=== design 1 ===
Design 1, logic cells by family:
Drawn at 4 px/um.
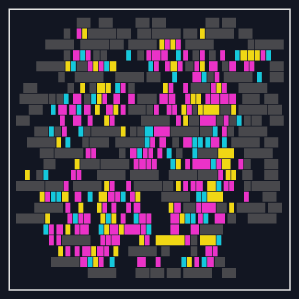
Design 1, pin map:
Drawn at 6 px/um. Pins as bars across the die edge, other pins in gray.
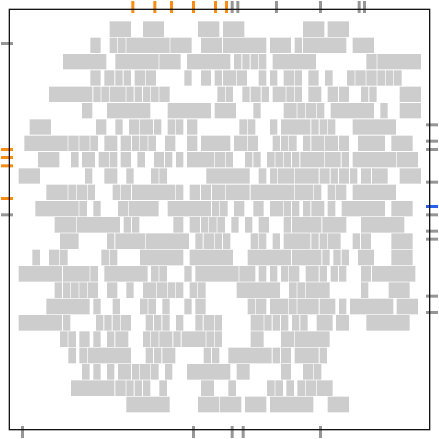
--- src/rtl/pong_match_ctrl_if.sv ---
// pong_match_ctrl_if: match-controller bus between input/physics logic and render stage.
// master drives the event inputs; slave is the match controller.
interface pong_match_ctrl_if;
  localparam int unsigned SCORE_W = 10;

  logic               frame_tick;
  logic               start_btn;
  logic               ball_out_left;
  logic               ball_out_right;
  logic               pause_btn;
  logic               game_en;
  logic               ball_run;
  logic               ball_reset;
  logic               serve_dir;
  logic [SCORE_W-1:0] p1_score;
  logic [SCORE_W-1:0] p2_score;
  logic               p1_win;
  logic               p2_win;

  modport master (
    output frame_tick, start_btn, ball_out_left, ball_out_right, pause_btn,
    input  game_en, ball_run, ball_reset, serve_dir, p1_score, p2_score, p1_win, p2_win
  );

  modport slave (
    input  frame_tick, start_btn, ball_out_left, ball_out_right, pause_btn,
    output game_en, ball_run, ball_reset, serve_dir, p1_score, p2_score, p1_win, p2_win
  );
endinterface

--- src/rtl/pong_match_ctrl.sv ---
// pong_match_ctrl: match sequencer (IDLE/SERVE/PLAY/POINT/WIN) owning scores, win
// flags and the ball-physics gate. Optional pause support when PONG_PAUSE_EN is defined.
module pong_match_ctrl #(
  parameter int unsigned WIN_SCORE    = 7,
  parameter int unsigned SERVE_FRAMES = 60,
  parameter int unsigned WIN_FRAMES   = 300
) (
  input  logic             clk,
  input  logic             rst,
  pong_match_ctrl_if.slave bus
);
  localparam int unsigned SCORE_W = 10;
  localparam int unsigned CNT_W   = 10;
  localparam logic [SCORE_W-1:0] WIN_PTS    = SCORE_W'(WIN_SCORE);
  localparam logic [CNT_W-1:0]   SERVE_LAST = CNT_W'(SERVE_FRAMES - 1);
  localparam logic [CNT_W-1:0]   WIN_LAST   = CNT_W'(WIN_FRAMES - 1);

  typedef enum logic [2:0] {S_IDLE, S_SERVE, S_PLAY, S_POINT, S_WIN} state_t;

  state_t           state;
  logic [CNT_W-1:0] frame_cnt;
  logic             start_prev;
  logic             serve_pending;  // new match: recentre one cycle after scores clear
  logic             point_p2;       // last point went to P2
  logic             start_edge;
  logic             win_hit;

  assign start_edge = bus.start_btn & ~start_prev;
  assign win_hit    = point_p2 ? (bus.p2_score == WIN_PTS) : (bus.p1_score == WIN_PTS);

`ifdef PONG_PAUSE_EN
  logic pause_prev;
  logic paused;
  logic paused_nxt;

  // Pause toggles only while the ball is being served or played
  always_comb begin
    paused_nxt = paused;
    if (bus.pause_btn && !pause_prev && (state == S_SERVE || state == S_PLAY))
      paused_nxt = ~paused;
  end

  // Pause flag; dropped in IDLE/WIN and when a point ends the match
  always_ff @(posedge clk) begin
    if (rst) begin
      pause_prev <= 1'b0;
      paused     <= 1'b0;
    end else begin
      pause_prev <= bus.pause_btn;
      if (state == S_IDLE || state == S_WIN || (state == S_POINT && win_hit))
        paused <= 1'b0;
      else
        paused <= paused_nxt;
    end
  end
`else
  logic paused;
  logic paused_nxt;
  logic unused_pause_btn;

  assign paused           = 1'b0;
  assign paused_nxt       = 1'b0;
  assign unused_pause_btn = bus.pause_btn;
`endif

  // Match FSM with registered outputs
  always_ff @(posedge clk) begin
    if (rst) begin
      state          <= S_IDLE;
      frame_cnt      <= '0;
      start_prev     <= 1'b0;
      serve_pending  <= 1'b0;
      point_p2       <= 1'b0;
      bus.game_en    <= 1'b0;
      bus.ball_run   <= 1'b0;
      bus.ball_reset <= 1'b0;
      bus.serve_dir  <= 1'b0;
      bus.p1_score   <= '0;
      bus.p2_score   <= '0;
      bus.p1_win     <= 1'b0;
      bus.p2_win     <= 1'b0;
    end else begin
      start_prev     <= bus.start_btn;
      bus.ball_reset <= 1'b0;
      serve_pending  <= 1'b0;
      case (state)
        S_IDLE, S_WIN: begin
          if (start_edge) begin
            state         <= S_SERVE;
            frame_cnt     <= '0;
            serve_pending <= 1'b1;
            bus.p1_score  <= '0;
            bus.p2_score  <= '0;
            bus.p1_win    <= 1'b0;
            bus.p2_win    <= 1'b0;
            bus.serve_dir <= 1'b0;
            bus.game_en   <= 1'b1;
            bus.ball_run  <= 1'b0;
          end else if (state == S_WIN && bus.frame_tick) begin
            if (frame_cnt == WIN_LAST) begin
              state       <= S_IDLE;
              frame_cnt   <= '0;
              bus.game_en <= 1'b0;
            end else begin
              frame_cnt <= frame_cnt + CNT_W'(1);
            end
          end
        end
        S_SERVE: begin
          bus.ball_reset <= serve_pending;
          bus.ball_run   <= 1'b0;
          if (bus.frame_tick && !paused) begin
            if (frame_cnt == SERVE_LAST) begin
              state        <= S_PLAY;
              frame_cnt    <= '0;
              bus.ball_run <= ~paused_nxt;
            end else begin
              frame_cnt <= frame_cnt + CNT_W'(1);
            end
          end
        end
        S_PLAY: begin
          bus.ball_run <= ~paused_nxt;
          if (!paused && bus.ball_out_left) begin
            bus.p2_score <= bus.p2_score + SCORE_W'(1);
            point_p2     <= 1'b1;
            state        <= S_POINT;
            frame_cnt    <= '0;
            bus.ball_run <= 1'b0;
          end else if (!paused && bus.ball_out_right) begin
            bus.p1_score <= bus.p1_score + SCORE_W'(1);
            point_p2     <= 1'b0;
            state        <= S_POINT;
            frame_cnt    <= '0;
            bus.ball_run <= 1'b0;
          end
        end
        S_POINT: begin
          bus.ball_run <= 1'b0;
          frame_cnt    <= '0;
          if (win_hit) begin
            state <= S_WIN;
            if (point_p2) bus.p2_win <= 1'b1;
            else          bus.p1_win <= 1'b1;
          end else begin
            state          <= S_SERVE;
            bus.serve_dir  <= ~point_p2;  // serve toward the player who conceded
            bus.ball_reset <= 1'b1;
          end
        end
        default: state <= S_IDLE;
      endcase
    end
  end
endmodule
--- src/flat_wrapper.sv ---
// flat-port wrapper written by rule: the top's interface ports become plain ports
module pong_match_ctrl_flat 
#(
  parameter int unsigned WIN_SCORE    = 7,
  parameter int unsigned SERVE_FRAMES = 60,
  parameter int unsigned WIN_FRAMES   = 300
)
  (clk, rst, bus_frame_tick, bus_start_btn, bus_ball_out_left, bus_ball_out_right, bus_pause_btn, bus_game_en, bus_ball_run, bus_ball_reset, bus_serve_dir, bus_p1_score, bus_p2_score, bus_p1_win, bus_p2_win);
  pong_match_ctrl_if bus_i ();
  input  logic clk;
  input  logic rst;
  input wire logic [$bits(bus_i.frame_tick)-1:0] bus_frame_tick;
  input wire logic [$bits(bus_i.start_btn)-1:0] bus_start_btn;
  input wire logic [$bits(bus_i.ball_out_left)-1:0] bus_ball_out_left;
  input wire logic [$bits(bus_i.ball_out_right)-1:0] bus_ball_out_right;
  input wire logic [$bits(bus_i.pause_btn)-1:0] bus_pause_btn;
  output wire logic [$bits(bus_i.game_en)-1:0] bus_game_en;
  output wire logic [$bits(bus_i.ball_run)-1:0] bus_ball_run;
  output wire logic [$bits(bus_i.ball_reset)-1:0] bus_ball_reset;
  output wire logic [$bits(bus_i.serve_dir)-1:0] bus_serve_dir;
  output wire logic [$bits(bus_i.p1_score)-1:0] bus_p1_score;
  output wire logic [$bits(bus_i.p2_score)-1:0] bus_p2_score;
  output wire logic [$bits(bus_i.p1_win)-1:0] bus_p1_win;
  output wire logic [$bits(bus_i.p2_win)-1:0] bus_p2_win;
  assign bus_i.frame_tick = bus_frame_tick;
  assign bus_i.start_btn = bus_start_btn;
  assign bus_i.ball_out_left = bus_ball_out_left;
  assign bus_i.ball_out_right = bus_ball_out_right;
  assign bus_i.pause_btn = bus_pause_btn;
  assign bus_game_en = bus_i.game_en;
  assign bus_ball_run = bus_i.ball_run;
  assign bus_ball_reset = bus_i.ball_reset;
  assign bus_serve_dir = bus_i.serve_dir;
  assign bus_p1_score = bus_i.p1_score;
  assign bus_p2_score = bus_i.p2_score;
  assign bus_p1_win = bus_i.p1_win;
  assign bus_p2_win = bus_i.p2_win;
  pong_match_ctrl #(.WIN_SCORE(WIN_SCORE), .SERVE_FRAMES(SERVE_FRAMES), .WIN_FRAMES(WIN_FRAMES)) u_core (.clk(clk), .rst(rst), .bus(bus_i));
endmodule
--- config.mk ---
export PLATFORM = sky130hd
export DESIGN_NAME = pong_match_ctrl_flat
export DESIGN_NICKNAME = d
export VERILOG_FILES = /design/src/rtl/pong_match_ctrl_if.sv /design/src/rtl/pong_match_ctrl.sv /design/src/flat_wrapper.sv
export SDC_FILE = /design/constraint.sdc
export NUM_CORES = 1
export LEC_CHECK = 0
export ABC_AREA = 1
export CAP_MARGIN = 25
export CORE_UTILIZATION = 50
export CTS_CLUSTER_SIZE = 24
export DETAILED_ROUTE_END_ITERATION = 10
export PLACE_DENSITY_LB_ADDON = 0.3
export SYNTH_ARGS = -nofsm -noshare
export SYNTH_HDL_FRONTEND = slang
export SYNTH_SLANG_ARGS = --single-unit
--- constraint.sdc ---
create_clock -name clk -period 1.74 [get_ports clk]
set_input_delay 0.174 -clock clk [delete_from_list [all_inputs] [get_ports clk]]
set_output_delay 0.174 -clock clk [all_outputs]
set_load 0.02 [all_outputs]
==> out/qor.csv <==
stage;metric;value;unit
cells_and_area;largest registers;u_core.bus.p1_score: 10 flops, u_core.bus.p2_score: 10 flops, u_core.frame_cnt: 10 flops;
die;Die ar.;4870;um^2
cells_and_area;most common logic cells in the final layout;nand2_1, nor2_1, inv_1;
min_path;HP Class;flop to flop;
timing;Slew @ Worst Pin;0.459;ns
critical_path;Max stage delay on crit path;0.33;ns
status;outcome;finished clean;
drt;M1 WL;2400;um
drt;Post-Route WL;4920;um
logic_synthesis;Synth area leader;dfxtp_1;
critical_path;Stages on worst setup path;8;
critical_path;crit path to;u_core.frame_cnt[6];
logic_synthesis;Largest logic family;simple AND/OR/NAND/NOR gates;
cells_and_area;fill cell count;406;
placed_design;Cells after DPL;435;
pwr;total power;2.18;mW
critical_path;r2r startpoint;u_core.frame_cnt[0];
grt;Congestion Overflow GR;0;
logic_synthesis;xor+xnor area frac;0.00381;
critical_path;CP required;1.92;ns
About 'logic cells by family' of design 1:
Magenta marks nand cells, cells 140, most used nand2_1. Yellow marks nor cells, cells 64, most used nor2_1. Cyan marks inv cells, cells 54, most used inv_1.

About 'pin map' of design 1:
Orange marks `bus_p2_score`, pins 10, direction output, edge 6 north, 4 west. Blue marks `bus_ball_out_left`, pins 1, direction input, edge east.
PortBufs: 31
die height: 69.8 um


=== design 2 ===
`config.mk`:
```
export PLATFORM = sky130hd
export DESIGN_NAME = load_scoreboard
export DESIGN_NICKNAME = d
export VERILOG_FILES = /design/src/rtl/pipe_pkg.sv /design/src/rtl/sb_counter.sv /design/src/rtl/load_scoreboard.sv
export SDC_FILE = /design/constraint.sdc
export NUM_CORES = 1
export LEC_CHECK = 0
export ABC_AREA = 1
export CAP_MARGIN = 20
export CORE_MARGIN = 10
export CORE_UTILIZATION = 34
export CTS_CLUSTER_DIAMETER = 150
export DETAILED_ROUTE_END_ITERATION = 8
export DONT_BUFFER_PORTS = 1
export REMOVE_ABC_BUFFERS = 1
export SYNTH_ARGS = -nofsm -noshare
export SYNTH_HDL_FRONTEND = slang
export SYNTH_SLANG_ARGS = --single-unit
```
`constraint.sdc`:
```
create_clock -name clk -period 3.55 [get_ports clk]
set_input_delay 0.8875 -clock clk [delete_from_list [all_inputs] [get_ports clk]]
set_output_delay 0.8875 -clock clk [all_outputs]
set_load 0.005 [all_outputs]
```
`src/rtl/pipe_pkg.sv`:
```
// Shared pipeline types for the load scoreboard: register index type,
// architectural register count, outstanding-load limit and the drain FSM
// state encoding.
package pipe_pkg;

   localparam int NREG    = 32;
   localparam int MAX_OUT = 4;

   typedef logic [4:0] regidx_t;

   typedef enum logic {
      RUN   = 1'b0,
      DRAIN = 1'b1
   } sb_state_e;

endpackage

```
`src/rtl/sb_counter.sv`:
```
// Up/down counter for loads in flight.
// Counting is bounded in both directions and never wraps:
//  - a decrement at zero is ignored;
//  - an increment at MAX is ignored.
// When inc and dec are both asserted and the decrement is legal, they cancel.
// count_nxt exposes next cycle's value so that the drain FSM can see a
// same-cycle return.
module sb_counter #(
   parameter int MAX = 4,
   parameter int W   = $clog2(MAX + 1)
) (
   input  logic         clk,
   input  logic         rst,
   input  logic         inc,
   input  logic         dec,
   output logic [W-1:0] count,
   output logic [W-1:0] count_nxt,
   output logic         at_max,
   output logic         is_zero
);

   logic dec_ok;

   assign at_max  = (count == W'(MAX));
   assign is_zero = (count == '0);
   assign dec_ok  = dec & ~is_zero;

   // Next count: cancel on inc+dec, otherwise step within bounds.
   always_comb begin
      count_nxt = count;
      if (inc && !dec_ok) begin
         if (!at_max) count_nxt = count + W'(1);
      end else if (dec_ok && !inc) begin
         count_nxt = count - W'(1);
      end
   end

   // Counter register.
   always_ff @(posedge clk or posedge rst) begin
      if (rst) count <= '0;
      else     count <= count_nxt;
   end

endmodule

```
`src/rtl/load_scoreboard.sv`:
```
// Load scoreboard: tracks destination registers of multi-cycle loads and
// stalls l2 while a source (or a WAW destination) is still pending.
// It also enforces an outstanding-load cap and drains all loads on a fence.
//
// Same-cycle returns (ld_done) are bypassed through wval_l3, so they are
// cleared from the hazard view in the cycle they arrive.
//
// Handshake: ld_done is a single-cycle strobe with no back-pressure.
// stall_l2 is combinational in the same cycle as the l2 inputs it depends on.
//
// Optional build macro SCOREBOARD_STATS_EN adds two saturating counters:
//  - stall_cycles;
//  - drain_cycles.
module load_scoreboard
   import pipe_pkg::*;
#(
   parameter int NREG    = pipe_pkg::NREG,
   parameter int MAX_OUT = pipe_pkg::MAX_OUT,
   parameter int CNT_W   = $clog2(MAX_OUT + 1)
) (
   input  logic             clk,
   input  logic             rst,
   input  logic             valid_l2,
   input  logic [4:0]       rs1_l2,
   input  logic [4:0]       rs2_l2,
   input  logic             use_rs1_l2,
   input  logic             use_rs2_l2,
   input  logic [4:0]       rd_l2,
   input  logic             is_load_l2,
   input  logic             is_fence_l2,
   input  logic             flush_l2,
   input  logic             ld_done,
   input  logic [4:0]       ld_rd,
   output logic             stall_l2,
   output logic [CNT_W-1:0] pend_cnt,
`ifdef SCOREBOARD_STATS_EN
   output logic [31:0]      stall_cycles,
   output logic [31:0]      drain_cycles,
`endif
   output logic             busy
);

   logic [NREG-1:0]  pending;
   logic [NREG-1:0]  pending_nxt;
   logic [NREG-1:0]  eff;
   logic [CNT_W-1:0] cnt_nxt;
   sb_state_e        state;
   logic             at_max;
   logic             is_zero;
   logic             live;
   logic             haz_src;
   logic             haz_cap;
   logic             haz_waw;
   logic             fence_go;
   logic             fsm_stall;
   logic             issue;

   assign live = valid_l2 & ~flush_l2;
   assign busy = ~is_zero;

   // Hazard view: a load returning this cycle is already forwarded.
   always_comb begin
      eff = pending;
      if (ld_done) eff[ld_rd] = 1'b0;
   end

   assign haz_src   = (use_rs1_l2 & eff[rs1_l2]) | (use_rs2_l2 & eff[rs2_l2]);
   assign haz_cap   = is_load_l2 & at_max & ~ld_done;
   assign haz_waw   = is_load_l2 & eff[rd_l2] & (rd_l2 != 5'd0);
   assign fence_go  = live & is_fence_l2 & busy & (state == RUN);
   assign fsm_stall = (state == DRAIN) | fence_go;
   assign stall_l2  = live & (haz_src | haz_cap | haz_waw | fsm_stall);

   // Loads to x0 still occupy a memory slot, so they count but set no bit.
   assign issue = live & ~stall_l2 & is_load_l2;

   sb_counter #(
      .MAX (MAX_OUT),
      .W   (CNT_W)
   ) u_cnt (
      .clk       (clk),
      .rst       (rst),
      .inc       (issue),
      .dec       (ld_done),
      .count     (pend_cnt),
      .count_nxt (cnt_nxt),
      .at_max    (at_max),
      .is_zero   (is_zero)
   );

   // Next bitmap: clear the returning rd first, then set the issuing rd.
   always_comb begin
      pending_nxt = pending;
      if (ld_done) pending_nxt[ld_rd] = 1'b0;
      if (issue && rd_l2 != 5'd0) pending_nxt[rd_l2] = 1'b1;
      pending_nxt[0] = 1'b0;
   end

   // Pending bitmap register.
   always_ff @(posedge clk or posedge rst) begin
      if (rst) pending <= '0;
      else     pending <= pending_nxt;
   end

   // Drain FSM: hold l2 from a busy fence until every load has returned.
   always_ff @(posedge clk or posedge rst) begin
      if (rst) begin
         state <= RUN;
      end else begin
         case (state)
            RUN:     if (fence_go) state <= DRAIN;
            DRAIN:   if (flush_l2 || cnt_nxt == '0) state <= RUN;
            default: state <= RUN;
         endcase
      end
   end

   // A return with nothing outstanding means the memory side lost track.
   a_no_spurious_return: assert property (
      @(posedge clk) disable iff (rst) !(ld_done && is_zero)
   );

`ifdef SCOREBOARD_STATS_EN
   // Saturating activity counters.
   always_ff @(posedge clk or posedge rst) begin
      if (rst) begin
         stall_cycles <= '0;
         drain_cycles <= '0;
      end else begin
         if (stall_l2 && stall_cycles != '1) stall_cycles <= stall_cycles + 32'd1;
         if (state == DRAIN && drain_cycles != '1) drain_cycles <= drain_cycles + 32'd1;
      end
   end
`endif

endmodule

```
Design 2, logic cells by family:
Drawn at 2 px/um.
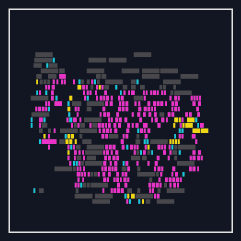
Magenta marks nand cells, cells 270, most used nand2_1. Cyan marks inv cells, cells 43, most used inv_1. Yellow marks nor cells, cells 28, most used nor2_1.

==> out/qor.csv <==
stage;metric;value;unit
status;outcome;finished clean;
timing;Pins Over Slew Limit;0;
logic_synthesis;Largest logic family;simple AND/OR/NAND/NOR gates;
cells_and_area;layout cell share with drive strength beyond 1;0.0722;
placed_design;Final HPWL DP;7690;um
pwr;Leakage;1.35;nW
die;die height;111;um
grt;GRT Resource Usage Total;0.162;
cells_and_area;Layout clock area frac;0.0289;
placed_design;DP Area;2940;um^2
die;num rows;33;
placed_design;global placement routability congestion;0.955;
drt;met2 WL post-DR;4530;um
critical_path;worst reg-to-reg setup slack;0.99;ns
die;Well Taps;105;
min_path;Hold Crit Start;state;
placed_design;PortBufs;0;
timing;slew margin rel.;0.677;
critical_path;crit path to;stall_l2;
Design 2, sequential cells colored by netlist name:
Drawn at 2 px/um. Other sequential cells in the stronger gray, the rest of the logic in the fainter gray.
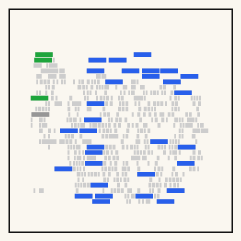
Blue marks `pending`, flops 31. Green marks `u_cnt.count`, flops 3.
Another 1 sequential cells are not colored.
storage element area: 876 um^2
seq pwr: 499 uW
sequential share of cell area: 0.289
Final Util: 0.375


=== design 3 ===
Design 3, sequential cells colored by netlist name:
Drawn at 4 px/um. Other sequential cells in the stronger gray, the rest of the logic in the fainter gray.
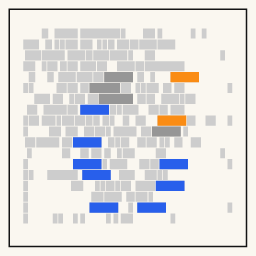
Design 3, a small window of the routed layout:
Window x 17 to 42, y 5 to 30 um. Cells in gray, sequential cells in the stronger gray; small squares are vias.
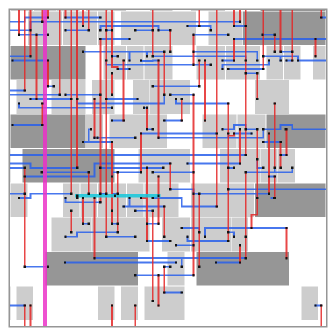
===== config.mk =====
export PLATFORM = sky130hd
export DESIGN_NAME = hazard_control_unit
export DESIGN_NICKNAME = d
export VERILOG_FILES = /design/src/rtl/hazard_control_unit.sv
export SDC_FILE = /design/constraint.sdc
export NUM_CORES = 1
export LEC_CHECK = 0
export CAP_MARGIN = 20
export CORE_MARGIN = 3
export CORE_UTILIZATION = 38
export DETAILED_ROUTE_END_ITERATION = 12
export MAX_ROUTING_LAYER = met4
export PLACE_DENSITY = 0.85
export SYNTH_ARGS = -nofsm -noshare
export SYNTH_HDL_FRONTEND = slang
export SYNTH_SLANG_ARGS = --single-unit

===== constraint.sdc =====
create_clock -name clk -period 1.9 [get_ports clk]
set_input_delay 0.38 -clock clk [delete_from_list [all_inputs] [get_ports clk]]
set_output_delay 0.38 -clock clk [all_outputs]
set_load 0.03 [all_outputs]

===== src/rtl/hazard_control_unit.sv =====
// ============================================================================
// hazard_control_unit
// ----------------------------------------------------------------------------
// Pipeline hazard controller that sits beside decode. It drives the enables
// and flushes of the PC, FD, DE and EX/MEM pipeline registers. It handles
// three kinds of event:
//   - load-use hazards against the instruction held in decode/execute,
//   - squashing wrong-path instructions after a taken branch,
//   - freezing the pipe during multi-cycle data-memory accesses.
// Priority within one cycle is dmem_busy > branch_taken > load-use.
//
// Parameters:
//   BRANCH_PENALTY  cycles FD is flushed after a taken branch, detect cycle
//                   included (1..3)
//   MEM_TIMEOUT     MEM_WAIT cycles before mem_timeout sets (2..255)
//   CNT_W           width of the performance counters
//
// Ports:
//   clk, rst                 rising-edge clock, synchronous active-high reset
//   rs_fd, rt_fd             source registers of the decode instruction
//   rs_used, rt_used         decode instruction actually reads rs / rt
//   mem_read_de              DE instruction is a load
//   reg_write_de             DE instruction writes a register
//   write_reg_de             destination register of the DE instruction
//   branch_taken             branch resolved taken this cycle
//   dmem_busy                data memory not ready; whole pipe holds
//   pc_wen, fd_wen, de_wen,
//   em_wen                   pipeline register enables
//   fd_flush, de_flush       load NOP / bubble into FD / DE
//   mem_timeout              sticky: memory wait exceeded MEM_TIMEOUT
//   stall_cycles             count of cycles with pc_wen=0
//   flush_cycles             count of cycles with fd_flush=1
//
// Build option: define HAZARD_PERF_EN to build the performance counters.
// Without it, stall_cycles and flush_cycles are tied to zero.
// ============================================================================
module hazard_control_unit #(
    parameter int BRANCH_PENALTY = 2,
    parameter int MEM_TIMEOUT    = 64,
    parameter int CNT_W          = 16
) (
    input  logic             clk,
    input  logic             rst,
    input  logic [3:0]       rs_fd,
    input  logic [3:0]       rt_fd,
    input  logic             rs_used,
    input  logic             rt_used,
    input  logic             mem_read_de,
    input  logic             reg_write_de,
    input  logic [3:0]       write_reg_de,
    input  logic             branch_taken,
    input  logic             dmem_busy,
    output logic             pc_wen,
    output logic             fd_wen,
    output logic             fd_flush,
    output logic             de_wen,
    output logic             de_flush,
    output logic             em_wen,
    output logic             mem_timeout,
    output logic [CNT_W-1:0] stall_cycles,
    output logic [CNT_W-1:0] flush_cycles
);

    typedef enum logic [1:0] {
        RUN        = 2'd0,
        LOAD_STALL = 2'd1,
        FLUSH      = 2'd2,
        MEM_WAIT   = 2'd3
    } state_e;

    localparam logic [1:0] FLUSH_RELOAD = 2'(BRANCH_PENALTY - 1);
    localparam logic [7:0] TIMEOUT_VAL  = 8'(MEM_TIMEOUT);

    state_e     state_q, state_d;
    state_e     ret_state_q, ret_state_d;
    logic [1:0] flush_cnt_q, flush_cnt_d;
    logic [7:0] wait_cnt_q, wait_cnt_d;
    logic       mem_timeout_q, mem_timeout_d;

    logic pc_wen_c, fd_wen_c, de_wen_c, em_wen_c;
    logic fd_flush_c, de_flush_c;
    logic load_use;

    // Register 0 is hard-wired zero, so a load targeting it creates no hazard.
    assign load_use = mem_read_de & reg_write_de & (write_reg_de != 4'd0) &
                      ((rs_used & (rs_fd == write_reg_de)) |
                       (rt_used & (rt_fd == write_reg_de)));

    // ------------------------------------------------------------------------
    // Next-state and output logic
    // ------------------------------------------------------------------------
    always_comb begin
        // NOTE: every signal gets a default first, so no path can infer a latch.
        pc_wen_c      = 1'b1;
        fd_wen_c      = 1'b1;
        de_wen_c      = 1'b1;
        em_wen_c      = 1'b1;
        fd_flush_c    = 1'b0;
        de_flush_c    = 1'b0;
        state_d       = state_q;
        ret_state_d   = ret_state_q;
        flush_cnt_d   = flush_cnt_q;
        wait_cnt_d    = wait_cnt_q;
        mem_timeout_d = mem_timeout_q;

        unique case (state_q)
            RUN, LOAD_STALL: begin
                state_d = RUN;
                if (dmem_busy) begin
                    pc_wen_c    = 1'b0;
                    fd_wen_c    = 1'b0;
                    de_wen_c    = 1'b0;
                    em_wen_c    = 1'b0;
                    ret_state_d = RUN;
                    wait_cnt_d  = 8'd1;
                    state_d     = MEM_WAIT;
                end else if (branch_taken) begin
                    fd_flush_c = 1'b1;
                    de_flush_c = 1'b1;
                    if (BRANCH_PENALTY > 1) begin
                        flush_cnt_d = FLUSH_RELOAD;
                        state_d     = FLUSH;
                    end
                end else if (load_use && (state_q == RUN)) begin
                    // Hold PC and FD and inject a bubble so the load can complete.
                    // LOAD_STALL never re-detects, so the stall lasts exactly one cycle.
                    pc_wen_c   = 1'b0;
                    fd_wen_c   = 1'b0;
                    de_flush_c = 1'b1;
                    state_d    = LOAD_STALL;
                end
            end

            FLUSH: begin
                if (dmem_busy) begin
                    // Freeze: the flush count is held and resumes on release.
                    pc_wen_c    = 1'b0;
                    fd_wen_c    = 1'b0;
                    de_wen_c    = 1'b0;
                    em_wen_c    = 1'b0;
                    ret_state_d = FLUSH;
                    wait_cnt_d  = 8'd1;
                    state_d     = MEM_WAIT;
                end else if (branch_taken) begin
                    fd_flush_c  = 1'b1;
                    de_flush_c  = 1'b1;
                    flush_cnt_d = FLUSH_RELOAD;
                end else begin
                    fd_flush_c  = 1'b1;
                    flush_cnt_d = flush_cnt_q - 2'd1;
                    if (flush_cnt_q == 2'd1) begin
                        state_d = RUN;
                    end
                end
            end

            MEM_WAIT: begin
                if (dmem_busy) begin
                    pc_wen_c = 1'b0;
                    fd_wen_c = 1'b0;
                    de_wen_c = 1'b0;
                    em_wen_c = 1'b0;
                    if (wait_cnt_q < TIMEOUT_VAL) begin
                        wait_cnt_d = wait_cnt_q + 8'd1;
                    end
                    if (wait_cnt_q == TIMEOUT_VAL) begin
                        mem_timeout_d = 1'b1;
                    end
                end else begin
                    // The release cycle behaves like the interrupted state with
                    // hazard detection suppressed. An interrupted flush performs
                    // its pending flush cycle here, so a final one ends in RUN.
                    wait_cnt_d = 8'd0;
                    state_d    = ret_state_q;
                    if (ret_state_q == FLUSH) begin
                        fd_flush_c  = 1'b1;
                        flush_cnt_d = flush_cnt_q - 2'd1;
                        if (flush_cnt_q == 2'd1) begin
                            state_d = RUN;
                        end
                    end
                end
            end

            default: state_d = RUN;
        endcase
    end

    // ------------------------------------------------------------------------
    // State registers
    // ------------------------------------------------------------------------
    // NOTE: sequential state uses non-blocking assignments, so every register
    // samples the values from before the clock edge.
    always_ff @(posedge clk) begin
        if (rst) begin
            state_q       <= RUN;
            ret_state_q   <= RUN;
            flush_cnt_q   <= 2'd0;
            wait_cnt_q    <= 8'd0;
            mem_timeout_q <= 1'b0;
        end else begin
            state_q       <= state_d;
            ret_state_q   <= ret_state_d;
            flush_cnt_q   <= flush_cnt_d;
            wait_cnt_q    <= wait_cnt_d;
            mem_timeout_q <= mem_timeout_d;
        end
    end

    // Reset overrides the outputs combinationally, so the pipe is held and
    // flushed from the very first reset cycle.
    assign pc_wen      = ~rst & pc_wen_c;
    assign fd_wen      = ~rst & fd_wen_c;
    assign de_wen      = ~rst & de_wen_c;
    assign em_wen      = ~rst & em_wen_c;
    assign fd_flush    =  rst | fd_flush_c;
    assign de_flush    =  rst | de_flush_c;
    assign mem_timeout = ~rst & mem_timeout_q;

    // ------------------------------------------------------------------------
    // Performance counters
    // ------------------------------------------------------------------------
`ifdef HAZARD_PERF_EN
    logic [CNT_W-1:0] stall_cnt_q;
    logic [CNT_W-1:0] flush_tot_q;

    // Both counters saturate at all-ones instead of wrapping.
    always_ff @(posedge clk) begin
        if (rst) begin
            stall_cnt_q <= '0;
            flush_tot_q <= '0;
        end else begin
            if (!pc_wen_c && (stall_cnt_q != '1)) begin
                stall_cnt_q <= stall_cnt_q + CNT_W'(1);
            end
            if (fd_flush_c && (flush_tot_q != '1)) begin
                flush_tot_q <= flush_tot_q + CNT_W'(1);
            end
        end
    end

    assign stall_cycles = rst ? '0 : stall_cnt_q;
    assign flush_cycles = rst ? '0 : flush_tot_q;
`else
    assign stall_cycles = '0;
    assign flush_cycles = '0;
`endif

endmodule


==> out/qor.csv <==
stage;metric;value;unit
critical_path;crit end category;output port;
placed_design;DP Area;1280;um^2
critical_path;Stages on worst setup path;7;
cells_and_area;sequential share of cell area;0.194;
logic_synthesis;fa+ha+maj area frac;0.0353;
critical_path;most frequent CP cell;buf_6;
min_path;HP Class;flop to flop;
die;Die X;58.9;um
critical_path;CP Launch Point;write_reg_de[2];
grt;GRT Resource Usage Total;0.145;
placed_design;PortBufs;26;
logic_synthesis;Mux area share;0.00940;
logic_synthesis;async set-reset flop share out of synthesis;0;
status;outcome;finished clean;
run;total of max-cap violations;0;
pwr;Leakage;0.682;nW
timing;Hold Vio Cnt, Final;0;
drt;DRC Markers;0;
cells_and_area;Commonest Layout Cell;conb_1;
cells_and_area;area grow syn2layout;38.1;%
logic_synthesis;Syn. warnings;0;
About 'sequential cells colored by netlist name' of design 3:
Blue marks `wait_cnt_q`, flops 8. Orange marks `flush_cnt_q`, flops 2.

About 'a small window of the routed layout' of design 3:
Blue marks M1. Red marks M2. Cyan marks M3. Magenta marks M4.
51 logic cells have their middle in the window. Netlist names of flops here include `wait_cnt_q` (7), `mem_timeout_q` (1). Most frequent: nor2_1 (9), dfxtp_1 (8). Sequential cells in the window: 8.


=== design 4 ===
Design 4, sequential cells colored by netlist name:
Drawn at 4 px/um. Other sequential cells in the stronger gray, the rest of the logic in the fainter gray.
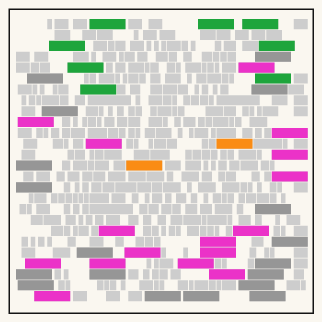
**config.mk**
```make
export PLATFORM = sky130hd
export DESIGN_NAME = booth_pp_accumulator
export DESIGN_NICKNAME = d
export VERILOG_FILES = /design/src/rtl/booth_pp_accumulator.sv
export SDC_FILE = /design/constraint.sdc
export NUM_CORES = 1
export LEC_CHECK = 0
export CAP_MARGIN = 40
export CORE_UTILIZATION = 61
export CTS_CLUSTER_SIZE = 16
export DETAILED_ROUTE_END_ITERATION = 6
export PLACE_DENSITY_LB_ADDON = 0.25
export SYNTH_ARGS = -nofsm -noshare
export SYNTH_HDL_FRONTEND = slang
export SYNTH_SLANG_ARGS = --single-unit
```
**constraint.sdc**
```tcl
create_clock -name clk -period 11.42 [get_ports clk]
set_input_delay 3.426 -clock clk [delete_from_list [all_inputs] [get_ports clk]]
set_output_delay 3.426 -clock clk [all_outputs]
set_load 0.05 [all_outputs]
```
**src/rtl/booth_pp_accumulator.sv**
```systemverilog
// booth_pp_accumulator
//   Consumer end of the radix-4 Booth digit interface. It latches a signed
//   multiplicand on start, then takes WIDTH/2 Booth digits, LSB digit first.
//   Each digit becomes a partial product (0, +-M, +-2M) at weight 4^i, and the
//   partial products are summed into a 2*WIDTH-bit accumulator. When the last
//   digit is accepted, the signed product is offered on prod/prod_valid and
//   held until prod_ready.
//
//   Handshakes: a transfer happens on a rising clk edge where valid and ready
//   are both high. Digits transfer on dig_valid & dig_ready. The product
//   transfers on prod_valid & prod_ready. When ready is low, valid has no
//   effect. The product side holds prod and prod_valid stable until the
//   transfer.
//
// Ports
//   clk, rst              clock, asynchronous active-high reset
//   start, mcand          begin a multiplication (taken only in IDLE)
//   dig_valid, dig_ready  digit handshake
//   single, double, neg,
//   pzero, nzero          Booth digit strobes
//   prod, prod_valid,
//   prod_ready            product handshake
//   busy                  operation in progress (ACCUM or DONE)
//   err                   sticky illegal-digit flag
//   state_dbg             current FSM state, for checkers
//
// Optional feature: define BOOTH_DIGIT_CHECK_EN to flag illegal digit codes
// on err and count those digits as zero. Without it, err is tied low.
module booth_pp_accumulator #(
  parameter int WIDTH = 8
) (
  input  logic               clk,
  input  logic               rst,
  input  logic               start,
  input  logic [WIDTH-1:0]   mcand,
  input  logic               dig_valid,
  output logic               dig_ready,
  input  logic               single,
  input  logic               double,
  input  logic               neg,
  input  logic               pzero,
  input  logic               nzero,
  output logic [2*WIDTH-1:0] prod,
  output logic               prod_valid,
  input  logic               prod_ready,
  output logic               busy,
  output logic               err,
  output logic [1:0]         state_dbg
);

  localparam int DIGITS = WIDTH / 2;
  localparam int PW     = 2 * WIDTH;
  localparam int CW     = (DIGITS > 1) ? $clog2(DIGITS) : 1;

  typedef enum logic [1:0] {
    S_IDLE  = 2'd0,
    S_ACCUM = 2'd1,
    S_DONE  = 2'd2
  } state_t;

  state_t            state_q, state_d;
  logic [PW-1:0]     acc_q, acc_d;
  logic [PW-1:0]     prod_q, prod_d;
  logic [CW-1:0]     cnt_q, cnt_d;
  logic [WIDTH-1:0]  m_q, m_d;

  // Partial-product decode for the digit currently on the strobes
  logic [PW-1:0]     m_ext;
  logic [PW-1:0]     pp_mag;
  logic [PW-1:0]     pp;
  logic [PW-1:0]     pp_shift;
  logic [PW-1:0]     acc_next;
  logic              digit_zero;
  logic              last_digit;

  assign m_ext      = {{WIDTH{m_q[WIDTH-1]}}, m_q};
  assign pp_mag     = double ? (m_ext << 1) : m_ext;
  assign digit_zero = pzero | nzero | (~single & ~double);
  assign last_digit = (cnt_q == CW'(DIGITS - 1));

`ifdef BOOTH_DIGIT_CHECK_EN
  logic err_q, err_d;
  logic digit_bad;

  assign digit_bad = (single & double) | (pzero & nzero) |
                     ((pzero | nzero) & (single | double)) |
                     (pzero & neg) | (nzero & ~neg);

  always_comb begin
    pp = '0;
    if (!digit_zero && !digit_bad) begin
      pp = neg ? (~pp_mag + PW'(1)) : pp_mag;
    end
  end
`else
  always_comb begin
    pp = '0;
    if (!digit_zero) begin
      pp = neg ? (~pp_mag + PW'(1)) : pp_mag;
    end
  end
`endif

  // Digit i carries weight 4^i, so shift by two bits per position
  assign pp_shift = pp << {cnt_q, 1'b0};
  assign acc_next = acc_q + pp_shift;

  always_comb begin
    state_d = state_q;
    acc_d   = acc_q;
    prod_d  = prod_q;
    cnt_d   = cnt_q;
    m_d     = m_q;
`ifdef BOOTH_DIGIT_CHECK_EN
    err_d   = err_q;
`endif
    case (state_q)
      S_IDLE: begin
        if (start) begin
          m_d     = mcand;
          acc_d   = '0;
          cnt_d   = '0;
`ifdef BOOTH_DIGIT_CHECK_EN
          err_d   = 1'b0;
`endif
          state_d = S_ACCUM;
        end
      end
      S_ACCUM: begin
        if (dig_valid) begin
          acc_d = acc_next;
          cnt_d = cnt_q + 1'b1;
`ifdef BOOTH_DIGIT_CHECK_EN
          err_d = err_q | digit_bad;
`endif
          if (last_digit) begin
            prod_d  = acc_next;
            state_d = S_DONE;
          end
        end
      end
      S_DONE: begin
        if (prod_ready) begin
          state_d = S_IDLE;
        end
      end
      default: state_d = S_IDLE;
    endcase
  end

  always_ff @(posedge clk or posedge rst) begin
    if (rst) begin
      state_q <= S_IDLE;
      acc_q   <= '0;
      prod_q  <= '0;
      cnt_q   <= '0;
      m_q     <= '0;
    end else begin
      state_q <= state_d;
      acc_q   <= acc_d;
      prod_q  <= prod_d;
      cnt_q   <= cnt_d;
      m_q     <= m_d;
    end
  end

`ifdef BOOTH_DIGIT_CHECK_EN
  always_ff @(posedge clk or posedge rst) begin
    if (rst) begin
      err_q <= 1'b0;
    end else begin
      err_q <= err_d;
    end
  end
  assign err = err_q;
`else
  assign err = 1'b0;
`endif

  assign dig_ready  = (state_q == S_ACCUM);
  assign prod_valid = (state_q == S_DONE);
  assign busy       = (state_q != S_IDLE);
  assign prod       = prod_q;
  assign state_dbg  = state_q;

endmodule

```
==> out/qor.csv <==
stage;metric;value;unit
logic_synthesis;Synth area leader;dfrtp_1;
timing;Tmin final;8.18;ns
logic_synthesis;Synth Cell Area;3310;um^2
placed_design;global placement routability congestion;0.895;
pwr;Comb group;543;uW
drt;Max Used Layer;met4;
grt;pin count of the biggest net entering global routing;45;
die;die height;75.6;um
die;floorplan-stage core utilization;0.639;
critical_path;Stages on worst setup path;17;
logic_synthesis;Compound Share, Synth;0.232;
status;outcome;finished clean;
timing;hold slack;0.483;ns
cells_and_area;Logic area;2040;um^2
timing;Worst Skew;0.00807;ns
cts;deepest level of the CTS H-tree;2;
cts;CTS hold repair buffers;0;
die;boundary pin count;40;
cells_and_area;fill cell count;397;
die;Well Taps;70;
grt;met2 Use GR;0.489;
logic_synthesis;Yosys top cell by instances;nand2_1;
run;total of max-cap violations;0;
placed_design;DP Area;3690;um^2
critical_path;CP startpoint kind;input pin;
min_path;Hold Crit Start;prod[2];
drt;DRT iter0 DRCs;253;
min_path;HP Class;flop to flop;
Notes on 'sequential cells colored by netlist name' of design 4 above:
Magenta marks `acc_q`, flops 16. Orange marks `cnt_q`, flops 2. Green marks `m_q`, flops 8.
storage element area: 1100 um^2
Final Util: 0.744
seq pwr: 299 uW
sequential share of cell area: 0.286


=== design 5 ===
Design 5, a small window of the routed layout:
Window x 52 to 77, y 27 to 52 um. Cells in gray, sequential cells in the stronger gray; small squares are vias.
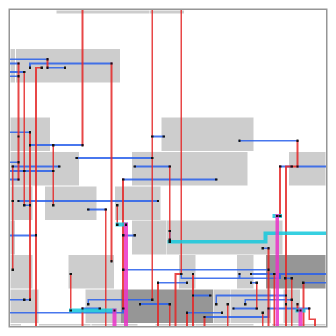
Design 5, pin map:
Drawn at 4 px/um. Pins as bars across the die edge, other pins in gray.
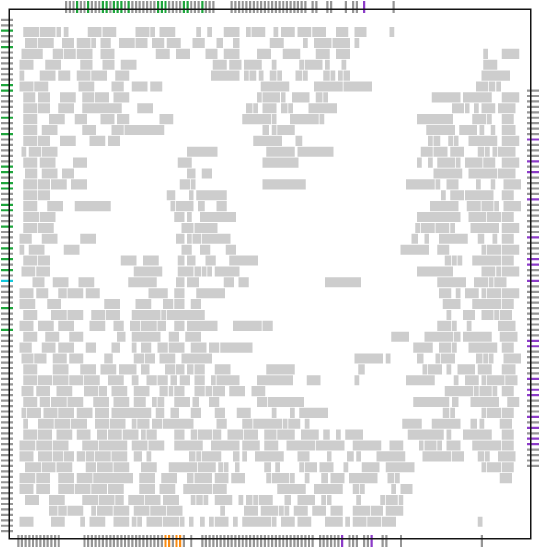
Design 5, sequential cells colored by netlist name:
Drawn at 2 px/um. Other sequential cells in the stronger gray, the rest of the logic in the fainter gray.
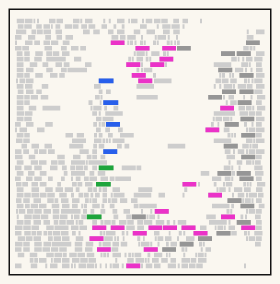
$ cat src/rtl/cache_refill_engine_if.sv
// AXI master-side bundle for the refill engine: AW/W/B write path and AR/R read path.
// No storage; purely wiring between the engine and the AXI slave.
// Backpressure is carried by the standard valid/ready pairs of each channel.
interface cache_refill_engine_if;
   // Read address channel
   logic        arvalid;
   logic        arready;
   logic [31:0] araddr;
   logic [7:0]  arlen;
   // Read data channel
   logic        rvalid;
   logic        rready;
   logic [31:0] rdata;
   logic        rlast;
   // Write address channel
   logic        awvalid;
   logic        awready;
   logic [31:0] awaddr;
   logic [7:0]  awlen;
   // Write data channel
   logic        wvalid;
   logic        wready;
   logic [31:0] wdata;
   logic        wlast;
   // Write response channel
   logic        bvalid;
   logic        bready;

   modport master (
      output arvalid, araddr, arlen, rready,
      output awvalid, awaddr, awlen, wvalid, wdata, wlast, bready,
      input  arready, rvalid, rdata, rlast,
      input  awready, wready, bvalid
   );

   modport slave (
      input  arvalid, araddr, arlen, rready,
      input  awvalid, awaddr, awlen, wvalid, wdata, wlast, bready,
      output arready, rvalid, rdata, rlast,
      output awready, wready, bvalid
   );
endinterface

$ cat src/rtl/cache_refill_engine.sv
// Cache miss handler: optional dirty-victim writeback burst, then a line refill burst.
// Clean miss with a zero-wait slave: arvalid one cycle after miss_req, done 18 cycles after.
// Each AXI channel stalls on its ready/valid; writeback runs at one word per two cycles.
module cache_refill_engine #(
   parameter int CACHE_LINE_WIDTH = 6,
   parameter int TAG_WIDTH        = 20,
   parameter int OFFSET_WIDTH     = CACHE_LINE_WIDTH - 2
) (
   input  logic                    clk,
   input  logic                    rst_n,
   // Cache controller side
   input  logic                    miss_req,
   input  logic [31:0]             miss_addr,
   input  logic                    victim_dirty,
   input  logic [31:0]             victim_addr,
   output logic                    busy,
   output logic                    done,
   // Line storage write port
   output logic                    line_we,
   output logic [TAG_WIDTH-1:0]    line_wtag,
   output logic [OFFSET_WIDTH-1:0] line_woff,
   output logic [31:0]             line_wdata,
   output logic [3:0]              line_wbe,
   output logic                    line_wdirty,
   output logic                    line_wvalid,
   // Line storage read port (registered, one cycle latency)
   output logic [OFFSET_WIDTH-1:0] line_roff,
   input  logic [31:0]             line_rdata,
   // AXI master port
   cache_refill_engine_if.master   axi
);

   localparam int LINE_ADDR_W = 32 - CACHE_LINE_WIDTH;
   localparam logic [7:0] BURST_LEN = 8'((1 << OFFSET_WIDTH) - 1);
   localparam logic [OFFSET_WIDTH-1:0] CNT_MAX = '1;

   typedef enum logic [2:0] {
      S_IDLE,
      S_WB_AW,
      S_WB_FETCH,
      S_WB_DATA,
      S_WB_RESP,
      S_RF_AR,
      S_RF_DATA,
      S_DONE
   } state_e;

   state_e                  state_q, state_d;
   logic [OFFSET_WIDTH-1:0] cnt_q, cnt_d;
   logic [LINE_ADDR_W-1:0]  miss_line_q, miss_line_d;
   logic [LINE_ADDR_W-1:0]  victim_line_q, victim_line_d;

   // Byte-within-line address bits never leave the engine; bursts are line aligned.
   logic unused_addr_bits;
   assign unused_addr_bits = ^{miss_addr[CACHE_LINE_WIDTH-1:0], victim_addr[CACHE_LINE_WIDTH-1:0]};

   // Local copies of the AXI outputs, driven by the FSM and forwarded to the interface.
   logic        arvalid_o, rready_o, awvalid_o, wvalid_o, wlast_o, bready_o;
   logic [31:0] wdata_o;

   // State, beat counter and latched line addresses.
   always_ff @(posedge clk) begin
      if (!rst_n) begin
         state_q       <= S_IDLE;
         cnt_q         <= '0;
         miss_line_q   <= '0;
         victim_line_q <= '0;
      end else begin
         state_q       <= state_d;
         cnt_q         <= cnt_d;
         miss_line_q   <= miss_line_d;
         victim_line_q <= victim_line_d;
      end
   end

   // Next-state and per-state outputs; everything defaults to idle/zero first.
   always_comb begin
      state_d       = state_q;
      cnt_d         = cnt_q;
      miss_line_d   = miss_line_q;
      victim_line_d = victim_line_q;

      done        = 1'b0;
      line_we     = 1'b0;
      line_wdata  = '0;
      line_wbe    = 4'h0;
      line_wvalid = 1'b0;
      arvalid_o   = 1'b0;
      rready_o    = 1'b0;
      awvalid_o   = 1'b0;
      wvalid_o    = 1'b0;
      wdata_o     = '0;
      wlast_o     = 1'b0;
      bready_o    = 1'b0;

      case (state_q)
         S_IDLE: begin
            if (miss_req) begin
               miss_line_d   = miss_addr[31:CACHE_LINE_WIDTH];
               victim_line_d = victim_addr[31:CACHE_LINE_WIDTH];
               state_d       = victim_dirty ? S_WB_AW : S_RF_AR;
            end
         end

         S_WB_AW: begin
            awvalid_o = 1'b1;
            if (axi.awready) begin
               cnt_d   = '0;
               state_d = S_WB_FETCH;
            end
         end

         // One cycle for the registered line read to return the word at cnt.
         S_WB_FETCH: begin
            state_d = S_WB_DATA;
         end

         // line_roff stays at cnt, so line_rdata (and hence wdata) holds while stalled.
         S_WB_DATA: begin
            wvalid_o = 1'b1;
            wdata_o  = line_rdata;
            wlast_o  = (cnt_q == CNT_MAX);
            if (axi.wready) begin
               if (cnt_q == CNT_MAX) begin
                  cnt_d   = '0;
                  state_d = S_WB_RESP;
               end else begin
                  cnt_d   = cnt_q + OFFSET_WIDTH'(1);
                  state_d = S_WB_FETCH;
               end
            end
         end

         // Response code is not inspected; a failed writeback is not recoverable here.
         S_WB_RESP: begin
            bready_o = 1'b1;
            if (axi.bvalid) begin
               state_d = S_RF_AR;
            end
         end

         S_RF_AR: begin
            arvalid_o = 1'b1;
            if (axi.arready) begin
               cnt_d   = '0;
               state_d = S_RF_DATA;
            end
         end

         // Each beat lands in the line the same cycle; valid is set only by the last beat,
         // so a partially refilled line never looks usable. rlast alone ends the burst.
         S_RF_DATA: begin
            rready_o = 1'b1;
            if (axi.rvalid) begin
               line_we     = 1'b1;
               line_wdata  = axi.rdata;
               line_wbe    = 4'hF;
               line_wvalid = axi.rlast;
               cnt_d       = cnt_q + OFFSET_WIDTH'(1);
               if (axi.rlast) begin
                  state_d = S_DONE;
               end
            end
         end

         S_DONE: begin
            done    = 1'b1;
            state_d = S_IDLE;
         end

         default: begin
            state_d = S_IDLE;
         end
      endcase
   end

   assign busy        = (state_q != S_IDLE);
   assign line_wtag   = miss_line_q[LINE_ADDR_W-1 -: TAG_WIDTH];
   assign line_woff   = cnt_q;
   assign line_roff   = cnt_q;
   assign line_wdirty = 1'b0;

   assign axi.arvalid = arvalid_o;
   assign axi.araddr  = {miss_line_q, {CACHE_LINE_WIDTH{1'b0}}};
   assign axi.arlen   = BURST_LEN;
   assign axi.rready  = rready_o;
   assign axi.awvalid = awvalid_o;
   assign axi.awaddr  = {victim_line_q, {CACHE_LINE_WIDTH{1'b0}}};
   assign axi.awlen   = BURST_LEN;
   assign axi.wvalid  = wvalid_o;
   assign axi.wdata   = wdata_o;
   assign axi.wlast   = wlast_o;
   assign axi.bready  = bready_o;

endmodule
$ cat src/flat_wrapper.sv
// flat-port wrapper written by rule: the top's interface ports become plain ports
module cache_refill_engine_flat 
#(
   parameter int CACHE_LINE_WIDTH = 6,
   parameter int TAG_WIDTH        = 20,
   parameter int OFFSET_WIDTH     = CACHE_LINE_WIDTH - 2
)
  (clk, rst_n, miss_req, miss_addr, victim_dirty, victim_addr, busy, done, line_we, line_wtag, line_woff, line_wdata, line_wbe, line_wdirty, line_wvalid, line_roff, line_rdata, axi_arvalid, axi_araddr, axi_arlen, axi_rready, axi_awvalid, axi_awaddr, axi_awlen, axi_wvalid, axi_wdata, axi_wlast, axi_bready, axi_arready, axi_rvalid, axi_rdata, axi_rlast, axi_awready, axi_wready, axi_bvalid);
  cache_refill_engine_if axi_i ();
  input  logic clk;
  input  logic rst_n;
  input  logic miss_req;
  input  logic [31:0] miss_addr;
  input  logic victim_dirty;
  input  logic [31:0] victim_addr;
  output logic busy;
  output logic done;
  output logic line_we;
  output logic [TAG_WIDTH-1:0] line_wtag;
  output logic [OFFSET_WIDTH-1:0] line_woff;
  output logic [31:0] line_wdata;
  output logic [3:0] line_wbe;
  output logic line_wdirty;
  output logic line_wvalid;
  output logic [OFFSET_WIDTH-1:0] line_roff;
  input  logic [31:0] line_rdata;
  output wire logic [$bits(axi_i.arvalid)-1:0] axi_arvalid;
  output wire logic [$bits(axi_i.araddr)-1:0] axi_araddr;
  output wire logic [$bits(axi_i.arlen)-1:0] axi_arlen;
  output wire logic [$bits(axi_i.rready)-1:0] axi_rready;
  output wire logic [$bits(axi_i.awvalid)-1:0] axi_awvalid;
  output wire logic [$bits(axi_i.awaddr)-1:0] axi_awaddr;
  output wire logic [$bits(axi_i.awlen)-1:0] axi_awlen;
  output wire logic [$bits(axi_i.wvalid)-1:0] axi_wvalid;
  output wire logic [$bits(axi_i.wdata)-1:0] axi_wdata;
  output wire logic [$bits(axi_i.wlast)-1:0] axi_wlast;
  output wire logic [$bits(axi_i.bready)-1:0] axi_bready;
  input wire logic [$bits(axi_i.arready)-1:0] axi_arready;
  input wire logic [$bits(axi_i.rvalid)-1:0] axi_rvalid;
  input wire logic [$bits(axi_i.rdata)-1:0] axi_rdata;
  input wire logic [$bits(axi_i.rlast)-1:0] axi_rlast;
  input wire logic [$bits(axi_i.awready)-1:0] axi_awready;
  input wire logic [$bits(axi_i.wready)-1:0] axi_wready;
  input wire logic [$bits(axi_i.bvalid)-1:0] axi_bvalid;
  assign axi_arvalid = axi_i.arvalid;
  assign axi_araddr = axi_i.araddr;
  assign axi_arlen = axi_i.arlen;
  assign axi_rready = axi_i.rready;
  assign axi_awvalid = axi_i.awvalid;
  assign axi_awaddr = axi_i.awaddr;
  assign axi_awlen = axi_i.awlen;
  assign axi_wvalid = axi_i.wvalid;
  assign axi_wdata = axi_i.wdata;
  assign axi_wlast = axi_i.wlast;
  assign axi_bready = axi_i.bready;
  assign axi_i.arready = axi_arready;
  assign axi_i.rvalid = axi_rvalid;
  assign axi_i.rdata = axi_rdata;
  assign axi_i.rlast = axi_rlast;
  assign axi_i.awready = axi_awready;
  assign axi_i.wready = axi_wready;
  assign axi_i.bvalid = axi_bvalid;
  cache_refill_engine #(.CACHE_LINE_WIDTH(CACHE_LINE_WIDTH), .TAG_WIDTH(TAG_WIDTH), .OFFSET_WIDTH(OFFSET_WIDTH)) u_core (.clk(clk), .rst_n(rst_n), .miss_req(miss_req), .miss_addr(miss_addr), .victim_dirty(victim_dirty), .victim_addr(victim_addr), .busy(busy), .done(done), .line_we(line_we), .line_wtag(line_wtag), .line_woff(line_woff), .line_wdata(line_wdata), .line_wbe(line_wbe), .line_wdirty(line_wdirty), .line_wvalid(line_wvalid), .line_roff(line_roff), .line_rdata(line_rdata), .axi(axi_i));
endmodule
$ cat config.mk
export PLATFORM = sky130hd
export DESIGN_NAME = cache_refill_engine_flat
export DESIGN_NICKNAME = d
export VERILOG_FILES = /design/src/rtl/cache_refill_engine_if.sv /design/src/rtl/cache_refill_engine.sv /design/src/flat_wrapper.sv
export SDC_FILE = /design/constraint.sdc
export NUM_CORES = 1
export LEC_CHECK = 0
export CORE_AREA = 2 2 128 130
export DETAILED_ROUTE_END_ITERATION = 12
export DIE_AREA = 0 0 130 132
export PLACE_DENSITY = 0.67
export SLEW_MARGIN = 20
export SYNTH_ARGS = -nofsm -noshare
export SYNTH_HDL_FRONTEND = slang
export SYNTH_SLANG_ARGS = --single-unit
export TNS_END_PERCENT = 30
$ cat constraint.sdc
create_clock -name clk -period 1.4 [get_ports clk]
set_input_delay 0.21 -clock clk [delete_from_list [all_inputs] [get_ports clk]]
set_output_delay 0.21 -clock clk [all_outputs]
set_load 0.02 [all_outputs]
==> out/qor.csv <==
stage;metric;value;unit
timing;worst setup margin;-0.431;ns
pwr;Reg power frac;0.251;
placed_design;PortBufs;283;
cts;CTS tree;yes;
logic_synthesis;Registers, synthesis;59;
cells_and_area;layout cell share with drive strength beyond 1;0.359;
placed_design;global placement routability congestion;0.778;
grt;GRT Resource Usage Total;0.160;
grt;initial antenna violation count;0;
cts;CTS hold repair buffers;0;
min_path;HP Class;input pin to flop;
logic_synthesis;register share after synthesis;0.365;
drt;DRT iter0 DRCs;100;
critical_path;delay-heaviest family, CP;buffers and inverters;
status;failing checks;negative setup slack;
status;outcome;finished, violations left;
timing;setup violators final;136;
timing;Worst Skew;0.00566;ns
cells_and_area;Non-clk invs;4;
critical_path;slowest cell on the critical path;dfxtp_2;
grt;met1 usage;0.152;
cells_and_area;sequential share of cell area;0.159;
## Picture notes: 'a small window of the routed layout' of design 5
Red marks M2. Blue marks M1. Cyan marks M3. Magenta marks M4.
Netlist names of flops here include `u_core.miss_line_q` (1), `u_core.victim_line_q` (1). Sequential cells in the window: 2. Most frequent: nand2_1 (4), clkdlybuf4s50_1 (3), buf_4 (3). 22 logic cells have their middle in the window.

## Picture notes: 'pin map' of design 5
Green marks `line_rdata`, pins 32, direction input, edge 18 west, 14 north. Cyan marks `done`, pins 1, direction output, edge west. Purple marks `line_wtag`, pins 20, direction output, edge 17 east, 2 south, 1 north. Orange marks `line_wbe`, pins 4, direction output, edge south.
All pins by edge: 95 west, 89 south, 71 north, 70 east.

## Picture notes: 'sequential cells colored by netlist name' of design 5
Blue marks `u_core.line_roff`, flops 4, where center. Green marks `u_core.state_q`, flops 3. Magenta marks `u_core.victim_line_q`, flops 26.


=== design 6 ===
**src/rtl/darkio_pkg.sv**
```systemverilog
// Shared types and register indices for the dark IO responder.
package darkio_pkg;

  typedef enum logic [1:0] {IDLE, WAIT, ACK} io_state_t;

  localparam logic [2:0] IO_INFO    = 3'd0;
  localparam logic [2:0] IO_LEDGPIO = 3'd2;
  localparam logic [2:0] IO_RELOAD  = 3'd3;
  localparam logic [2:0] IO_COUNT   = 3'd4;

  typedef struct packed {
    logic        wr;
    logic [2:0]  idx;
    logic [3:0]  be;
    logic [31:0] data;
  } io_req_t;

endpackage

```
**src/rtl/dark_io_timer.sv**
```systemverilog
// Periodic down-counter with a single request/ack interrupt pair on bit 7.
module dark_io_timer #(
  parameter logic [31:0] RELOAD_INIT = 32'd99
) (
  input  logic        clk,
  input  logic        rst,
  input  logic        reload_we,
  input  logic [3:0]  be,
  input  logic [31:0] wdata,
  input  logic        ack_we,
  input  logic [7:0]  ack_mask,
  output logic [31:0] reload,
  output logic [31:0] count,
  output logic [7:0]  irq
);

  logic [7:0] ireq, iack;

  always_ff @(posedge clk) begin
    if (rst) begin
      reload <= RELOAD_INIT;
      count  <= '0;
      ireq   <= '0;
      iack   <= '0;
    end else begin
      if (reload_we)
        for (int b = 0; b < 4; b++)
          if (be[b]) reload[8*b +: 8] <= wdata[8*b +: 8];
      if (ack_we)
        for (int i = 0; i < 8; i++)
          if (ack_mask[i]) iack[i] <= ireq[i];
      // Set condition looks at pre-edge IREQ/IACK, so a same-cycle ack cannot mask or double a set.
      if (reload != 32'd0) begin
        count <= (count != 32'd0) ? count - 32'd1 : reload;
        if (count == 32'd0 && ireq == iack) ireq[7] <= ~iack[7];
      end
    end
  end

  assign irq = ireq ^ iack;

endmodule

```
**src/rtl/dark_io_responder.sv**
```systemverilog
// Device-bus responder: IO window decode, handshake FSM, LED/GPIO regs and the timer.
module dark_io_responder
  import darkio_pkg::*;
#(
  parameter logic [7:0]  BOARD_ID    = 8'h00,
  parameter int unsigned BOARD_CK    = 100000000,
  parameter int unsigned WAIT_STATES = 0
) (
  input  logic        XCLK,
  input  logic        XRES,
  input  logic        EN,
  input  logic        RE,
  input  logic        WE,
  input  logic [3:0]  BE,
  input  logic [4:0]  ADDR,
  input  logic [31:0] DATAI,
  output logic [31:0] DATAO,
  output logic        RACK,
  output logic        WACK,
  output logic [15:0] LED,
  output logic [15:0] GPIO,
  output logic [7:0]  IRQ
);

  localparam logic [7:0]  MHZ         = 8'(BOARD_CK / 1000000);
  localparam logic [7:0]  KHZ         = 8'((BOARD_CK / 10000) % 100);
  localparam logic [31:0] RELOAD_INIT = 32'(BOARD_CK / 1000000 - 1);
  localparam logic [3:0]  WS_LAST     = (WAIT_STATES > 0) ? 4'(WAIT_STATES - 1) : 4'd0;

  io_state_t   state, state_n;
  io_req_t     req, req_n;
  logic [3:0]  wcnt, wcnt_n;
  logic [31:0] rdata, datao_n;
  logic [31:0] reload, count;
  logic        wr_fire;
  logic        unused_addr;

  assign unused_addr = ^ADDR[1:0];

  always_comb begin
    state_n = state;
    req_n   = req;
    wcnt_n  = wcnt;
    unique case (state)
      IDLE: if (EN && (RE || WE)) begin
        req_n   = '{wr: WE, idx: ADDR[4:2], be: BE, data: DATAI};
        wcnt_n  = '0;
        state_n = (WAIT_STATES > 0) ? WAIT : ACK;
      end
      WAIT: if (wcnt == WS_LAST) state_n = ACK;
            else wcnt_n = wcnt + 4'd1;
      ACK:  state_n = IDLE;
      default: state_n = IDLE;
    endcase
  end

  // req_n carries the fresh address in the accept cycle, so zero-wait reads still register in time.
  always_comb begin
    rdata = '0;
    unique case (req_n.idx)
      IO_INFO:    rdata = {IRQ, KHZ, MHZ, BOARD_ID};
      IO_LEDGPIO: rdata = {GPIO, LED};
      IO_RELOAD:  rdata = reload;
      IO_COUNT:   rdata = count;
      default:    rdata = '0;
    endcase
    datao_n = (state_n == ACK && !req_n.wr) ? rdata : '0;
  end

  always_ff @(posedge XCLK) begin
    if (XRES) begin
      state <= IDLE;
      req   <= '0;
      wcnt  <= '0;
      DATAO <= '0;
    end else begin
      state <= state_n;
      req   <= req_n;
      wcnt  <= wcnt_n;
      DATAO <= datao_n;
    end
  end

  assign RACK    = (state == ACK) && !req.wr;
  assign WACK    = (state == ACK) &&  req.wr;
  assign wr_fire = WACK;

  always_ff @(posedge XCLK) begin
    if (XRES) begin
      LED  <= '0;
      GPIO <= '0;
    end else if (wr_fire && req.idx == IO_LEDGPIO) begin
      if (req.be[0]) LED[7:0]   <= req.data[7:0];
      if (req.be[1]) LED[15:8]  <= req.data[15:8];
      if (req.be[2]) GPIO[7:0]  <= req.data[23:16];
      if (req.be[3]) GPIO[15:8] <= req.data[31:24];
    end
  end

  dark_io_timer #(.RELOAD_INIT(RELOAD_INIT)) u_timer (
    .clk       (XCLK),
    .rst       (XRES),
    .reload_we (wr_fire && req.idx == IO_RELOAD),
    .be        (req.be),
    .wdata     (req.data),
    .ack_we    (wr_fire && req.idx == IO_INFO && req.be[3]),
    .ack_mask  (req.data[31:24]),
    .reload    (reload),
    .count     (count),
    .irq       (IRQ)
  );

endmodule

```
**config.mk**
```make
export PLATFORM = sky130hd
export DESIGN_NAME = dark_io_responder
export DESIGN_NICKNAME = d
export VERILOG_FILES = /design/src/rtl/darkio_pkg.sv /design/src/rtl/dark_io_timer.sv /design/src/rtl/dark_io_responder.sv
export SDC_FILE = /design/constraint.sdc
export NUM_CORES = 1
export LEC_CHECK = 0
export ABC_AREA = 1
export CAP_MARGIN = 20
export CORE_ASPECT_RATIO = 0.8
export CORE_MARGIN = 4
export CORE_UTILIZATION = 55
export CTS_BUF_LIST = sky130_fd_sc_hd__clkbuf_16
export CTS_CLUSTER_SIZE = 30
export DETAILED_ROUTE_END_ITERATION = 16
export HOLD_SLACK_MARGIN = 0.08
export PLACE_DENSITY = 0.9
export SLEW_MARGIN = 40
export SYNTH_ARGS = -nofsm -noshare
export SYNTH_HDL_FRONTEND = slang
export SYNTH_SLANG_ARGS = --single-unit
export TNS_END_PERCENT = 30
```
**constraint.sdc**
```tcl
create_clock -name XCLK -period 2.2 [get_ports XCLK]
set_input_delay 0.44 -clock XCLK [delete_from_list [all_inputs] [get_ports XCLK]]
set_output_delay 0.44 -clock XCLK [all_outputs]
set_load 0.01 [all_outputs]
```
==> out/qor.csv <==
stage;metric;value;unit
placed_design;Final HPWL DP;18300;um
logic_synthesis;ys cells;1210;
run;Log Warnings;30;
cells_and_area;most common logic cells in the final layout;nand2_1, dfxtp_1, inv_1;
drt;M1 WL;10700;um
logic_synthesis;Registers, synthesis;176;
cells_and_area;final instance area;10200;um^2
placed_design;Cells after DPL;1485;
pwr;Clock power frac;0.240;
grt;pin count of the biggest net entering global routing;76;
logic_synthesis;Compound Share, Synth;0.170;
logic_synthesis;Post-Synth Simple-Gate Area;0.271;
critical_path;Stages on worst setup path;2;
logic_synthesis;Post-synth top cells;nand2_1, dfxtp_1, inv_1, a21oi_1, o21ai_0;
timing;Pins Over Slew Limit;0;
status;outcome;finished clean;
die;Die ar.;17200;um^2
die;floorplan-stage core utilization;0.572;
Design 6, a small window of the routed layout:
Window x 60 to 85, y 23 to 48 um. Cells in gray, sequential cells in the stronger gray; small squares are vias.
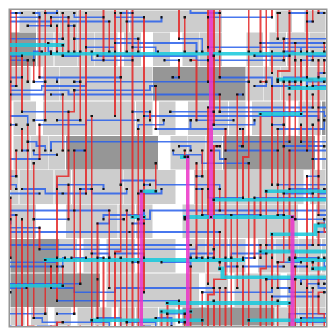
Cyan marks M3. Blue marks M1. Magenta marks M4. Red marks M2.
Most frequent: nand2_1 (18), nand3_1 (18), nor2_1 (11). 84 logic cells have their middle in the window. Sequential cells in the window: 6. Netlist names of flops here include `DATAO` (4).

Design 6, routing congestion map:
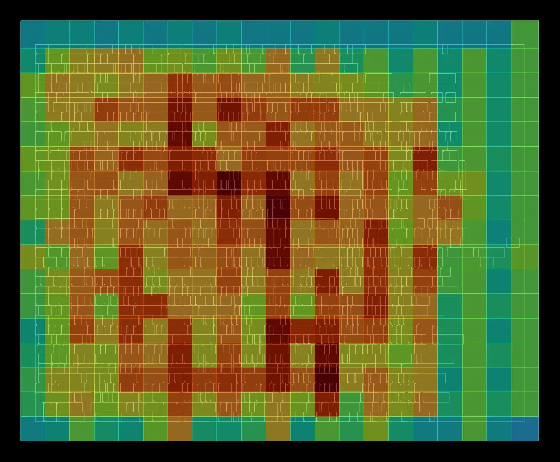
met2 Use GR: 0.450
met3 usage: 0.0666
GRT Resource Usage Total: 0.291
Final Util: 0.702


=== design 7 ===
`src/rtl/wav_dfi_lp_req_ctrl.sv`:
```
// DFI low-power request sequencer: drives lp_ctrl_req/lp_ctrl_wakeup from a host level
// request and watches lp_ctrl_ack so the DFI lp handshake rules always hold.
module wav_dfi_lp_req_ctrl #(
    parameter int TLP_RESP     = 8,
    parameter int ACK_DROP_MAX = 16,
    parameter int WAKEUP_W     = 6
) (
    input  logic                clock,
    input  logic                reset,
    input  logic                lp_en,
    input  logic [WAKEUP_W-1:0] lp_wakeup_in,
    input  logic                init_start,
    input  logic                lp_ctrl_ack,
    output logic                lp_ctrl_req,
    output logic [WAKEUP_W-1:0] lp_ctrl_wakeup,
    output logic                lp_active,
    output logic                lp_timeout,
    output logic                lp_done,
    output logic                proto_err,
    output logic [2:0]          state_o
);

    localparam int CNT_MAX = (TLP_RESP > ACK_DROP_MAX) ? TLP_RESP : ACK_DROP_MAX;
    localparam int CNT_W   = $clog2(CNT_MAX) + 1;

    localparam logic [CNT_W-1:0] TLP_LAST  = CNT_W'(TLP_RESP - 1);
    localparam logic [CNT_W-1:0] DROP_LAST = CNT_W'(ACK_DROP_MAX - 1);
    localparam logic [CNT_W-1:0] CNT_SAT   = CNT_W'(CNT_MAX);

    typedef enum logic [2:0] {
        IDLE  = 3'd0,
        REQ   = 3'd1,
        ACKED = 3'd2,
        EXIT  = 3'd3,
        ABORT = 3'd4
    } state_t;

    state_t           state;
    state_t           state_n;
    logic [CNT_W-1:0] cnt;
    logic [CNT_W-1:0] cnt_n;
    logic             timeout_n;
    logic             done_n;
    logic             err_n;
    logic             load_wakeup;

    function automatic logic [CNT_W-1:0] sat_inc(input logic [CNT_W-1:0] v);
        return (v >= CNT_SAT) ? v : v + CNT_W'(1);
    endfunction

    always_comb begin
        state_n     = state;
        cnt_n       = cnt;
        timeout_n   = 1'b0;
        done_n      = 1'b0;
        err_n       = 1'b0;
        load_wakeup = 1'b0;
        case (state)
            IDLE: begin
                cnt_n = '0;
                if (lp_en && !init_start && !lp_ctrl_ack) begin
                    load_wakeup = 1'b1;
                    state_n     = REQ;
                end
            end
            REQ: begin
                // ack wins over both cancel and timeout when they coincide
                if (lp_ctrl_ack) begin
                    state_n = ACKED;
                end else if (!lp_en) begin
                    state_n = ABORT;
                end else if (cnt == TLP_LAST) begin
                    timeout_n = 1'b1;
                    state_n   = ABORT;
                end else begin
                    cnt_n = sat_inc(cnt);
                end
            end
            ACKED: begin
                cnt_n = '0;
                if (!lp_en) begin
                    state_n = EXIT;
                end else if (!lp_ctrl_ack) begin
                    err_n   = 1'b1;
                    state_n = EXIT;
                end
            end
            EXIT: begin
                if (!lp_ctrl_ack) begin
                    done_n  = 1'b1;
                    cnt_n   = '0;
                    state_n = IDLE;
                end else begin
                    cnt_n = sat_inc(cnt);
                    err_n = (cnt == DROP_LAST);
                end
            end
            ABORT: begin
                cnt_n = '0;
                if (!lp_ctrl_ack) begin
                    state_n = IDLE;
                end
            end
            default: begin
                cnt_n   = '0;
                state_n = IDLE;
            end
        endcase
    end

    // outputs are registered from the next state so req follows lp_en by one cycle
    always_ff @(posedge clock) begin
        if (reset) begin
            state          <= IDLE;
            cnt            <= '0;
            lp_ctrl_req    <= 1'b0;
            lp_ctrl_wakeup <= '0;
            lp_active      <= 1'b0;
            lp_timeout     <= 1'b0;
            lp_done        <= 1'b0;
            proto_err      <= 1'b0;
        end else begin
            state       <= state_n;
            cnt         <= cnt_n;
            lp_ctrl_req <= (state_n == REQ) || (state_n == ACKED);
            lp_active   <= (state_n == ACKED);
            lp_timeout  <= timeout_n;
            lp_done     <= done_n;
            proto_err   <= err_n;
            if (load_wakeup) begin
                lp_ctrl_wakeup <= lp_wakeup_in;
            end
        end
    end

    assign state_o = state;

endmodule

```
`config.mk`:
```
export PLATFORM = sky130hd
export DESIGN_NAME = wav_dfi_lp_req_ctrl
export DESIGN_NICKNAME = d
export VERILOG_FILES = /design/src/rtl/wav_dfi_lp_req_ctrl.sv
export SDC_FILE = /design/constraint.sdc
export NUM_CORES = 1
export LEC_CHECK = 0
export CAP_MARGIN = 40
export CORE_MARGIN = 5
export CORE_UTILIZATION = 46
export CTS_BUF_LIST = sky130_fd_sc_hd__clkbuf_16
export CTS_CLUSTER_DIAMETER = 100
export DETAILED_ROUTE_END_ITERATION = 6
export GPL_TIMING_DRIVEN = 1
export MAX_ROUTING_LAYER = met4
export PLACE_DENSITY = 0.77
export SETUP_SLACK_MARGIN = 0.4
export SLEW_MARGIN = 25
export SYNTH_ARGS = -nofsm -noshare
export SYNTH_HDL_FRONTEND = slang
export SYNTH_SLANG_ARGS = --single-unit
```
`constraint.sdc`:
```
create_clock -name clock -period 1.9 [get_ports clock]
set_input_delay 0.38 -clock clock [delete_from_list [all_inputs] [get_ports clock]]
set_output_delay 0.38 -clock clock [all_outputs]
set_load 0.02 [all_outputs]
```
Design 7, logic cells by family:
Drawn at 4 px/um.
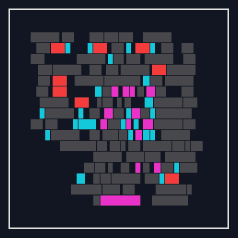
Magenta marks nand cells, cells 13, most used nand3_1, where center. Red marks mux cells, cells 8, most used mux2i_1. Cyan marks nor cells, cells 23, most used nor2_1.

Design 7, sequential cells colored by netlist name:
Drawn at 4 px/um. Other sequential cells in the stronger gray, the rest of the logic in the fainter gray.
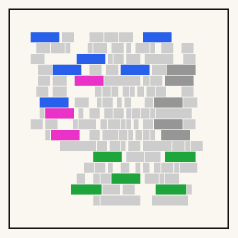
Green marks `cnt`, flops 5, where south. Magenta marks `state_o`, flops 3. Blue marks `lp_ctrl_wakeup`, flops 6.
storage element area: 384 um^2
seq pwr: 412 uW
Final Util: 0.683

==> out/qor.csv <==
stage;metric;value;unit
drt;total number of vias;817;
cts;CTS resizes;20;
pwr;Max IR drop VDD;0.545;mV
cells_and_area;combinational share of cell area;0.390;
critical_path;Max stage delay on crit path;0.43;ns
logic_synthesis;fa+ha+maj area frac;0.0414;
timing;RSZ-0062 raised after global routing;no;
drt;met2 WL post-DR;960;um
timing;Tmin final;1.44;ns
placed_design;PortBufs;24;
logic_synthesis;Compound Share, Synth;0.121;
placed_design;Final HPWL DP;1550;um
status;outcome;finished clean;
min_path;HP Class;flop to flop;
min_path;Hold EP;lp_ctrl_wakeup[1];
pwr;total power;952;uW
cts;Post-CTS Repair Setup Buffers;0;
cells_and_area;Logic area;512;um^2
cells_and_area;Final nets;144;
logic_synthesis;Largest logic family;simple AND/OR/NAND/NOR gates;

=== design 8 ===
Design 8, routing congestion map:
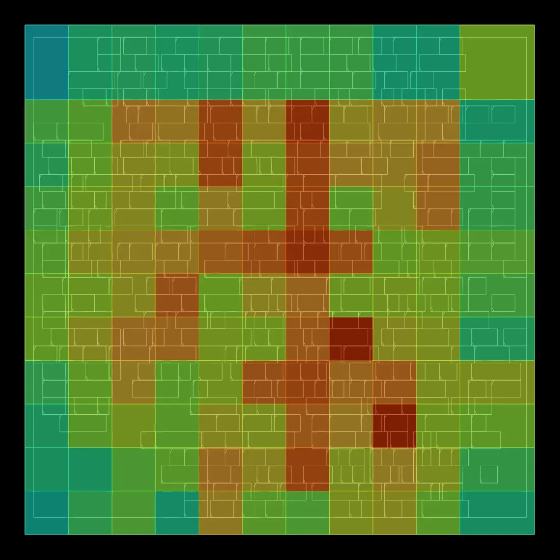
Design 8, a small window of the routed layout:
Window x 28 to 53, y 12 to 37 um. Cells in gray, sequential cells in the stronger gray; small squares are vias.
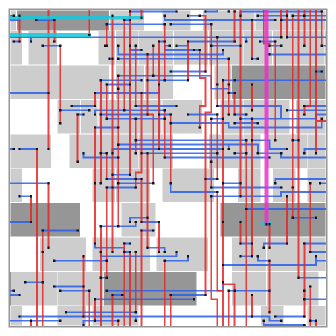
--- config.mk ---
export PLATFORM = sky130hd
export DESIGN_NAME = reg_file_scan_ctrl
export DESIGN_NICKNAME = d
export VERILOG_FILES = /design/src/rtl/reg_file_scan_ctrl_pkg.sv /design/src/rtl/scan_shift_reg.sv /design/src/rtl/reg_file_scan_ctrl.sv
export SDC_FILE = /design/constraint.sdc
export NUM_CORES = 1
export LEC_CHECK = 0
export CAP_MARGIN = 20
export CORE_UTILIZATION = 40
export DETAILED_ROUTE_END_ITERATION = 7
export PLACE_DENSITY = 0.73
export SLEW_MARGIN = 20
export SYNTH_ARGS = -nofsm -noshare
export SYNTH_HDL_FRONTEND = slang
export SYNTH_SLANG_ARGS = --single-unit
export TNS_END_PERCENT = 5
--- constraint.sdc ---
create_clock -name clk -period 1.58 [get_ports clk]
set_input_delay 0.158 -clock clk [delete_from_list [all_inputs] [get_ports clk]]
set_output_delay 0.158 -clock clk [all_outputs]
set_load 0.02 [all_outputs]
--- src/rtl/reg_file_scan_ctrl_pkg.sv ---
// rtl/reg_file_scan_ctrl_pkg.sv - shared word length, scan FSM state codes and helpers
package reg_file_scan_ctrl_pkg;

  localparam int WORD_LENGTH = 32;

  localparam int STATE_W = 3;

  localparam logic [STATE_W-1:0] ST_IDLE      = 3'd0;
  localparam logic [STATE_W-1:0] ST_ADDR      = 3'd1;
  localparam logic [STATE_W-1:0] ST_DATA_IN   = 3'd2;
  localparam logic [STATE_W-1:0] ST_WAIT_GNT  = 3'd3;
  localparam logic [STATE_W-1:0] ST_ACCESS    = 3'd4;
  localparam logic [STATE_W-1:0] ST_SHIFT_OUT = 3'd5;

  // The core's register-file port is claimed while waiting for and during the access.
  function automatic logic state_owns_port(input logic [STATE_W-1:0] s);
    return (s == ST_WAIT_GNT) || (s == ST_ACCESS);
  endfunction

endpackage

--- src/rtl/scan_shift_reg.sv ---
// rtl/scan_shift_reg.sv - parallel-load, serial-in/serial-out shift register (MSB first)
module scan_shift_reg #(
  parameter int WIDTH = 32
) (
  input  logic             clk,
  input  logic             rst,
  input  logic             load,
  input  logic [WIDTH-1:0] load_data,
  input  logic             shift_en,
  input  logic             shift_in,
  output logic [WIDTH-1:0] data,
  output logic             msb
);

  logic [WIDTH-1:0] data_q;
  logic [WIDTH-1:0] data_d;

  // Parallel load wins over shifting; shifting moves toward the MSB and fills the LSB.
  always_comb begin
    data_d = data_q;
    if (load) begin
      data_d = load_data;
    end else if (shift_en) begin
      data_d = WIDTH'({data_q, shift_in});
    end
  end

  // Register with synchronous active-low clear.
  always_ff @(posedge clk) begin
    if (!rst) begin
      data_q <= '0;
    end else begin
      data_q <= data_d;
    end
  end

  assign data = data_q;
  assign msb  = data_q[WIDTH-1];

endmodule

--- src/rtl/reg_file_scan_ctrl.sv ---
// rtl/reg_file_scan_ctrl.sv - serial scan access controller for a register file
module reg_file_scan_ctrl
  import reg_file_scan_ctrl_pkg::*;
#(
  parameter  int SIZE   = 16,
  parameter  int WIDTH  = WORD_LENGTH,
  localparam int ADDR_W = $clog2(SIZE)
) (
  input  logic              clk,
  input  logic              rst,
  input  logic              sEnable,
  input  logic              sIn,
  output logic              sOut,
  output logic              sBusy,
  output logic              sDone,
  output logic              scanReq,
  input  logic              scanGnt,
  output logic [ADDR_W-1:0] regAddr,
  input  logic [WIDTH-1:0]  regReadData,
  output logic              regWriteEnable,
  output logic [WIDTH-1:0]  regWriteData
);

  localparam int CNT_W = $clog2(WIDTH) + 1;

  logic [STATE_W-1:0] state_q, state_d;
  logic [CNT_W-1:0]   cnt_q, cnt_d;
  logic [ADDR_W-1:0]  addr_q, addr_d;
  logic               cmd_q, cmd_d;
  logic               sdone_q, sdone_d;

  logic               sr_load;
  logic               sr_shift;
  logic               sr_in;
  logic [WIDTH-1:0]   sr_data;
  logic               sr_msb;

  scan_shift_reg #(
    .WIDTH (WIDTH)
  ) u_shift (
    .clk       (clk),
    .rst       (rst),
    .load      (sr_load),
    .load_data (regReadData),
    .shift_en  (sr_shift),
    .shift_in  (sr_in),
    .data      (sr_data),
    .msb       (sr_msb)
  );

  // Frame sequencing: every state change also clears the bit counter.
  always_comb begin
    state_d  = state_q;
    cnt_d    = cnt_q;
    addr_d   = addr_q;
    cmd_d    = cmd_q;
    sdone_d  = 1'b0;
    sr_load  = 1'b0;
    sr_shift = 1'b0;
    sr_in    = sIn;
    case (state_q)
      ST_IDLE: begin
        if (sEnable) begin
          cmd_d   = sIn;
          state_d = ST_ADDR;
          cnt_d   = '0;
        end
      end
      ST_ADDR: begin
        if (!sEnable) begin
          state_d = ST_IDLE;
          cnt_d   = '0;
        end else begin
          addr_d = ADDR_W'({addr_q, sIn});
          if (cnt_q == CNT_W'(ADDR_W - 1)) begin
            state_d = cmd_q ? ST_DATA_IN : ST_WAIT_GNT;
            cnt_d   = '0;
          end else begin
            cnt_d = cnt_q + 1'b1;
          end
        end
      end
      ST_DATA_IN: begin
        if (!sEnable) begin
          state_d = ST_IDLE;
          cnt_d   = '0;
        end else begin
          sr_shift = 1'b1;
          if (cnt_q == CNT_W'(WIDTH - 1)) begin
            state_d = ST_WAIT_GNT;
            cnt_d   = '0;
          end else begin
            cnt_d = cnt_q + 1'b1;
          end
        end
      end
      ST_WAIT_GNT: begin
        if (scanGnt) begin
          state_d = ST_ACCESS;
          cnt_d   = '0;
        end
      end
      ST_ACCESS: begin
        cnt_d = '0;
        if (cmd_q) begin
          state_d = ST_IDLE;
          sdone_d = 1'b1;
        end else begin
          sr_load = 1'b1;
          state_d = ST_SHIFT_OUT;
        end
      end
      ST_SHIFT_OUT: begin
        if (sEnable) begin
          sr_shift = 1'b1;
          sr_in    = 1'b0;
          if (cnt_q == CNT_W'(WIDTH - 1)) begin
            state_d = ST_IDLE;
            cnt_d   = '0;
            sdone_d = 1'b1;
          end else begin
            cnt_d = cnt_q + 1'b1;
          end
        end
      end
      default: begin
        state_d = ST_IDLE;
        cnt_d   = '0;
      end
    endcase
  end

  // Control state with synchronous active-low reset that abandons any frame.
  always_ff @(posedge clk) begin
    if (!rst) begin
      state_q <= ST_IDLE;
      cnt_q   <= '0;
      addr_q  <= '0;
      cmd_q   <= 1'b0;
      sdone_q <= 1'b0;
    end else begin
      state_q <= state_d;
      cnt_q   <= cnt_d;
      addr_q  <= addr_d;
      cmd_q   <= cmd_d;
      sdone_q <= sdone_d;
    end
  end

  // Address 0 is read-only: the frame completes but no write strobe is issued.
  assign regWriteEnable = (state_q == ST_ACCESS) && cmd_q && (addr_q != '0);
  assign regAddr        = addr_q;
  assign regWriteData   = sr_data;
  assign scanReq        = state_owns_port(state_q);
  assign sBusy          = (state_q != ST_IDLE);
  assign sDone          = sdone_q;
  assign sOut           = (state_q == ST_SHIFT_OUT) && sr_msb;

endmodule

==> out/qor.csv <==
stage;metric;value;unit
timing;worst setup margin;-0.149;ns
critical_path;Critical Path AT;1.94;ns
status;failing checks;negative setup slack;
drt;wire per inst;16.7;um
status;outcome;finished, violations left;
min_path;Hold Crit Depth;1;
timing;accumulated negative setup slack;-4.16;ns
cells_and_area;count of non-CTS buffers in the layout;122;
drt;Post-Route WL;7270;um
cells_and_area;layout cell share with drive strength beyond 1;0.227;
timing;setup violators final;36;
grt;global-route wire length before repair;11300;um
die;num rows;28;
cells_and_area;final non-filler cell total;436;
die;Well Taps;75;
logic_synthesis;yosys stat area;2490;um^2
placed_design;PortBufs;77;
min_path;Hold Crit Start;u_shift.data[16];
cells_and_area;area grow syn2layout;60.4;%
cells_and_area;sequential share of cell area;0.239;
pwr;Psw;585;uW
grt;GRT Resource Usage Total;0.227;
placed_design;DP Area;3520;um^2
cts;Root Buffer;clkbuf_8;
About 'routing congestion map' of design 8:
met1 usage: 0.287
Final Util: 0.670
met3 usage: 0.0517
busiest layer in global routing: met2

About 'a small window of the routed layout' of design 8:
Magenta marks M4. Blue marks M1. Red marks M2. Cyan marks M3.
Netlist names of flops here include `regAddr` (2), `state_q` (2). Most frequent: buf_4 (7), mux2i_1 (5). Sequential cells in the window: 5. 54 logic cells have their middle in the window.


=== design 9 ===
Design 9, sequential cells colored by netlist name:
Drawn at 3 px/um. Other sequential cells in the stronger gray, the rest of the logic in the fainter gray.
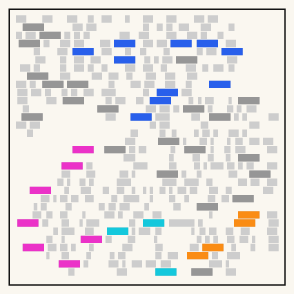
Design 9, routing congestion map:
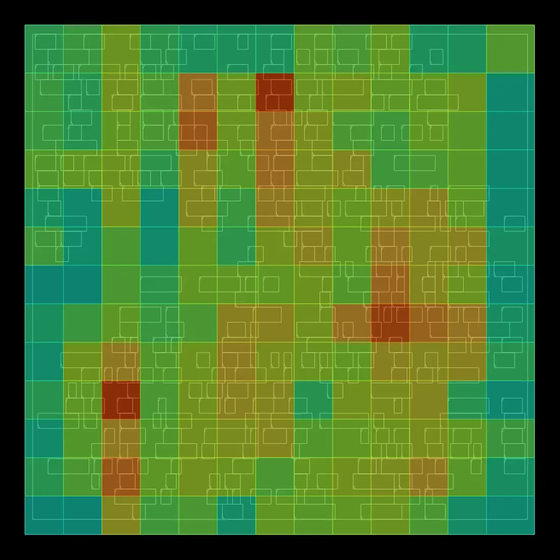
[config.mk]
export PLATFORM = sky130hd
export DESIGN_NAME = q_sweep_sequencer_flat
export DESIGN_NICKNAME = d
export VERILOG_FILES = /design/src/rtl/q_sweep_sequencer_if.sv /design/src/rtl/q_sweep_sequencer.sv /design/src/flat_wrapper.sv
export SDC_FILE = /design/constraint.sdc
export NUM_CORES = 1
export LEC_CHECK = 0
export ABC_CLOCK_PERIOD_IN_PS = 3300
export CAP_MARGIN = 10
export CELL_PAD_IN_SITES_DETAIL_PLACEMENT = 1
export CELL_PAD_IN_SITES_GLOBAL_PLACEMENT = 2
export CORE_UTILIZATION = 30
export DETAILED_ROUTE_END_ITERATION = 7
export PLACE_DENSITY = 0.82
export SKIP_LAST_GASP = 1
export SLEW_MARGIN = 20
export SYNTH_ARGS = -nofsm -noshare
export SYNTH_HDL_FRONTEND = slang
export SYNTH_SLANG_ARGS = --single-unit
[constraint.sdc]
create_clock -name clk -period 3.3 [get_ports clk]
set_input_delay 0.825 -clock clk [delete_from_list [all_inputs] [get_ports clk]]
set_output_delay 0.825 -clock clk [all_outputs]
set_load 0.01 [all_outputs]
[src/rtl/q_sweep_sequencer_if.sv]
// Result stream between the sweep sequencer and its consumer.
//   result_valid   : result available (master -> slave)
//   result_ready   : consumer accepts result (slave -> master)
//   result_i_ref   : captured controller i_ref
//   result_q       : captured measured_q
//   result_index   : setpoint index of the result
//   result_timeout : point ended by timeout rather than convergence
interface q_sweep_sequencer_if #(
   parameter int WIDTH = 10,
   parameter int IDX_W = 4
);
   logic             result_valid;
   logic             result_ready;
   logic [WIDTH-1:0] result_i_ref;
   logic [WIDTH-1:0] result_q;
   logic [IDX_W-1:0] result_index;
   logic             result_timeout;

   modport master (
      output result_valid, result_i_ref, result_q, result_index, result_timeout,
      input  result_ready
   );

   modport slave (
      input  result_valid, result_i_ref, result_q, result_index, result_timeout,
      output result_ready
   );
endinterface

[src/rtl/q_sweep_sequencer.sv]
// Steps the i_ref controller through a sweep of desired_q setpoints. Each
// point: reset the controller, hold it for SETTLE cycles, enable it until it
// converges or TIMEOUT cycles elapse, then offer the final i_ref/measured_q
// pair on the result stream.
//   clk, rst        : clock, synchronous active-high reset
//   start, abort    : begin sweep (IDLE only) / terminate sweep (non-IDLE)
//   busy, done      : sweep in progress / one-cycle pulse on final handshake
//   ctrl_rst        : controller reset
//   ctrl_ready      : controller enable
//   desired_q       : current setpoint
//   ctrl_converged, ctrl_i_ref, measured_q : controller / plant observations
//   res             : result stream (master side)
module q_sweep_sequencer #(
   parameter int WIDTH    = 10,
   parameter int N_POINTS = 14,
   parameter int Q_START  = 30,
   parameter int Q_STEP   = 20,
   parameter int SETTLE   = 2,
   parameter int TIMEOUT  = 64,
   parameter int IDX_W    = (N_POINTS > 1) ? $clog2(N_POINTS) : 1
) (
   input  logic                 clk,
   input  logic                 rst,
   input  logic                 start,
   input  logic                 abort,
   output logic                 busy,
   output logic                 done,
   output logic                 ctrl_rst,
   output logic                 ctrl_ready,
   output logic [WIDTH-1:0]     desired_q,
   input  logic                 ctrl_converged,
   input  logic [WIDTH-1:0]     ctrl_i_ref,
   input  logic [WIDTH-1:0]     measured_q,
   q_sweep_sequencer_if.master  res
);

   localparam longint Q_MAX = (longint'(1) << WIDTH) - 1;
   localparam logic [WIDTH-1:0] Q_START_SAT =
      (longint'(Q_START) > Q_MAX) ? '1 : WIDTH'(Q_START);
   localparam logic [WIDTH:0] STEP_EXT =
      (longint'(Q_STEP) > Q_MAX) ? {1'b0, {WIDTH{1'b1}}} : (WIDTH+1)'(Q_STEP);
   // One counter serves both SETTLE and RUN; it is cleared on each entry.
   localparam int CNT_MAX = (SETTLE > TIMEOUT) ? SETTLE : TIMEOUT;
   localparam int CNT_W   = $clog2(CNT_MAX + 1);
   localparam logic [CNT_W-1:0] SETTLE_LAST  = CNT_W'(SETTLE - 1);
   localparam logic [CNT_W-1:0] TIMEOUT_LAST = CNT_W'(TIMEOUT - 1);
   localparam logic [IDX_W-1:0] LAST_IDX     = IDX_W'(N_POINTS - 1);

   typedef enum logic [2:0] {
      S_IDLE,
      S_RESET_CTRL,
      S_SETTLE,
      S_RUN,
      S_REPORT
   } state_t;

   state_t           state, state_n;
   logic [IDX_W-1:0] idx, idx_n;
   logic [CNT_W-1:0] cnt, cnt_n;
   logic [WIDTH-1:0] dq, dq_n;
   logic             done_r, done_n;
   logic [WIDTH-1:0] ri, ri_n, rq, rq_n;
   logic             rto, rto_n;
   logic [WIDTH:0]   dq_sum;

   always_ff @(posedge clk) begin
      if (rst) begin
         state  <= S_IDLE;
         idx    <= '0;
         cnt    <= '0;
         dq     <= Q_START_SAT;
         done_r <= 1'b0;
         ri     <= '0;
         rq     <= '0;
         rto    <= 1'b0;
      end else begin
         state  <= state_n;
         idx    <= idx_n;
         cnt    <= cnt_n;
         dq     <= dq_n;
         done_r <= done_n;
         ri     <= ri_n;
         rq     <= rq_n;
         rto    <= rto_n;
      end
   end

   always_comb begin
      state_n = state;
      idx_n   = idx;
      cnt_n   = cnt;
      dq_n    = dq;
      done_n  = 1'b0;
      ri_n    = ri;
      rq_n    = rq;
      rto_n   = rto;
      dq_sum  = {1'b0, dq} + STEP_EXT;

      // Abort outranks convergence, timeout and handshake alike.
      if (state != S_IDLE && abort) begin
         state_n = S_IDLE;
      end else begin
         case (state)
            S_IDLE: begin
               if (start) begin
                  state_n = S_RESET_CTRL;
                  idx_n   = '0;
                  dq_n    = Q_START_SAT;
               end
            end
            S_RESET_CTRL: begin
               state_n = S_SETTLE;
               cnt_n   = '0;
            end
            S_SETTLE: begin
               if (cnt == SETTLE_LAST) begin
                  state_n = S_RUN;
                  cnt_n   = '0;
               end else begin
                  cnt_n = cnt + 1'b1;
               end
            end
            S_RUN: begin
               if (ctrl_converged || cnt == TIMEOUT_LAST) begin
                  state_n = S_REPORT;
                  ri_n    = ctrl_i_ref;
                  rq_n    = measured_q;
                  rto_n   = !ctrl_converged;
               end else begin
                  cnt_n = cnt + 1'b1;
               end
            end
            S_REPORT: begin
               if (res.result_ready) begin
                  if (idx == LAST_IDX) begin
                     state_n = S_IDLE;
                     done_n  = 1'b1;
                  end else begin
                     state_n = S_RESET_CTRL;
                     idx_n   = idx + 1'b1;
                     dq_n    = dq_sum[WIDTH] ? '1 : dq_sum[WIDTH-1:0];
                  end
               end
            end
            default: state_n = S_IDLE;
         endcase
      end
   end

   assign busy               = (state != S_IDLE);
   assign done               = done_r;
   assign ctrl_rst           = (state == S_IDLE) || (state == S_RESET_CTRL);
   assign ctrl_ready         = (state == S_RUN);
   assign desired_q          = dq;
   assign res.result_valid   = (state == S_REPORT);
   assign res.result_i_ref   = ri;
   assign res.result_q       = rq;
   assign res.result_index   = idx;
   assign res.result_timeout = rto;

endmodule

[src/flat_wrapper.sv]
// flat-port wrapper written by rule: the top's interface ports become plain ports
module q_sweep_sequencer_flat 
#(
   parameter int WIDTH    = 10,
   parameter int N_POINTS = 14,
   parameter int Q_START  = 30,
   parameter int Q_STEP   = 20,
   parameter int SETTLE   = 2,
   parameter int TIMEOUT  = 64,
   parameter int IDX_W    = (N_POINTS > 1) ? $clog2(N_POINTS) : 1
)
  (clk, rst, start, abort, busy, done, ctrl_rst, ctrl_ready, desired_q, ctrl_converged, ctrl_i_ref, measured_q, res_result_valid, res_result_i_ref, res_result_q, res_result_index, res_result_timeout, res_result_ready);
  q_sweep_sequencer_if #(.WIDTH(WIDTH), .IDX_W(IDX_W)) res_i ();
  input  logic clk;
  input  logic rst;
  input  logic start;
  input  logic abort;
  output logic busy;
  output logic done;
  output logic ctrl_rst;
  output logic ctrl_ready;
  output logic [WIDTH-1:0] desired_q;
  input  logic ctrl_converged;
  input  logic [WIDTH-1:0] ctrl_i_ref;
  input  logic [WIDTH-1:0] measured_q;
  output wire logic [$bits(res_i.result_valid)-1:0] res_result_valid;
  output wire logic [$bits(res_i.result_i_ref)-1:0] res_result_i_ref;
  output wire logic [$bits(res_i.result_q)-1:0] res_result_q;
  output wire logic [$bits(res_i.result_index)-1:0] res_result_index;
  output wire logic [$bits(res_i.result_timeout)-1:0] res_result_timeout;
  input wire logic [$bits(res_i.result_ready)-1:0] res_result_ready;
  assign res_result_valid = res_i.result_valid;
  assign res_result_i_ref = res_i.result_i_ref;
  assign res_result_q = res_i.result_q;
  assign res_result_index = res_i.result_index;
  assign res_result_timeout = res_i.result_timeout;
  assign res_i.result_ready = res_result_ready;
  q_sweep_sequencer #(.WIDTH(WIDTH), .N_POINTS(N_POINTS), .Q_START(Q_START), .Q_STEP(Q_STEP), .SETTLE(SETTLE), .TIMEOUT(TIMEOUT), .IDX_W(IDX_W)) u_core (.clk(clk), .rst(rst), .start(start), .abort(abort), .busy(busy), .done(done), .ctrl_rst(ctrl_rst), .ctrl_ready(ctrl_ready), .desired_q(desired_q), .ctrl_converged(ctrl_converged), .ctrl_i_ref(ctrl_i_ref), .measured_q(measured_q), .res(res_i));
endmodule
==> out/qor.csv <==
stage;metric;value;unit
status;outcome;finished clean;
timing;FMAX;333;MHz
cts;CTS resizes;0;
pwr;total power;1.10;mW
critical_path;Critical Path AT;2.18;ns
placed_design;DP Area;3130;um^2
pwr;Leakage;1.07;nW
cts;deepest level of the CTS H-tree;2;
critical_path;CP required;2.47;ns
cts;CTS buffer count;5;
cts;Root Buffer;clkbuf_8;
cells_and_area;ant diodes;0;
placed_design;Cells after DPL;420;
logic_synthesis;Post-synth EDFFs;0;
cells_and_area;number of clock buffers in the layout;6;
pwr;Clock power frac;0.338;
min_path;HP Class;flop to flop;
grt;initial antenna violation count;0;
cells_and_area;storage element area;921;um^2
cells_and_area;most common logic cells in the final layout;clkdlybuf4s50_1, dfxtp_1, nand2b_1;
drt;First-pass DRT Iterations;4;
timing;accumulated negative setup slack;0;ns
die;floorplan-stage core utilization;0.310;
placed_design;PortBufs;65;
timing;Hold Vio Cnt, Final;0;
min_path;Hold EP;u_core.desired_q[1];
drt;Post-Route WL;6240;um
logic_synthesis;Largest logic family;simple AND/OR/NAND/NOR gates;
Notes on 'sequential cells colored by netlist name' of design 9 above:
Magenta marks `u_core.cnt`, flops 7, where south-west. Blue marks `u_core.res.result_q`, flops 10. Orange marks `u_core.res.result_index`, flops 4, where south-east. Cyan marks `u_core.state`, flops 3.
Another 22 sequential cells are not colored.
seq pwr: 574 uW
Final Util: 0.417

Notes on 'routing congestion map' of design 9 above:
met1 usage: 0.205
wire per inst: 14.6 um
busiest layer in global routing: met2
GRT Resource Usage Total: 0.156
met3 usage: 0.0310


=== design 10 ===
Design 10, pin map:
Drawn at 4 px/um. Pins as bars across the die edge, other pins in gray.
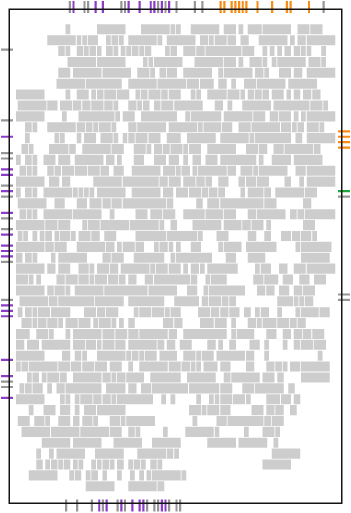
Design 10, sequential cells colored by netlist name:
Drawn at 2 px/um. Other sequential cells in the stronger gray, the rest of the logic in the fainter gray.
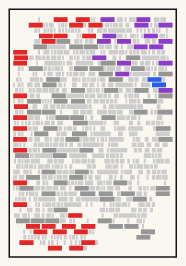
Design 10, routing congestion map:
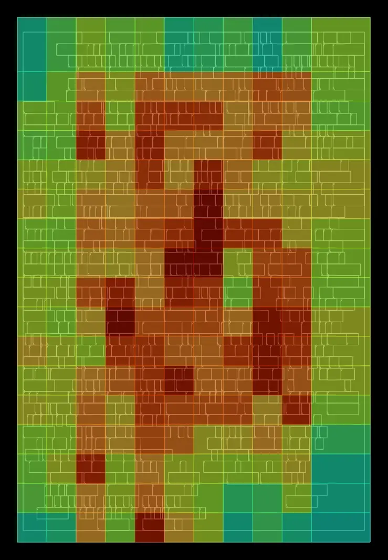
$ cat config.mk
export PLATFORM = sky130hd
export DESIGN_NAME = count_monitor
export DESIGN_NICKNAME = d
export VERILOG_FILES = /design/src/rtl/count_monitor.sv
export SDC_FILE = /design/constraint.sdc
export NUM_CORES = 1
export LEC_CHECK = 0
export ABC_CLOCK_PERIOD_IN_PS = 2900
export CAP_MARGIN = 5
export CORE_ASPECT_RATIO = 1.5
export CORE_UTILIZATION = 60
export CTS_CLUSTER_SIZE = 25
export DETAILED_ROUTE_END_ITERATION = 10
export DONT_BUFFER_PORTS = 1
export GPL_ROUTABILITY_DRIVEN = 1
export MAX_ROUTING_LAYER = met4
export PLACE_DENSITY = 0.85
export SKIP_LAST_GASP = 1
export SYNTH_ARGS = -nofsm -noshare
export SYNTH_HDL_FRONTEND = slang
export SYNTH_SLANG_ARGS = --single-unit
export TNS_END_PERCENT = 1
$ cat constraint.sdc
create_clock -name clk -period 2.9 [get_ports clk]
set_input_delay 0.29 -clock clk [delete_from_list [all_inputs] [get_ports clk]]
set_output_delay 0.29 -clock clk [all_outputs]
set_load 0.01 [all_outputs]
$ cat src/rtl/count_monitor.sv
// count_monitor: checks that an incrementing count stream arrives in order.
// Ports: clk, rst_n (sync, active-low), in_valid/in_data/in_ready handshake,
//   last_value, err_count (saturating), done, fault, finish_req (pulse).
// Optional COUNT_MONITOR_STOP_ON_ERROR_EN: first mismatch halts in FAULT.
module count_monitor #(
  parameter int WIDTH = 32,
  parameter int START = 0,
  parameter int LIMIT = 5
) (
  input  logic             clk,
  input  logic             rst_n,
  input  logic             in_valid,
  input  logic [WIDTH-1:0] in_data,
  output logic             in_ready,
  output logic [WIDTH-1:0] last_value,
  output logic [15:0]      err_count,
  output logic             done,
  output logic             fault,
  output logic             finish_req
);

  typedef enum logic [1:0] {
    IDLE,
    RUN,
    DONE,
    FAULT
  } state_t;

  localparam logic [WIDTH-1:0] START_V = WIDTH'(START);
  localparam logic [31:0]      LIMIT_V = 32'(LIMIT);

`ifdef COUNT_MONITOR_STOP_ON_ERROR_EN
  localparam bit STOP_EN = 1'b1;
`else
  localparam bit STOP_EN = 1'b0;
`endif

  state_t           state;
  state_t           state_nx;
  logic [WIDTH-1:0] expected;
  logic [31:0]      accepted;
  logic [31:0]      accepted_nx;
  logic             accept;
  logic             mismatch;
  logic             limit_hit;

  // in_ready is a register, so it is only ever high in IDLE/RUN.
  assign accept   = in_valid & in_ready;
  assign mismatch = accept & (in_data != expected);

  always_comb begin
    accepted_nx = accepted;
    if (accept && (accepted != 32'hFFFF_FFFF))
      accepted_nx = accepted + 32'd1;
  end

  assign limit_hit = accept & (LIMIT_V != 32'd0)
                   & (accepted_nx == LIMIT_V);

  // Fault beats done when both happen on the same word.
  always_comb begin
    state_nx = state;
    unique case (state)
      IDLE, RUN: begin
        if (accept) begin
          if (STOP_EN && mismatch)
            state_nx = FAULT;
          else if (limit_hit)
            state_nx = DONE;
          else
            state_nx = RUN;
        end
      end
      DONE:  state_nx = DONE;
      FAULT: state_nx = FAULT;
      default: state_nx = IDLE;
    endcase
  end

  always_ff @(posedge clk) begin
    if (!rst_n) begin
      state      <= IDLE;
      in_ready   <= 1'b0;
      expected   <= START_V;
      accepted   <= 32'd0;
      last_value <= '0;
      err_count  <= 16'd0;
      done       <= 1'b0;
      finish_req <= 1'b0;
    end else begin
      state      <= state_nx;
      in_ready   <= (state_nx == IDLE) || (state_nx == RUN);
      done       <= (state_nx == DONE);
      finish_req <= (state_nx == DONE) && (state != DONE);
      if (accept) begin
        // Resync on every word so one glitch counts as one error.
        expected   <= in_data + WIDTH'(1);
        last_value <= in_data;
        accepted   <= accepted_nx;
        if (mismatch && (err_count != 16'hFFFF))
          err_count <= err_count + 16'd1;
      end
    end
  end

`ifdef COUNT_MONITOR_STOP_ON_ERROR_EN
  always_ff @(posedge clk) begin
    if (!rst_n)
      fault <= 1'b0;
    else
      fault <= (state_nx == FAULT);
  end
`else
  assign fault = 1'b0;
`endif

endmodule

==> out/qor.csv <==
stage;metric;value;unit
status;outcome;finished clean;
pwr;P_clk;2.28;mW
drt;met2 WL post-DR;7880;um
logic_synthesis;top cells by area;dfxtp_1, xnor2_1, nand2_1;
pwr;Comb pwr share;0.056;
critical_path;crit path to;finish_req;
cts;Root Buffer;clkbuf_16;
drt;Max Used Layer;met4;
cells_and_area;Largest area class, layout;logic gates;
pwr;Psw;912;uW
cells_and_area;storage element area;2350;um^2
critical_path;worst reg-to-reg setup slack;0.11;ns
die;boundary pin count;87;
timing;setup violators final;0;
drt;Post-Route WL;14800;um
timing;Pins Over Slew Limit;0;
grt;met3 usage;0.0804;
About 'pin map' of design 10:
Purple marks `in_data`, pins 32, direction input, edge 15 west, 9 north, 8 south. Orange marks `err_count`, pins 16, direction output, edge 12 north, 4 east. Green marks `done`, pins 1, direction output, edge east.

About 'sequential cells colored by netlist name' of design 10:
Red marks `last_value`, flops 32. Blue marks `state`, flops 2. Purple marks `err_count`, flops 16, where north-east.
seq pwr: 1.72 mW
Final Util: 0.718

About 'routing congestion map' of design 10:
met2 Use GR: 0.525
busiest layer in global routing: met2
wire per inst: 17.6 um


=== design 11 ===
Design 11, a small window of the routed layout:
Window x 32 to 57, y 14 to 39 um. Cells in gray, sequential cells in the stronger gray; small squares are vias.
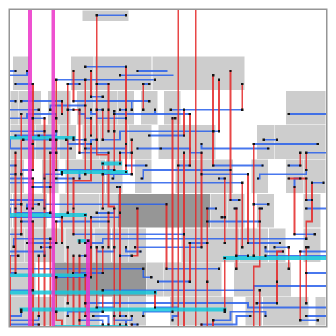
Design 11, pin map:
Drawn at 6 px/um. Pins as bars across the die edge, other pins in gray.
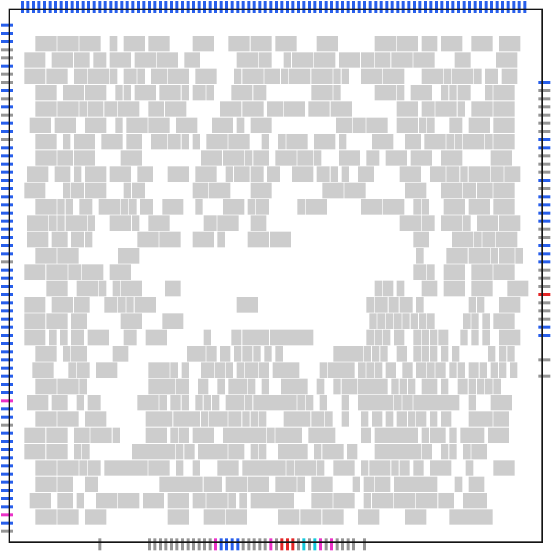
Design 11, logic cells by family:
Drawn at 3 px/um.
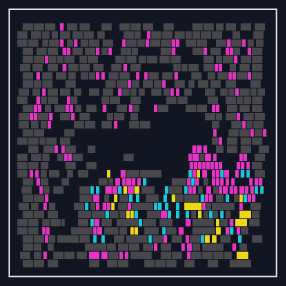
===== src/rtl/tlx_fwd_link_arbiter_if.sv =====
// Bundle of the requester-side streams, the TLX forward payload channel and the
// TLX forward flow (credit-return) channel shared by the link arbiter.
interface tlx_fwd_link_arbiter_if #(
  parameter int unsigned NUM_REQ = 4,
  parameter int unsigned DATA_W  = 40
);
  logic [NUM_REQ-1:0]        req_tvalid;
  logic [NUM_REQ-1:0]        req_tready;
  logic [NUM_REQ*DATA_W-1:0] req_tdata;
  logic [NUM_REQ-1:0]        req_tlast;

  logic                      tlx_fwd_payload_tvalid;
  logic                      tlx_fwd_payload_tready;
  logic [DATA_W-1:0]         tlx_fwd_payload_tdata;

  logic                      tlx_fwd_flow_tvalid;
  logic                      tlx_fwd_flow_tready;
  logic [1:0]                tlx_fwd_flow_tdata;

  // Arbiter view.
  modport slave (
    input  req_tvalid, req_tdata, req_tlast,
    output req_tready,
    output tlx_fwd_payload_tvalid, tlx_fwd_payload_tdata,
    input  tlx_fwd_payload_tready,
    input  tlx_fwd_flow_tvalid, tlx_fwd_flow_tdata,
    output tlx_fwd_flow_tready
  );

  // Requester / pad-frame view.
  modport master (
    output req_tvalid, req_tdata, req_tlast,
    input  req_tready,
    input  tlx_fwd_payload_tvalid, tlx_fwd_payload_tdata,
    output tlx_fwd_payload_tready,
    output tlx_fwd_flow_tvalid, tlx_fwd_flow_tdata,
    input  tlx_fwd_flow_tready
  );
endinterface


===== src/rtl/tlx_fwd_link_arbiter.sv =====
// Packet-level round-robin arbiter for the TLX forward payload channel, with
// credit metering replenished by returns on the TLX forward flow channel.
module tlx_fwd_link_arbiter #(
  parameter int unsigned NUM_REQ     = 4,
  parameter int unsigned DATA_W      = 40,
  parameter int unsigned CREDIT_INIT = 16,
  parameter int unsigned CREDIT_W    = 6
) (
  input  logic                       tlx_fwd_clk,
  input  logic                       tlx_fwd_reset,
  tlx_fwd_link_arbiter_if.slave      link,
  output logic [$clog2(NUM_REQ)-1:0] grant_id,
  output logic [CREDIT_W-1:0]        credit_count,
  output logic                       credit_overflow
);
  localparam int unsigned GNT_W = $clog2(NUM_REQ);
  localparam logic [GNT_W-1:0]    LAST_RST   = GNT_W'(NUM_REQ - 1);
  localparam logic [CREDIT_W-1:0] CREDIT_RST = CREDIT_W'(CREDIT_INIT);
  localparam logic [CREDIT_W:0]   CREDIT_MAX = (CREDIT_W + 1)'(CREDIT_INIT);

  typedef enum logic {IDLE, BURST} state_e;

  state_e              state_q, state_d;
  logic [GNT_W-1:0]    grant_q, grant_d;
  logic [GNT_W-1:0]    last_q, last_d;
  logic [CREDIT_W-1:0] credit_q, credit_d;
  logic                ovf_q, ovf_d;

  logic                credit_ok;
  logic                accept;
  logic                found;
  logic [GNT_W-1:0]    idx;
  logic [CREDIT_W:0]   credit_sum;

  // Credit returns are never back-pressured outside reset.
  assign link.tlx_fwd_flow_tready = ~tlx_fwd_reset;

  assign grant_id        = grant_q;
  assign credit_count    = credit_q;
  assign credit_overflow = ovf_q;

  always_comb begin
    state_d                     = state_q;
    grant_d                     = grant_q;
    last_d                      = last_q;
    link.req_tready             = '0;
    link.tlx_fwd_payload_tvalid = 1'b0;
    link.tlx_fwd_payload_tdata  = '0;
    accept                      = 1'b0;
    found                       = 1'b0;
    idx                         = '0;
    credit_ok                   = (credit_q != '0);

    case (state_q)
      IDLE: begin
        if (credit_ok && (|link.req_tvalid)) begin
          // Scan starts one past the last packet owner so every requester rotates to top priority.
          for (int unsigned i = 1; i <= NUM_REQ; i++) begin
            idx = GNT_W'((32'(last_q) + i) % NUM_REQ);
            if (!found && link.req_tvalid[idx]) begin
              found   = 1'b1;
              grant_d = idx;
            end
          end
          state_d = BURST;
        end
      end
      BURST: begin
        link.tlx_fwd_payload_tvalid = link.req_tvalid[grant_q] & credit_ok;
        if (link.tlx_fwd_payload_tvalid) begin
          link.tlx_fwd_payload_tdata = link.req_tdata[grant_q*DATA_W +: DATA_W];
        end
        link.req_tready[grant_q] = link.tlx_fwd_payload_tready & credit_ok;
        accept = link.tlx_fwd_payload_tvalid & link.tlx_fwd_payload_tready;
        if (accept && link.req_tlast[grant_q]) begin
          last_d  = grant_q;
          state_d = IDLE;
        end
      end
      default: state_d = IDLE;
    endcase

    credit_sum = {1'b0, credit_q} - (CREDIT_W + 1)'(accept)
               + (link.tlx_fwd_flow_tvalid ? (CREDIT_W + 1)'(link.tlx_fwd_flow_tdata) : '0);
    credit_d   = credit_sum[CREDIT_W-1:0];
    ovf_d      = ovf_q;
    if (credit_sum > CREDIT_MAX) begin
      credit_d = CREDIT_RST;
      ovf_d    = 1'b1;
    end
  end

  always_ff @(posedge tlx_fwd_clk) begin
    if (tlx_fwd_reset) begin
      state_q  <= IDLE;
      grant_q  <= '0;
      last_q   <= LAST_RST;
      credit_q <= CREDIT_RST;
      ovf_q    <= 1'b0;
    end else begin
      state_q  <= state_d;
      grant_q  <= grant_d;
      last_q   <= last_d;
      credit_q <= credit_d;
      ovf_q    <= ovf_d;
    end
  end
endmodule


===== src/flat_wrapper.sv =====
// flat-port wrapper written by rule: the top's interface ports become plain ports
module tlx_fwd_link_arbiter_flat 
#(
  parameter int unsigned NUM_REQ     = 4,
  parameter int unsigned DATA_W      = 40,
  parameter int unsigned CREDIT_INIT = 16,
  parameter int unsigned CREDIT_W    = 6
)
  (tlx_fwd_clk, tlx_fwd_reset, grant_id, credit_count, credit_overflow, link_req_tvalid, link_req_tdata, link_req_tlast, link_req_tready, link_tlx_fwd_payload_tvalid, link_tlx_fwd_payload_tdata, link_tlx_fwd_payload_tready, link_tlx_fwd_flow_tvalid, link_tlx_fwd_flow_tdata, link_tlx_fwd_flow_tready);
  tlx_fwd_link_arbiter_if #(.NUM_REQ(NUM_REQ), .DATA_W(DATA_W)) link_i ();
  input  logic tlx_fwd_clk;
  input  logic tlx_fwd_reset;
  output logic [$clog2(NUM_REQ)-1:0] grant_id;
  output logic [CREDIT_W-1:0] credit_count;
  output logic credit_overflow;
  input wire logic [$bits(link_i.req_tvalid)-1:0] link_req_tvalid;
  input wire logic [$bits(link_i.req_tdata)-1:0] link_req_tdata;
  input wire logic [$bits(link_i.req_tlast)-1:0] link_req_tlast;
  output wire logic [$bits(link_i.req_tready)-1:0] link_req_tready;
  output wire logic [$bits(link_i.tlx_fwd_payload_tvalid)-1:0] link_tlx_fwd_payload_tvalid;
  output wire logic [$bits(link_i.tlx_fwd_payload_tdata)-1:0] link_tlx_fwd_payload_tdata;
  input wire logic [$bits(link_i.tlx_fwd_payload_tready)-1:0] link_tlx_fwd_payload_tready;
  input wire logic [$bits(link_i.tlx_fwd_flow_tvalid)-1:0] link_tlx_fwd_flow_tvalid;
  input wire logic [$bits(link_i.tlx_fwd_flow_tdata)-1:0] link_tlx_fwd_flow_tdata;
  output wire logic [$bits(link_i.tlx_fwd_flow_tready)-1:0] link_tlx_fwd_flow_tready;
  assign link_i.req_tvalid = link_req_tvalid;
  assign link_i.req_tdata = link_req_tdata;
  assign link_i.req_tlast = link_req_tlast;
  assign link_req_tready = link_i.req_tready;
  assign link_tlx_fwd_payload_tvalid = link_i.tlx_fwd_payload_tvalid;
  assign link_tlx_fwd_payload_tdata = link_i.tlx_fwd_payload_tdata;
  assign link_i.tlx_fwd_payload_tready = link_tlx_fwd_payload_tready;
  assign link_i.tlx_fwd_flow_tvalid = link_tlx_fwd_flow_tvalid;
  assign link_i.tlx_fwd_flow_tdata = link_tlx_fwd_flow_tdata;
  assign link_tlx_fwd_flow_tready = link_i.tlx_fwd_flow_tready;
  tlx_fwd_link_arbiter #(.NUM_REQ(NUM_REQ), .DATA_W(DATA_W), .CREDIT_INIT(CREDIT_INIT), .CREDIT_W(CREDIT_W)) u_core (.tlx_fwd_clk(tlx_fwd_clk), .tlx_fwd_reset(tlx_fwd_reset), .link(link_i), .grant_id(grant_id), .credit_count(credit_count), .credit_overflow(credit_overflow));
endmodule

===== config.mk =====
export PLATFORM = sky130hd
export DESIGN_NAME = tlx_fwd_link_arbiter_flat
export DESIGN_NICKNAME = d
export VERILOG_FILES = /design/src/rtl/tlx_fwd_link_arbiter_if.sv /design/src/rtl/tlx_fwd_link_arbiter.sv /design/src/flat_wrapper.sv
export SDC_FILE = /design/constraint.sdc
export NUM_CORES = 1
export LEC_CHECK = 0
export ABC_AREA = 1
export CAP_MARGIN = 10
export CORE_MARGIN = 2
export CORE_UTILIZATION = 29
export CTS_CLUSTER_SIZE = 30
export DETAILED_ROUTE_END_ITERATION = 16
export HOLD_SLACK_MARGIN = 0.02
export PLACE_DENSITY = 0.83
export SYNTH_ARGS = -nofsm -noshare
export SYNTH_HDL_FRONTEND = slang
export SYNTH_SLANG_ARGS = --single-unit

===== constraint.sdc =====
create_clock -name tlx_fwd_clk -period 3.5 [get_ports tlx_fwd_clk]
set_clock_uncertainty 0.1 [all_clocks]
set_input_delay 0.35 -clock tlx_fwd_clk [delete_from_list [all_inputs] [get_ports tlx_fwd_clk]]
set_output_delay 0.35 -clock tlx_fwd_clk [all_outputs]
set_load 0.01 [all_outputs]

==> out/qor.csv <==
stage;metric;value;unit
timing;fin crit share;0.894;
die;Die ar.;7850;um^2
logic_synthesis;Mux area share;0;
cells_and_area;Final nets;774;
critical_path;r2r startpoint;u_core.credit_count[5];
cts;clk sinks;12;
cells_and_area;Commonest Layout Cell;clkdlybuf4s50_1;
status;outcome;finished clean;
drt;Post-Route WL;11100;um
logic_synthesis;Syn. warnings;0;
die;Die X;88.6;um
grt;global-route wire length before repair;15800;um
cts;CTS hold repair buffers;0;
cells_and_area;fill cell count;620;
pwr;Comb group;840;uW
critical_path;Max stage delay on crit path;0.44;ns
cells_and_area;ant diodes;0;
drt;First-pass DRT Iterations;4;
critical_path;Crit Path Class;flop to flop;
logic_synthesis;Synth Area per Inst;5.56;um^2
placed_design;global placement routability congestion;0.963;
logic_synthesis;xor+xnor area frac;0.0169;
logic_synthesis;fa+ha+maj area frac;0.0700;
critical_path;CP required;3.58;ns
drt;M1 WL;4200;um
Notes on 'a small window of the routed layout' of design 11 above:
Cyan marks M3. Magenta marks M4. Red marks M2. Blue marks M1.
61 logic cells have their middle in the window. Most frequent: inv_1 (15), nor2_1 (9), ha_1 (7). Sequential cells in the window: 2. Netlist names of flops here include `u_core.credit_count` (2).

Notes on 'pin map' of design 11 above:
Magenta marks `credit_count`, pins 6, direction output, edge 4 south, 2 west. Red marks `link_req_tlast`, pins 4, direction input, edge 3 south, 1 east. Cyan marks `link_tlx_fwd_flow_tdata`, pins 2, direction input, edge south. Blue marks `link_req_tdata`, pins 160, direction input, edge 92 north, 51 west, 13 east, 4 south.
All pins by edge: 92 north, 63 west, 40 south, 34 east.

Notes on 'logic cells by family' of design 11 above:
Cyan marks inv cells, cells 40, most used inv_1. Magenta marks nand cells, cells 164, most used nand2_1, where all over the die. Yellow marks nor cells, cells 21, most used nor2_1.


=== design 12 ===
Design 12, pin map:
Drawn at 1 px/um. Pins as bars across the die edge, other pins in gray.
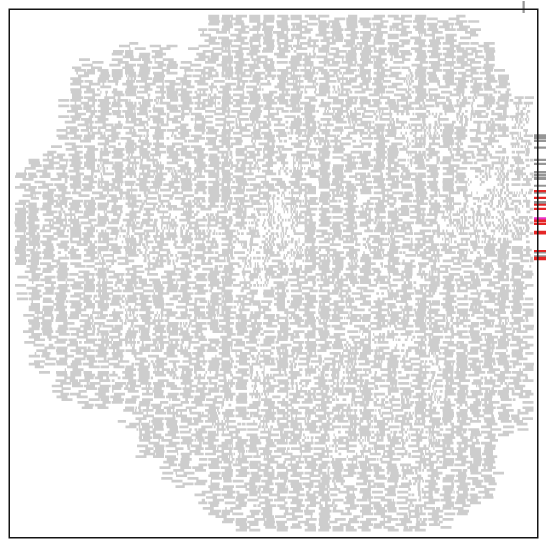
Design 12, sequential cells colored by netlist name:
Drawn at 1 px/um. Other sequential cells in the stronger gray, the rest of the logic in the fainter gray.
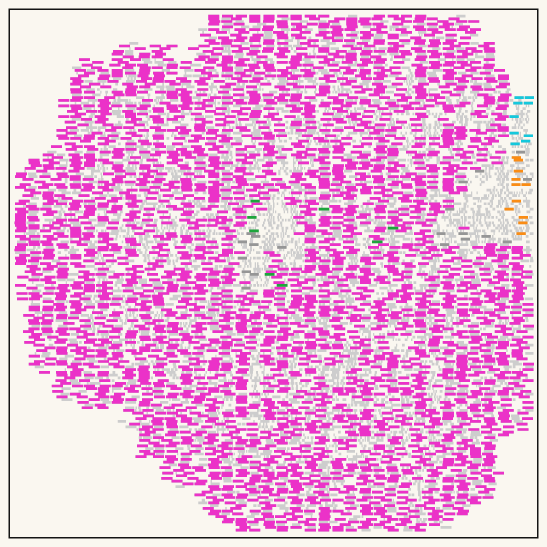
===== config.mk =====
export PLATFORM = sky130hd
export DESIGN_NAME = adc_moving_average
export DESIGN_NICKNAME = d
export VERILOG_FILES = /design/src/rtl/adc_filter_pkg.sv /design/src/rtl/sample_ring_buffer.sv /design/src/rtl/adc_moving_average.sv
export SDC_FILE = /design/constraint.sdc
export NUM_CORES = 2
export LEC_CHECK = 0
export CELL_PAD_IN_SITES_DETAIL_PLACEMENT = 1
export CELL_PAD_IN_SITES_GLOBAL_PLACEMENT = 2
export CORE_MARGIN = 3
export CORE_UTILIZATION = 45
export CTS_CLUSTER_DIAMETER = 120
export DETAILED_ROUTE_END_ITERATION = 12
export PLACE_DENSITY = 0.71
export SYNTH_ARGS = -nofsm -noshare
export SYNTH_HDL_FRONTEND = slang
export SYNTH_HIERARCHICAL = 1
export SYNTH_SLANG_ARGS = --single-unit
export TNS_END_PERCENT = 5

===== constraint.sdc =====
create_clock -name clk -period 5.76 [get_ports clk]
set_clock_uncertainty 0.1 [all_clocks]
set_input_delay 0.864 -clock clk [delete_from_list [all_inputs] [get_ports clk]]
set_output_delay 0.864 -clock clk [all_outputs]
set_load 0.005 [all_outputs]

===== src/rtl/adc_filter_pkg.sv =====
// Shared types and defaults for the ADC moving-average filter.
// The running-sum width is derived here so the top and any user agree on it.
package adc_filter_pkg;

  typedef enum logic {INIT, RUN} avg_state_t;

  localparam int ADC_WIDTH      = 12;
  localparam int AVG_LOG2_DEPTH = 8;

  // A sum of 2^log2_d samples of data_w bits needs log2_d extra bits of headroom.
  function automatic int sum_width(input int data_w, input int log2_d);
    return data_w + log2_d;
  endfunction

endpackage


===== src/rtl/sample_ring_buffer.sv =====
// Register-array sample store with one write port and a combinational read port.
// Storage has no reset; the owner zero-fills it.
module sample_ring_buffer #(
  parameter int DATA_WIDTH = 12,
  parameter int ADDR_WIDTH = 8
) (
  input  logic                  clk,
  input  logic                  we,
  input  logic [ADDR_WIDTH-1:0] waddr,
  input  logic [DATA_WIDTH-1:0] wdata,
  input  logic [ADDR_WIDTH-1:0] raddr,
  output logic [DATA_WIDTH-1:0] rdata
);

  logic [DATA_WIDTH-1:0] mem [2**ADDR_WIDTH];

  always_ff @(posedge clk) begin
    if (we) mem[waddr] <= wdata;
  end

  assign rdata = mem[raddr];

endmodule


===== src/rtl/adc_moving_average.sv =====
// Boxcar moving average over 2^LOG2_DEPTH ADC samples using a circular buffer
// and a running sum; the buffer is zero-filled after reset or clear.
module adc_moving_average
  import adc_filter_pkg::*;
#(
  parameter int DATA_WIDTH = ADC_WIDTH,
  parameter int LOG2_DEPTH = AVG_LOG2_DEPTH
) (
  input  logic                  clk,
  input  logic                  reset_n,
  input  logic                  clear,
  input  logic                  sample_valid,
  input  logic [DATA_WIDTH-1:0] sample_in,
  output logic                  sample_ready,
  output logic [DATA_WIDTH-1:0] avg_out,
  output logic                  avg_valid,
  output logic                  filled
);

  localparam int DEPTH = 1 << LOG2_DEPTH;
  localparam int SUM_W = sum_width(DATA_WIDTH, LOG2_DEPTH);
  localparam logic [LOG2_DEPTH-1:0] LAST_SLOT = LOG2_DEPTH'(DEPTH - 1);
  localparam logic [LOG2_DEPTH-1:0] PTR_ONE   = LOG2_DEPTH'(1);
  localparam logic [LOG2_DEPTH:0]   FULL_CNT  = (LOG2_DEPTH + 1)'(DEPTH);
  localparam logic [LOG2_DEPTH:0]   LAST_CNT  = (LOG2_DEPTH + 1)'(DEPTH - 1);
  localparam logic [LOG2_DEPTH:0]   CNT_ONE   = (LOG2_DEPTH + 1)'(1);

  avg_state_t state, next_state;

  logic [LOG2_DEPTH-1:0] init_cnt;
  logic [LOG2_DEPTH-1:0] wr_ptr;
  logic [LOG2_DEPTH-1:0] buf_waddr;
  logic [DATA_WIDTH-1:0] buf_wdata;
  logic [DATA_WIDTH-1:0] oldest;
  logic [SUM_W-1:0]      sum;
  logic [SUM_W-1:0]      next_sum;
  logic [LOG2_DEPTH:0]   fill_cnt;
  logic                  buf_we;
  logic                  accept;

  sample_ring_buffer #(
    .DATA_WIDTH(DATA_WIDTH),
    .ADDR_WIDTH(LOG2_DEPTH)
  ) u_ring (
    .clk  (clk),
    .we   (buf_we),
    .waddr(buf_waddr),
    .wdata(buf_wdata),
    .raddr(wr_ptr),
    .rdata(oldest)
  );

  // The slot about to be overwritten holds the oldest sample, so one add and
  // one subtract keep the sum equal to the buffer total.
  assign next_sum = sum + SUM_W'(sample_in) - SUM_W'(oldest);

  always_ff @(posedge clk or negedge reset_n) begin
    if (!reset_n) state <= INIT;
    else          state <= next_state;
  end

  // clear overrides everything: no write, no accept, back to zero-fill.
  always_comb begin
    next_state   = state;
    sample_ready = 1'b0;
    accept       = 1'b0;
    buf_we       = 1'b0;
    buf_waddr    = wr_ptr;
    buf_wdata    = sample_in;
    case (state)
      INIT: begin
        buf_we    = 1'b1;
        buf_waddr = init_cnt;
        buf_wdata = '0;
        if (init_cnt == LAST_SLOT) next_state = RUN;
      end
      RUN: begin
        sample_ready = 1'b1;
        accept       = sample_valid;
        buf_we       = sample_valid;
      end
      default: next_state = INIT;
    endcase
    if (clear) begin
      next_state = INIT;
      accept     = 1'b0;
      buf_we     = 1'b0;
    end
  end

  always_ff @(posedge clk or negedge reset_n) begin
    if (!reset_n) begin
      init_cnt  <= '0;
      wr_ptr    <= '0;
      sum       <= '0;
      avg_out   <= '0;
      avg_valid <= 1'b0;
      fill_cnt  <= '0;
      filled    <= 1'b0;
    end else if (clear) begin
      init_cnt  <= '0;
      wr_ptr    <= '0;
      sum       <= '0;
      avg_out   <= '0;
      avg_valid <= 1'b0;
      fill_cnt  <= '0;
      filled    <= 1'b0;
    end else begin
      avg_valid <= accept;
      if (state == INIT) init_cnt <= init_cnt + PTR_ONE;
      if (accept) begin
        sum     <= next_sum;
        wr_ptr  <= wr_ptr + PTR_ONE;
        avg_out <= DATA_WIDTH'(next_sum >> LOG2_DEPTH);
        if (fill_cnt != FULL_CNT) fill_cnt <= fill_cnt + CNT_ONE;
        if (fill_cnt == LAST_CNT) filled <= 1'b1;
      end
    end
  end

endmodule

==> out/qor.csv <==
stage;metric;value;unit
status;outcome;finished, violations left;
status;failing checks;negative setup slack;
cts;CTS buffer count;327;
timing;setup violators final;1;
pwr;Pwr top;sequential cells;
cells_and_area;Commonest Layout Cell;edfxtp_1;
logic_synthesis;Top-area cell share;0.755;
grt;Congestion Overflow GR;0;
pwr;Leakage;51.7;nW
cells_and_area;ant diodes;3;
timing;fin crit share;1.00;
cells_and_area;sequential share of cell area;0.656;
cts;CTS resizes;14;
logic_synthesis;Yosys top cell by instances;edfxtp_1;
die;boundary pin count;31;
cells_and_area;most common logic cells in the final layout;edfxtp_1, buf_4, mux4_2;
critical_path;CP Launch Point;wr_ptr[0];
cells_and_area;Final nets;6727;
timing;worst setup margin;-0.0115;ns
logic_synthesis;ys cells;5921;
grt;busiest layer in global routing;met2;
run;total of max-cap violations;0;
timing;Slew @ Worst Pin;1.31;ns
critical_path;CP startpoint kind;flop;
critical_path;maximum fanout along the worst path;11;
cells_and_area;max reg flops;3072;
logic_synthesis;Post-Synth Simple-Gate Area;0.0266;
critical_path;Critical Path AT;6.45;ns
About 'pin map' of design 12:
Red marks `sample_in`, pins 12, direction input, edge east. Magenta marks `sample_ready`, pins 1, direction output, edge east.
All pins by edge: 30 east, 1 north.

About 'sequential cells colored by netlist name' of design 12:
Cyan marks `fill_cnt`, flops 9, where north-east. Magenta marks `u_ring/mem`, flops 3,072, where all over the die. Orange marks `avg_out`, flops 11. Green marks `wr_ptr`, flops 8, where center.



==> screenshots <==
Pin map.
image #1
Drawn at 4 px/um. Pins as bars across the die edge, other pins in gray.
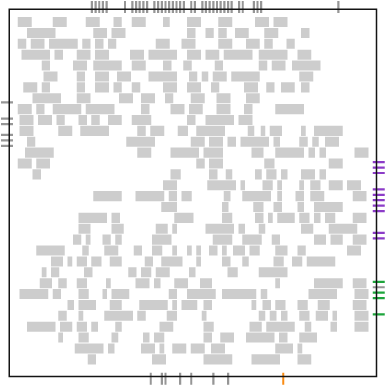
image #2
Drawn at 8 px/um. Pins as bars across the die edge, other pins in gray.
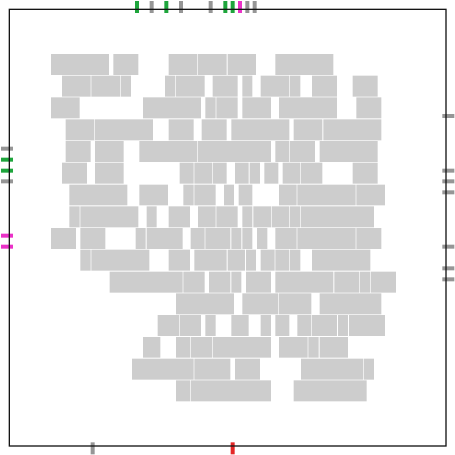
image #3
Drawn at 6 px/um. Pins as bars across the die edge, other pins in gray.
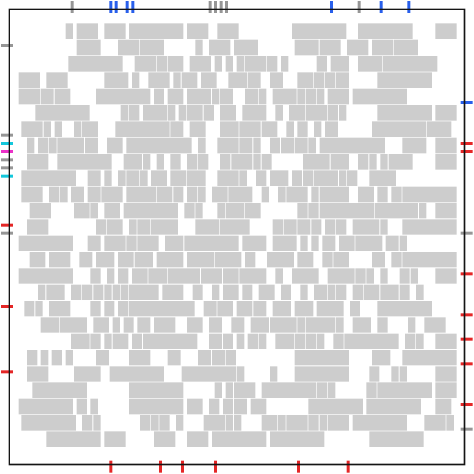
image #4
Drawn at 8 px/um. Pins as bars across the die edge, other pins in gray.
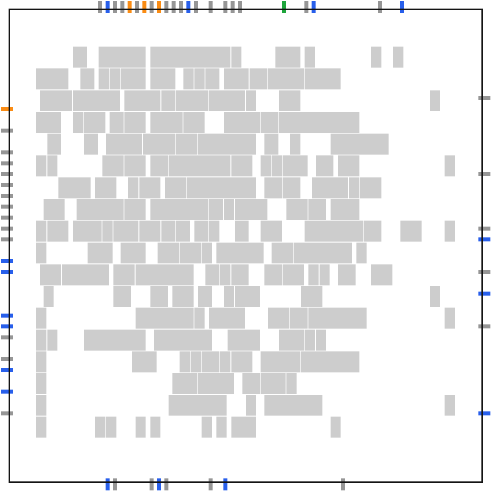
image #5
Drawn at 6 px/um. Pins as bars across the die edge, other pins in gray.
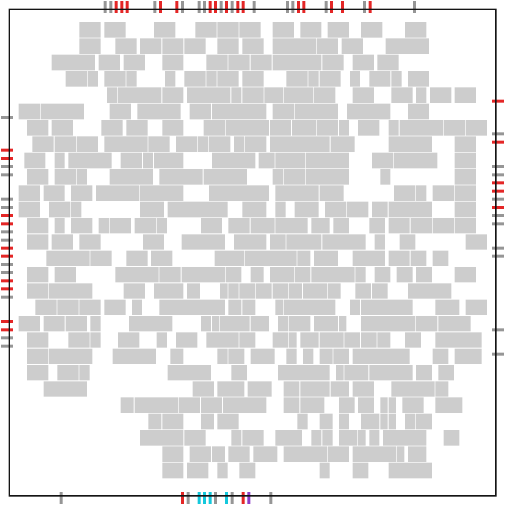
image #6
Drawn at 3 px/um. Pins as bars across the die edge, other pins in gray.
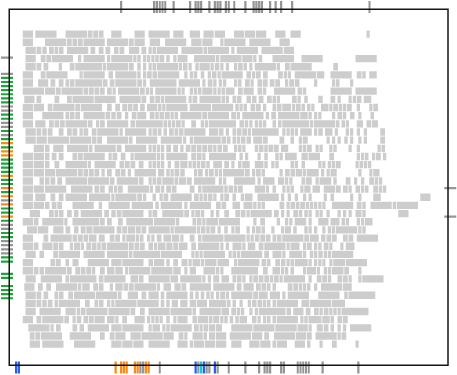
Image #4 comes from design 3.
Image #5 comes from design 8.
Image #3 comes from design 4.
Image #1 comes from design 9.
Image #2 comes from design 7.
Image #6 comes from design 6.


==> notes/layouts.md <==
Pictures saved along the way, in no particular order.

Logic cells by family.
(a)
Drawn at 2 px/um.
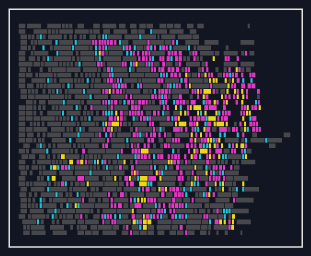
(b)
Drawn at 2 px/um.
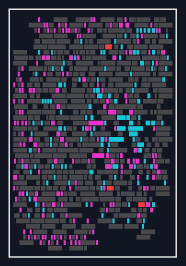
(c)
Drawn at 4 px/um.
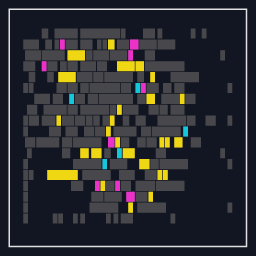
(d)
Drawn at 3 px/um.
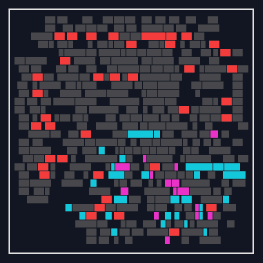
(e)
Drawn at 2 px/um.
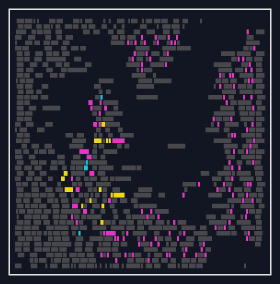
(f)
Drawn at 4 px/um.
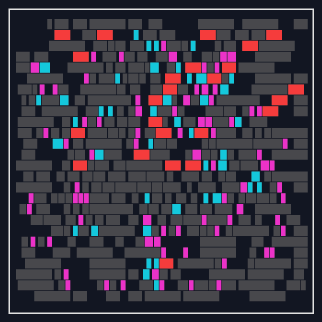
- (f) = design 4
- (d) = design 8
- (a) = design 6
- (e) = design 5
- (b) = design 10
- (c) = design 3
Of these, most cells: (a)
Of these, smallest die: (c)

Key to (e):
Magenta marks nand cells, cells 123, most used nand2_1. Cyan marks inv cells, cells 4, most used inv_2. Yellow marks nor cells, cells 14, most used nor2_1.

Power and IR drop assume default switching activity.
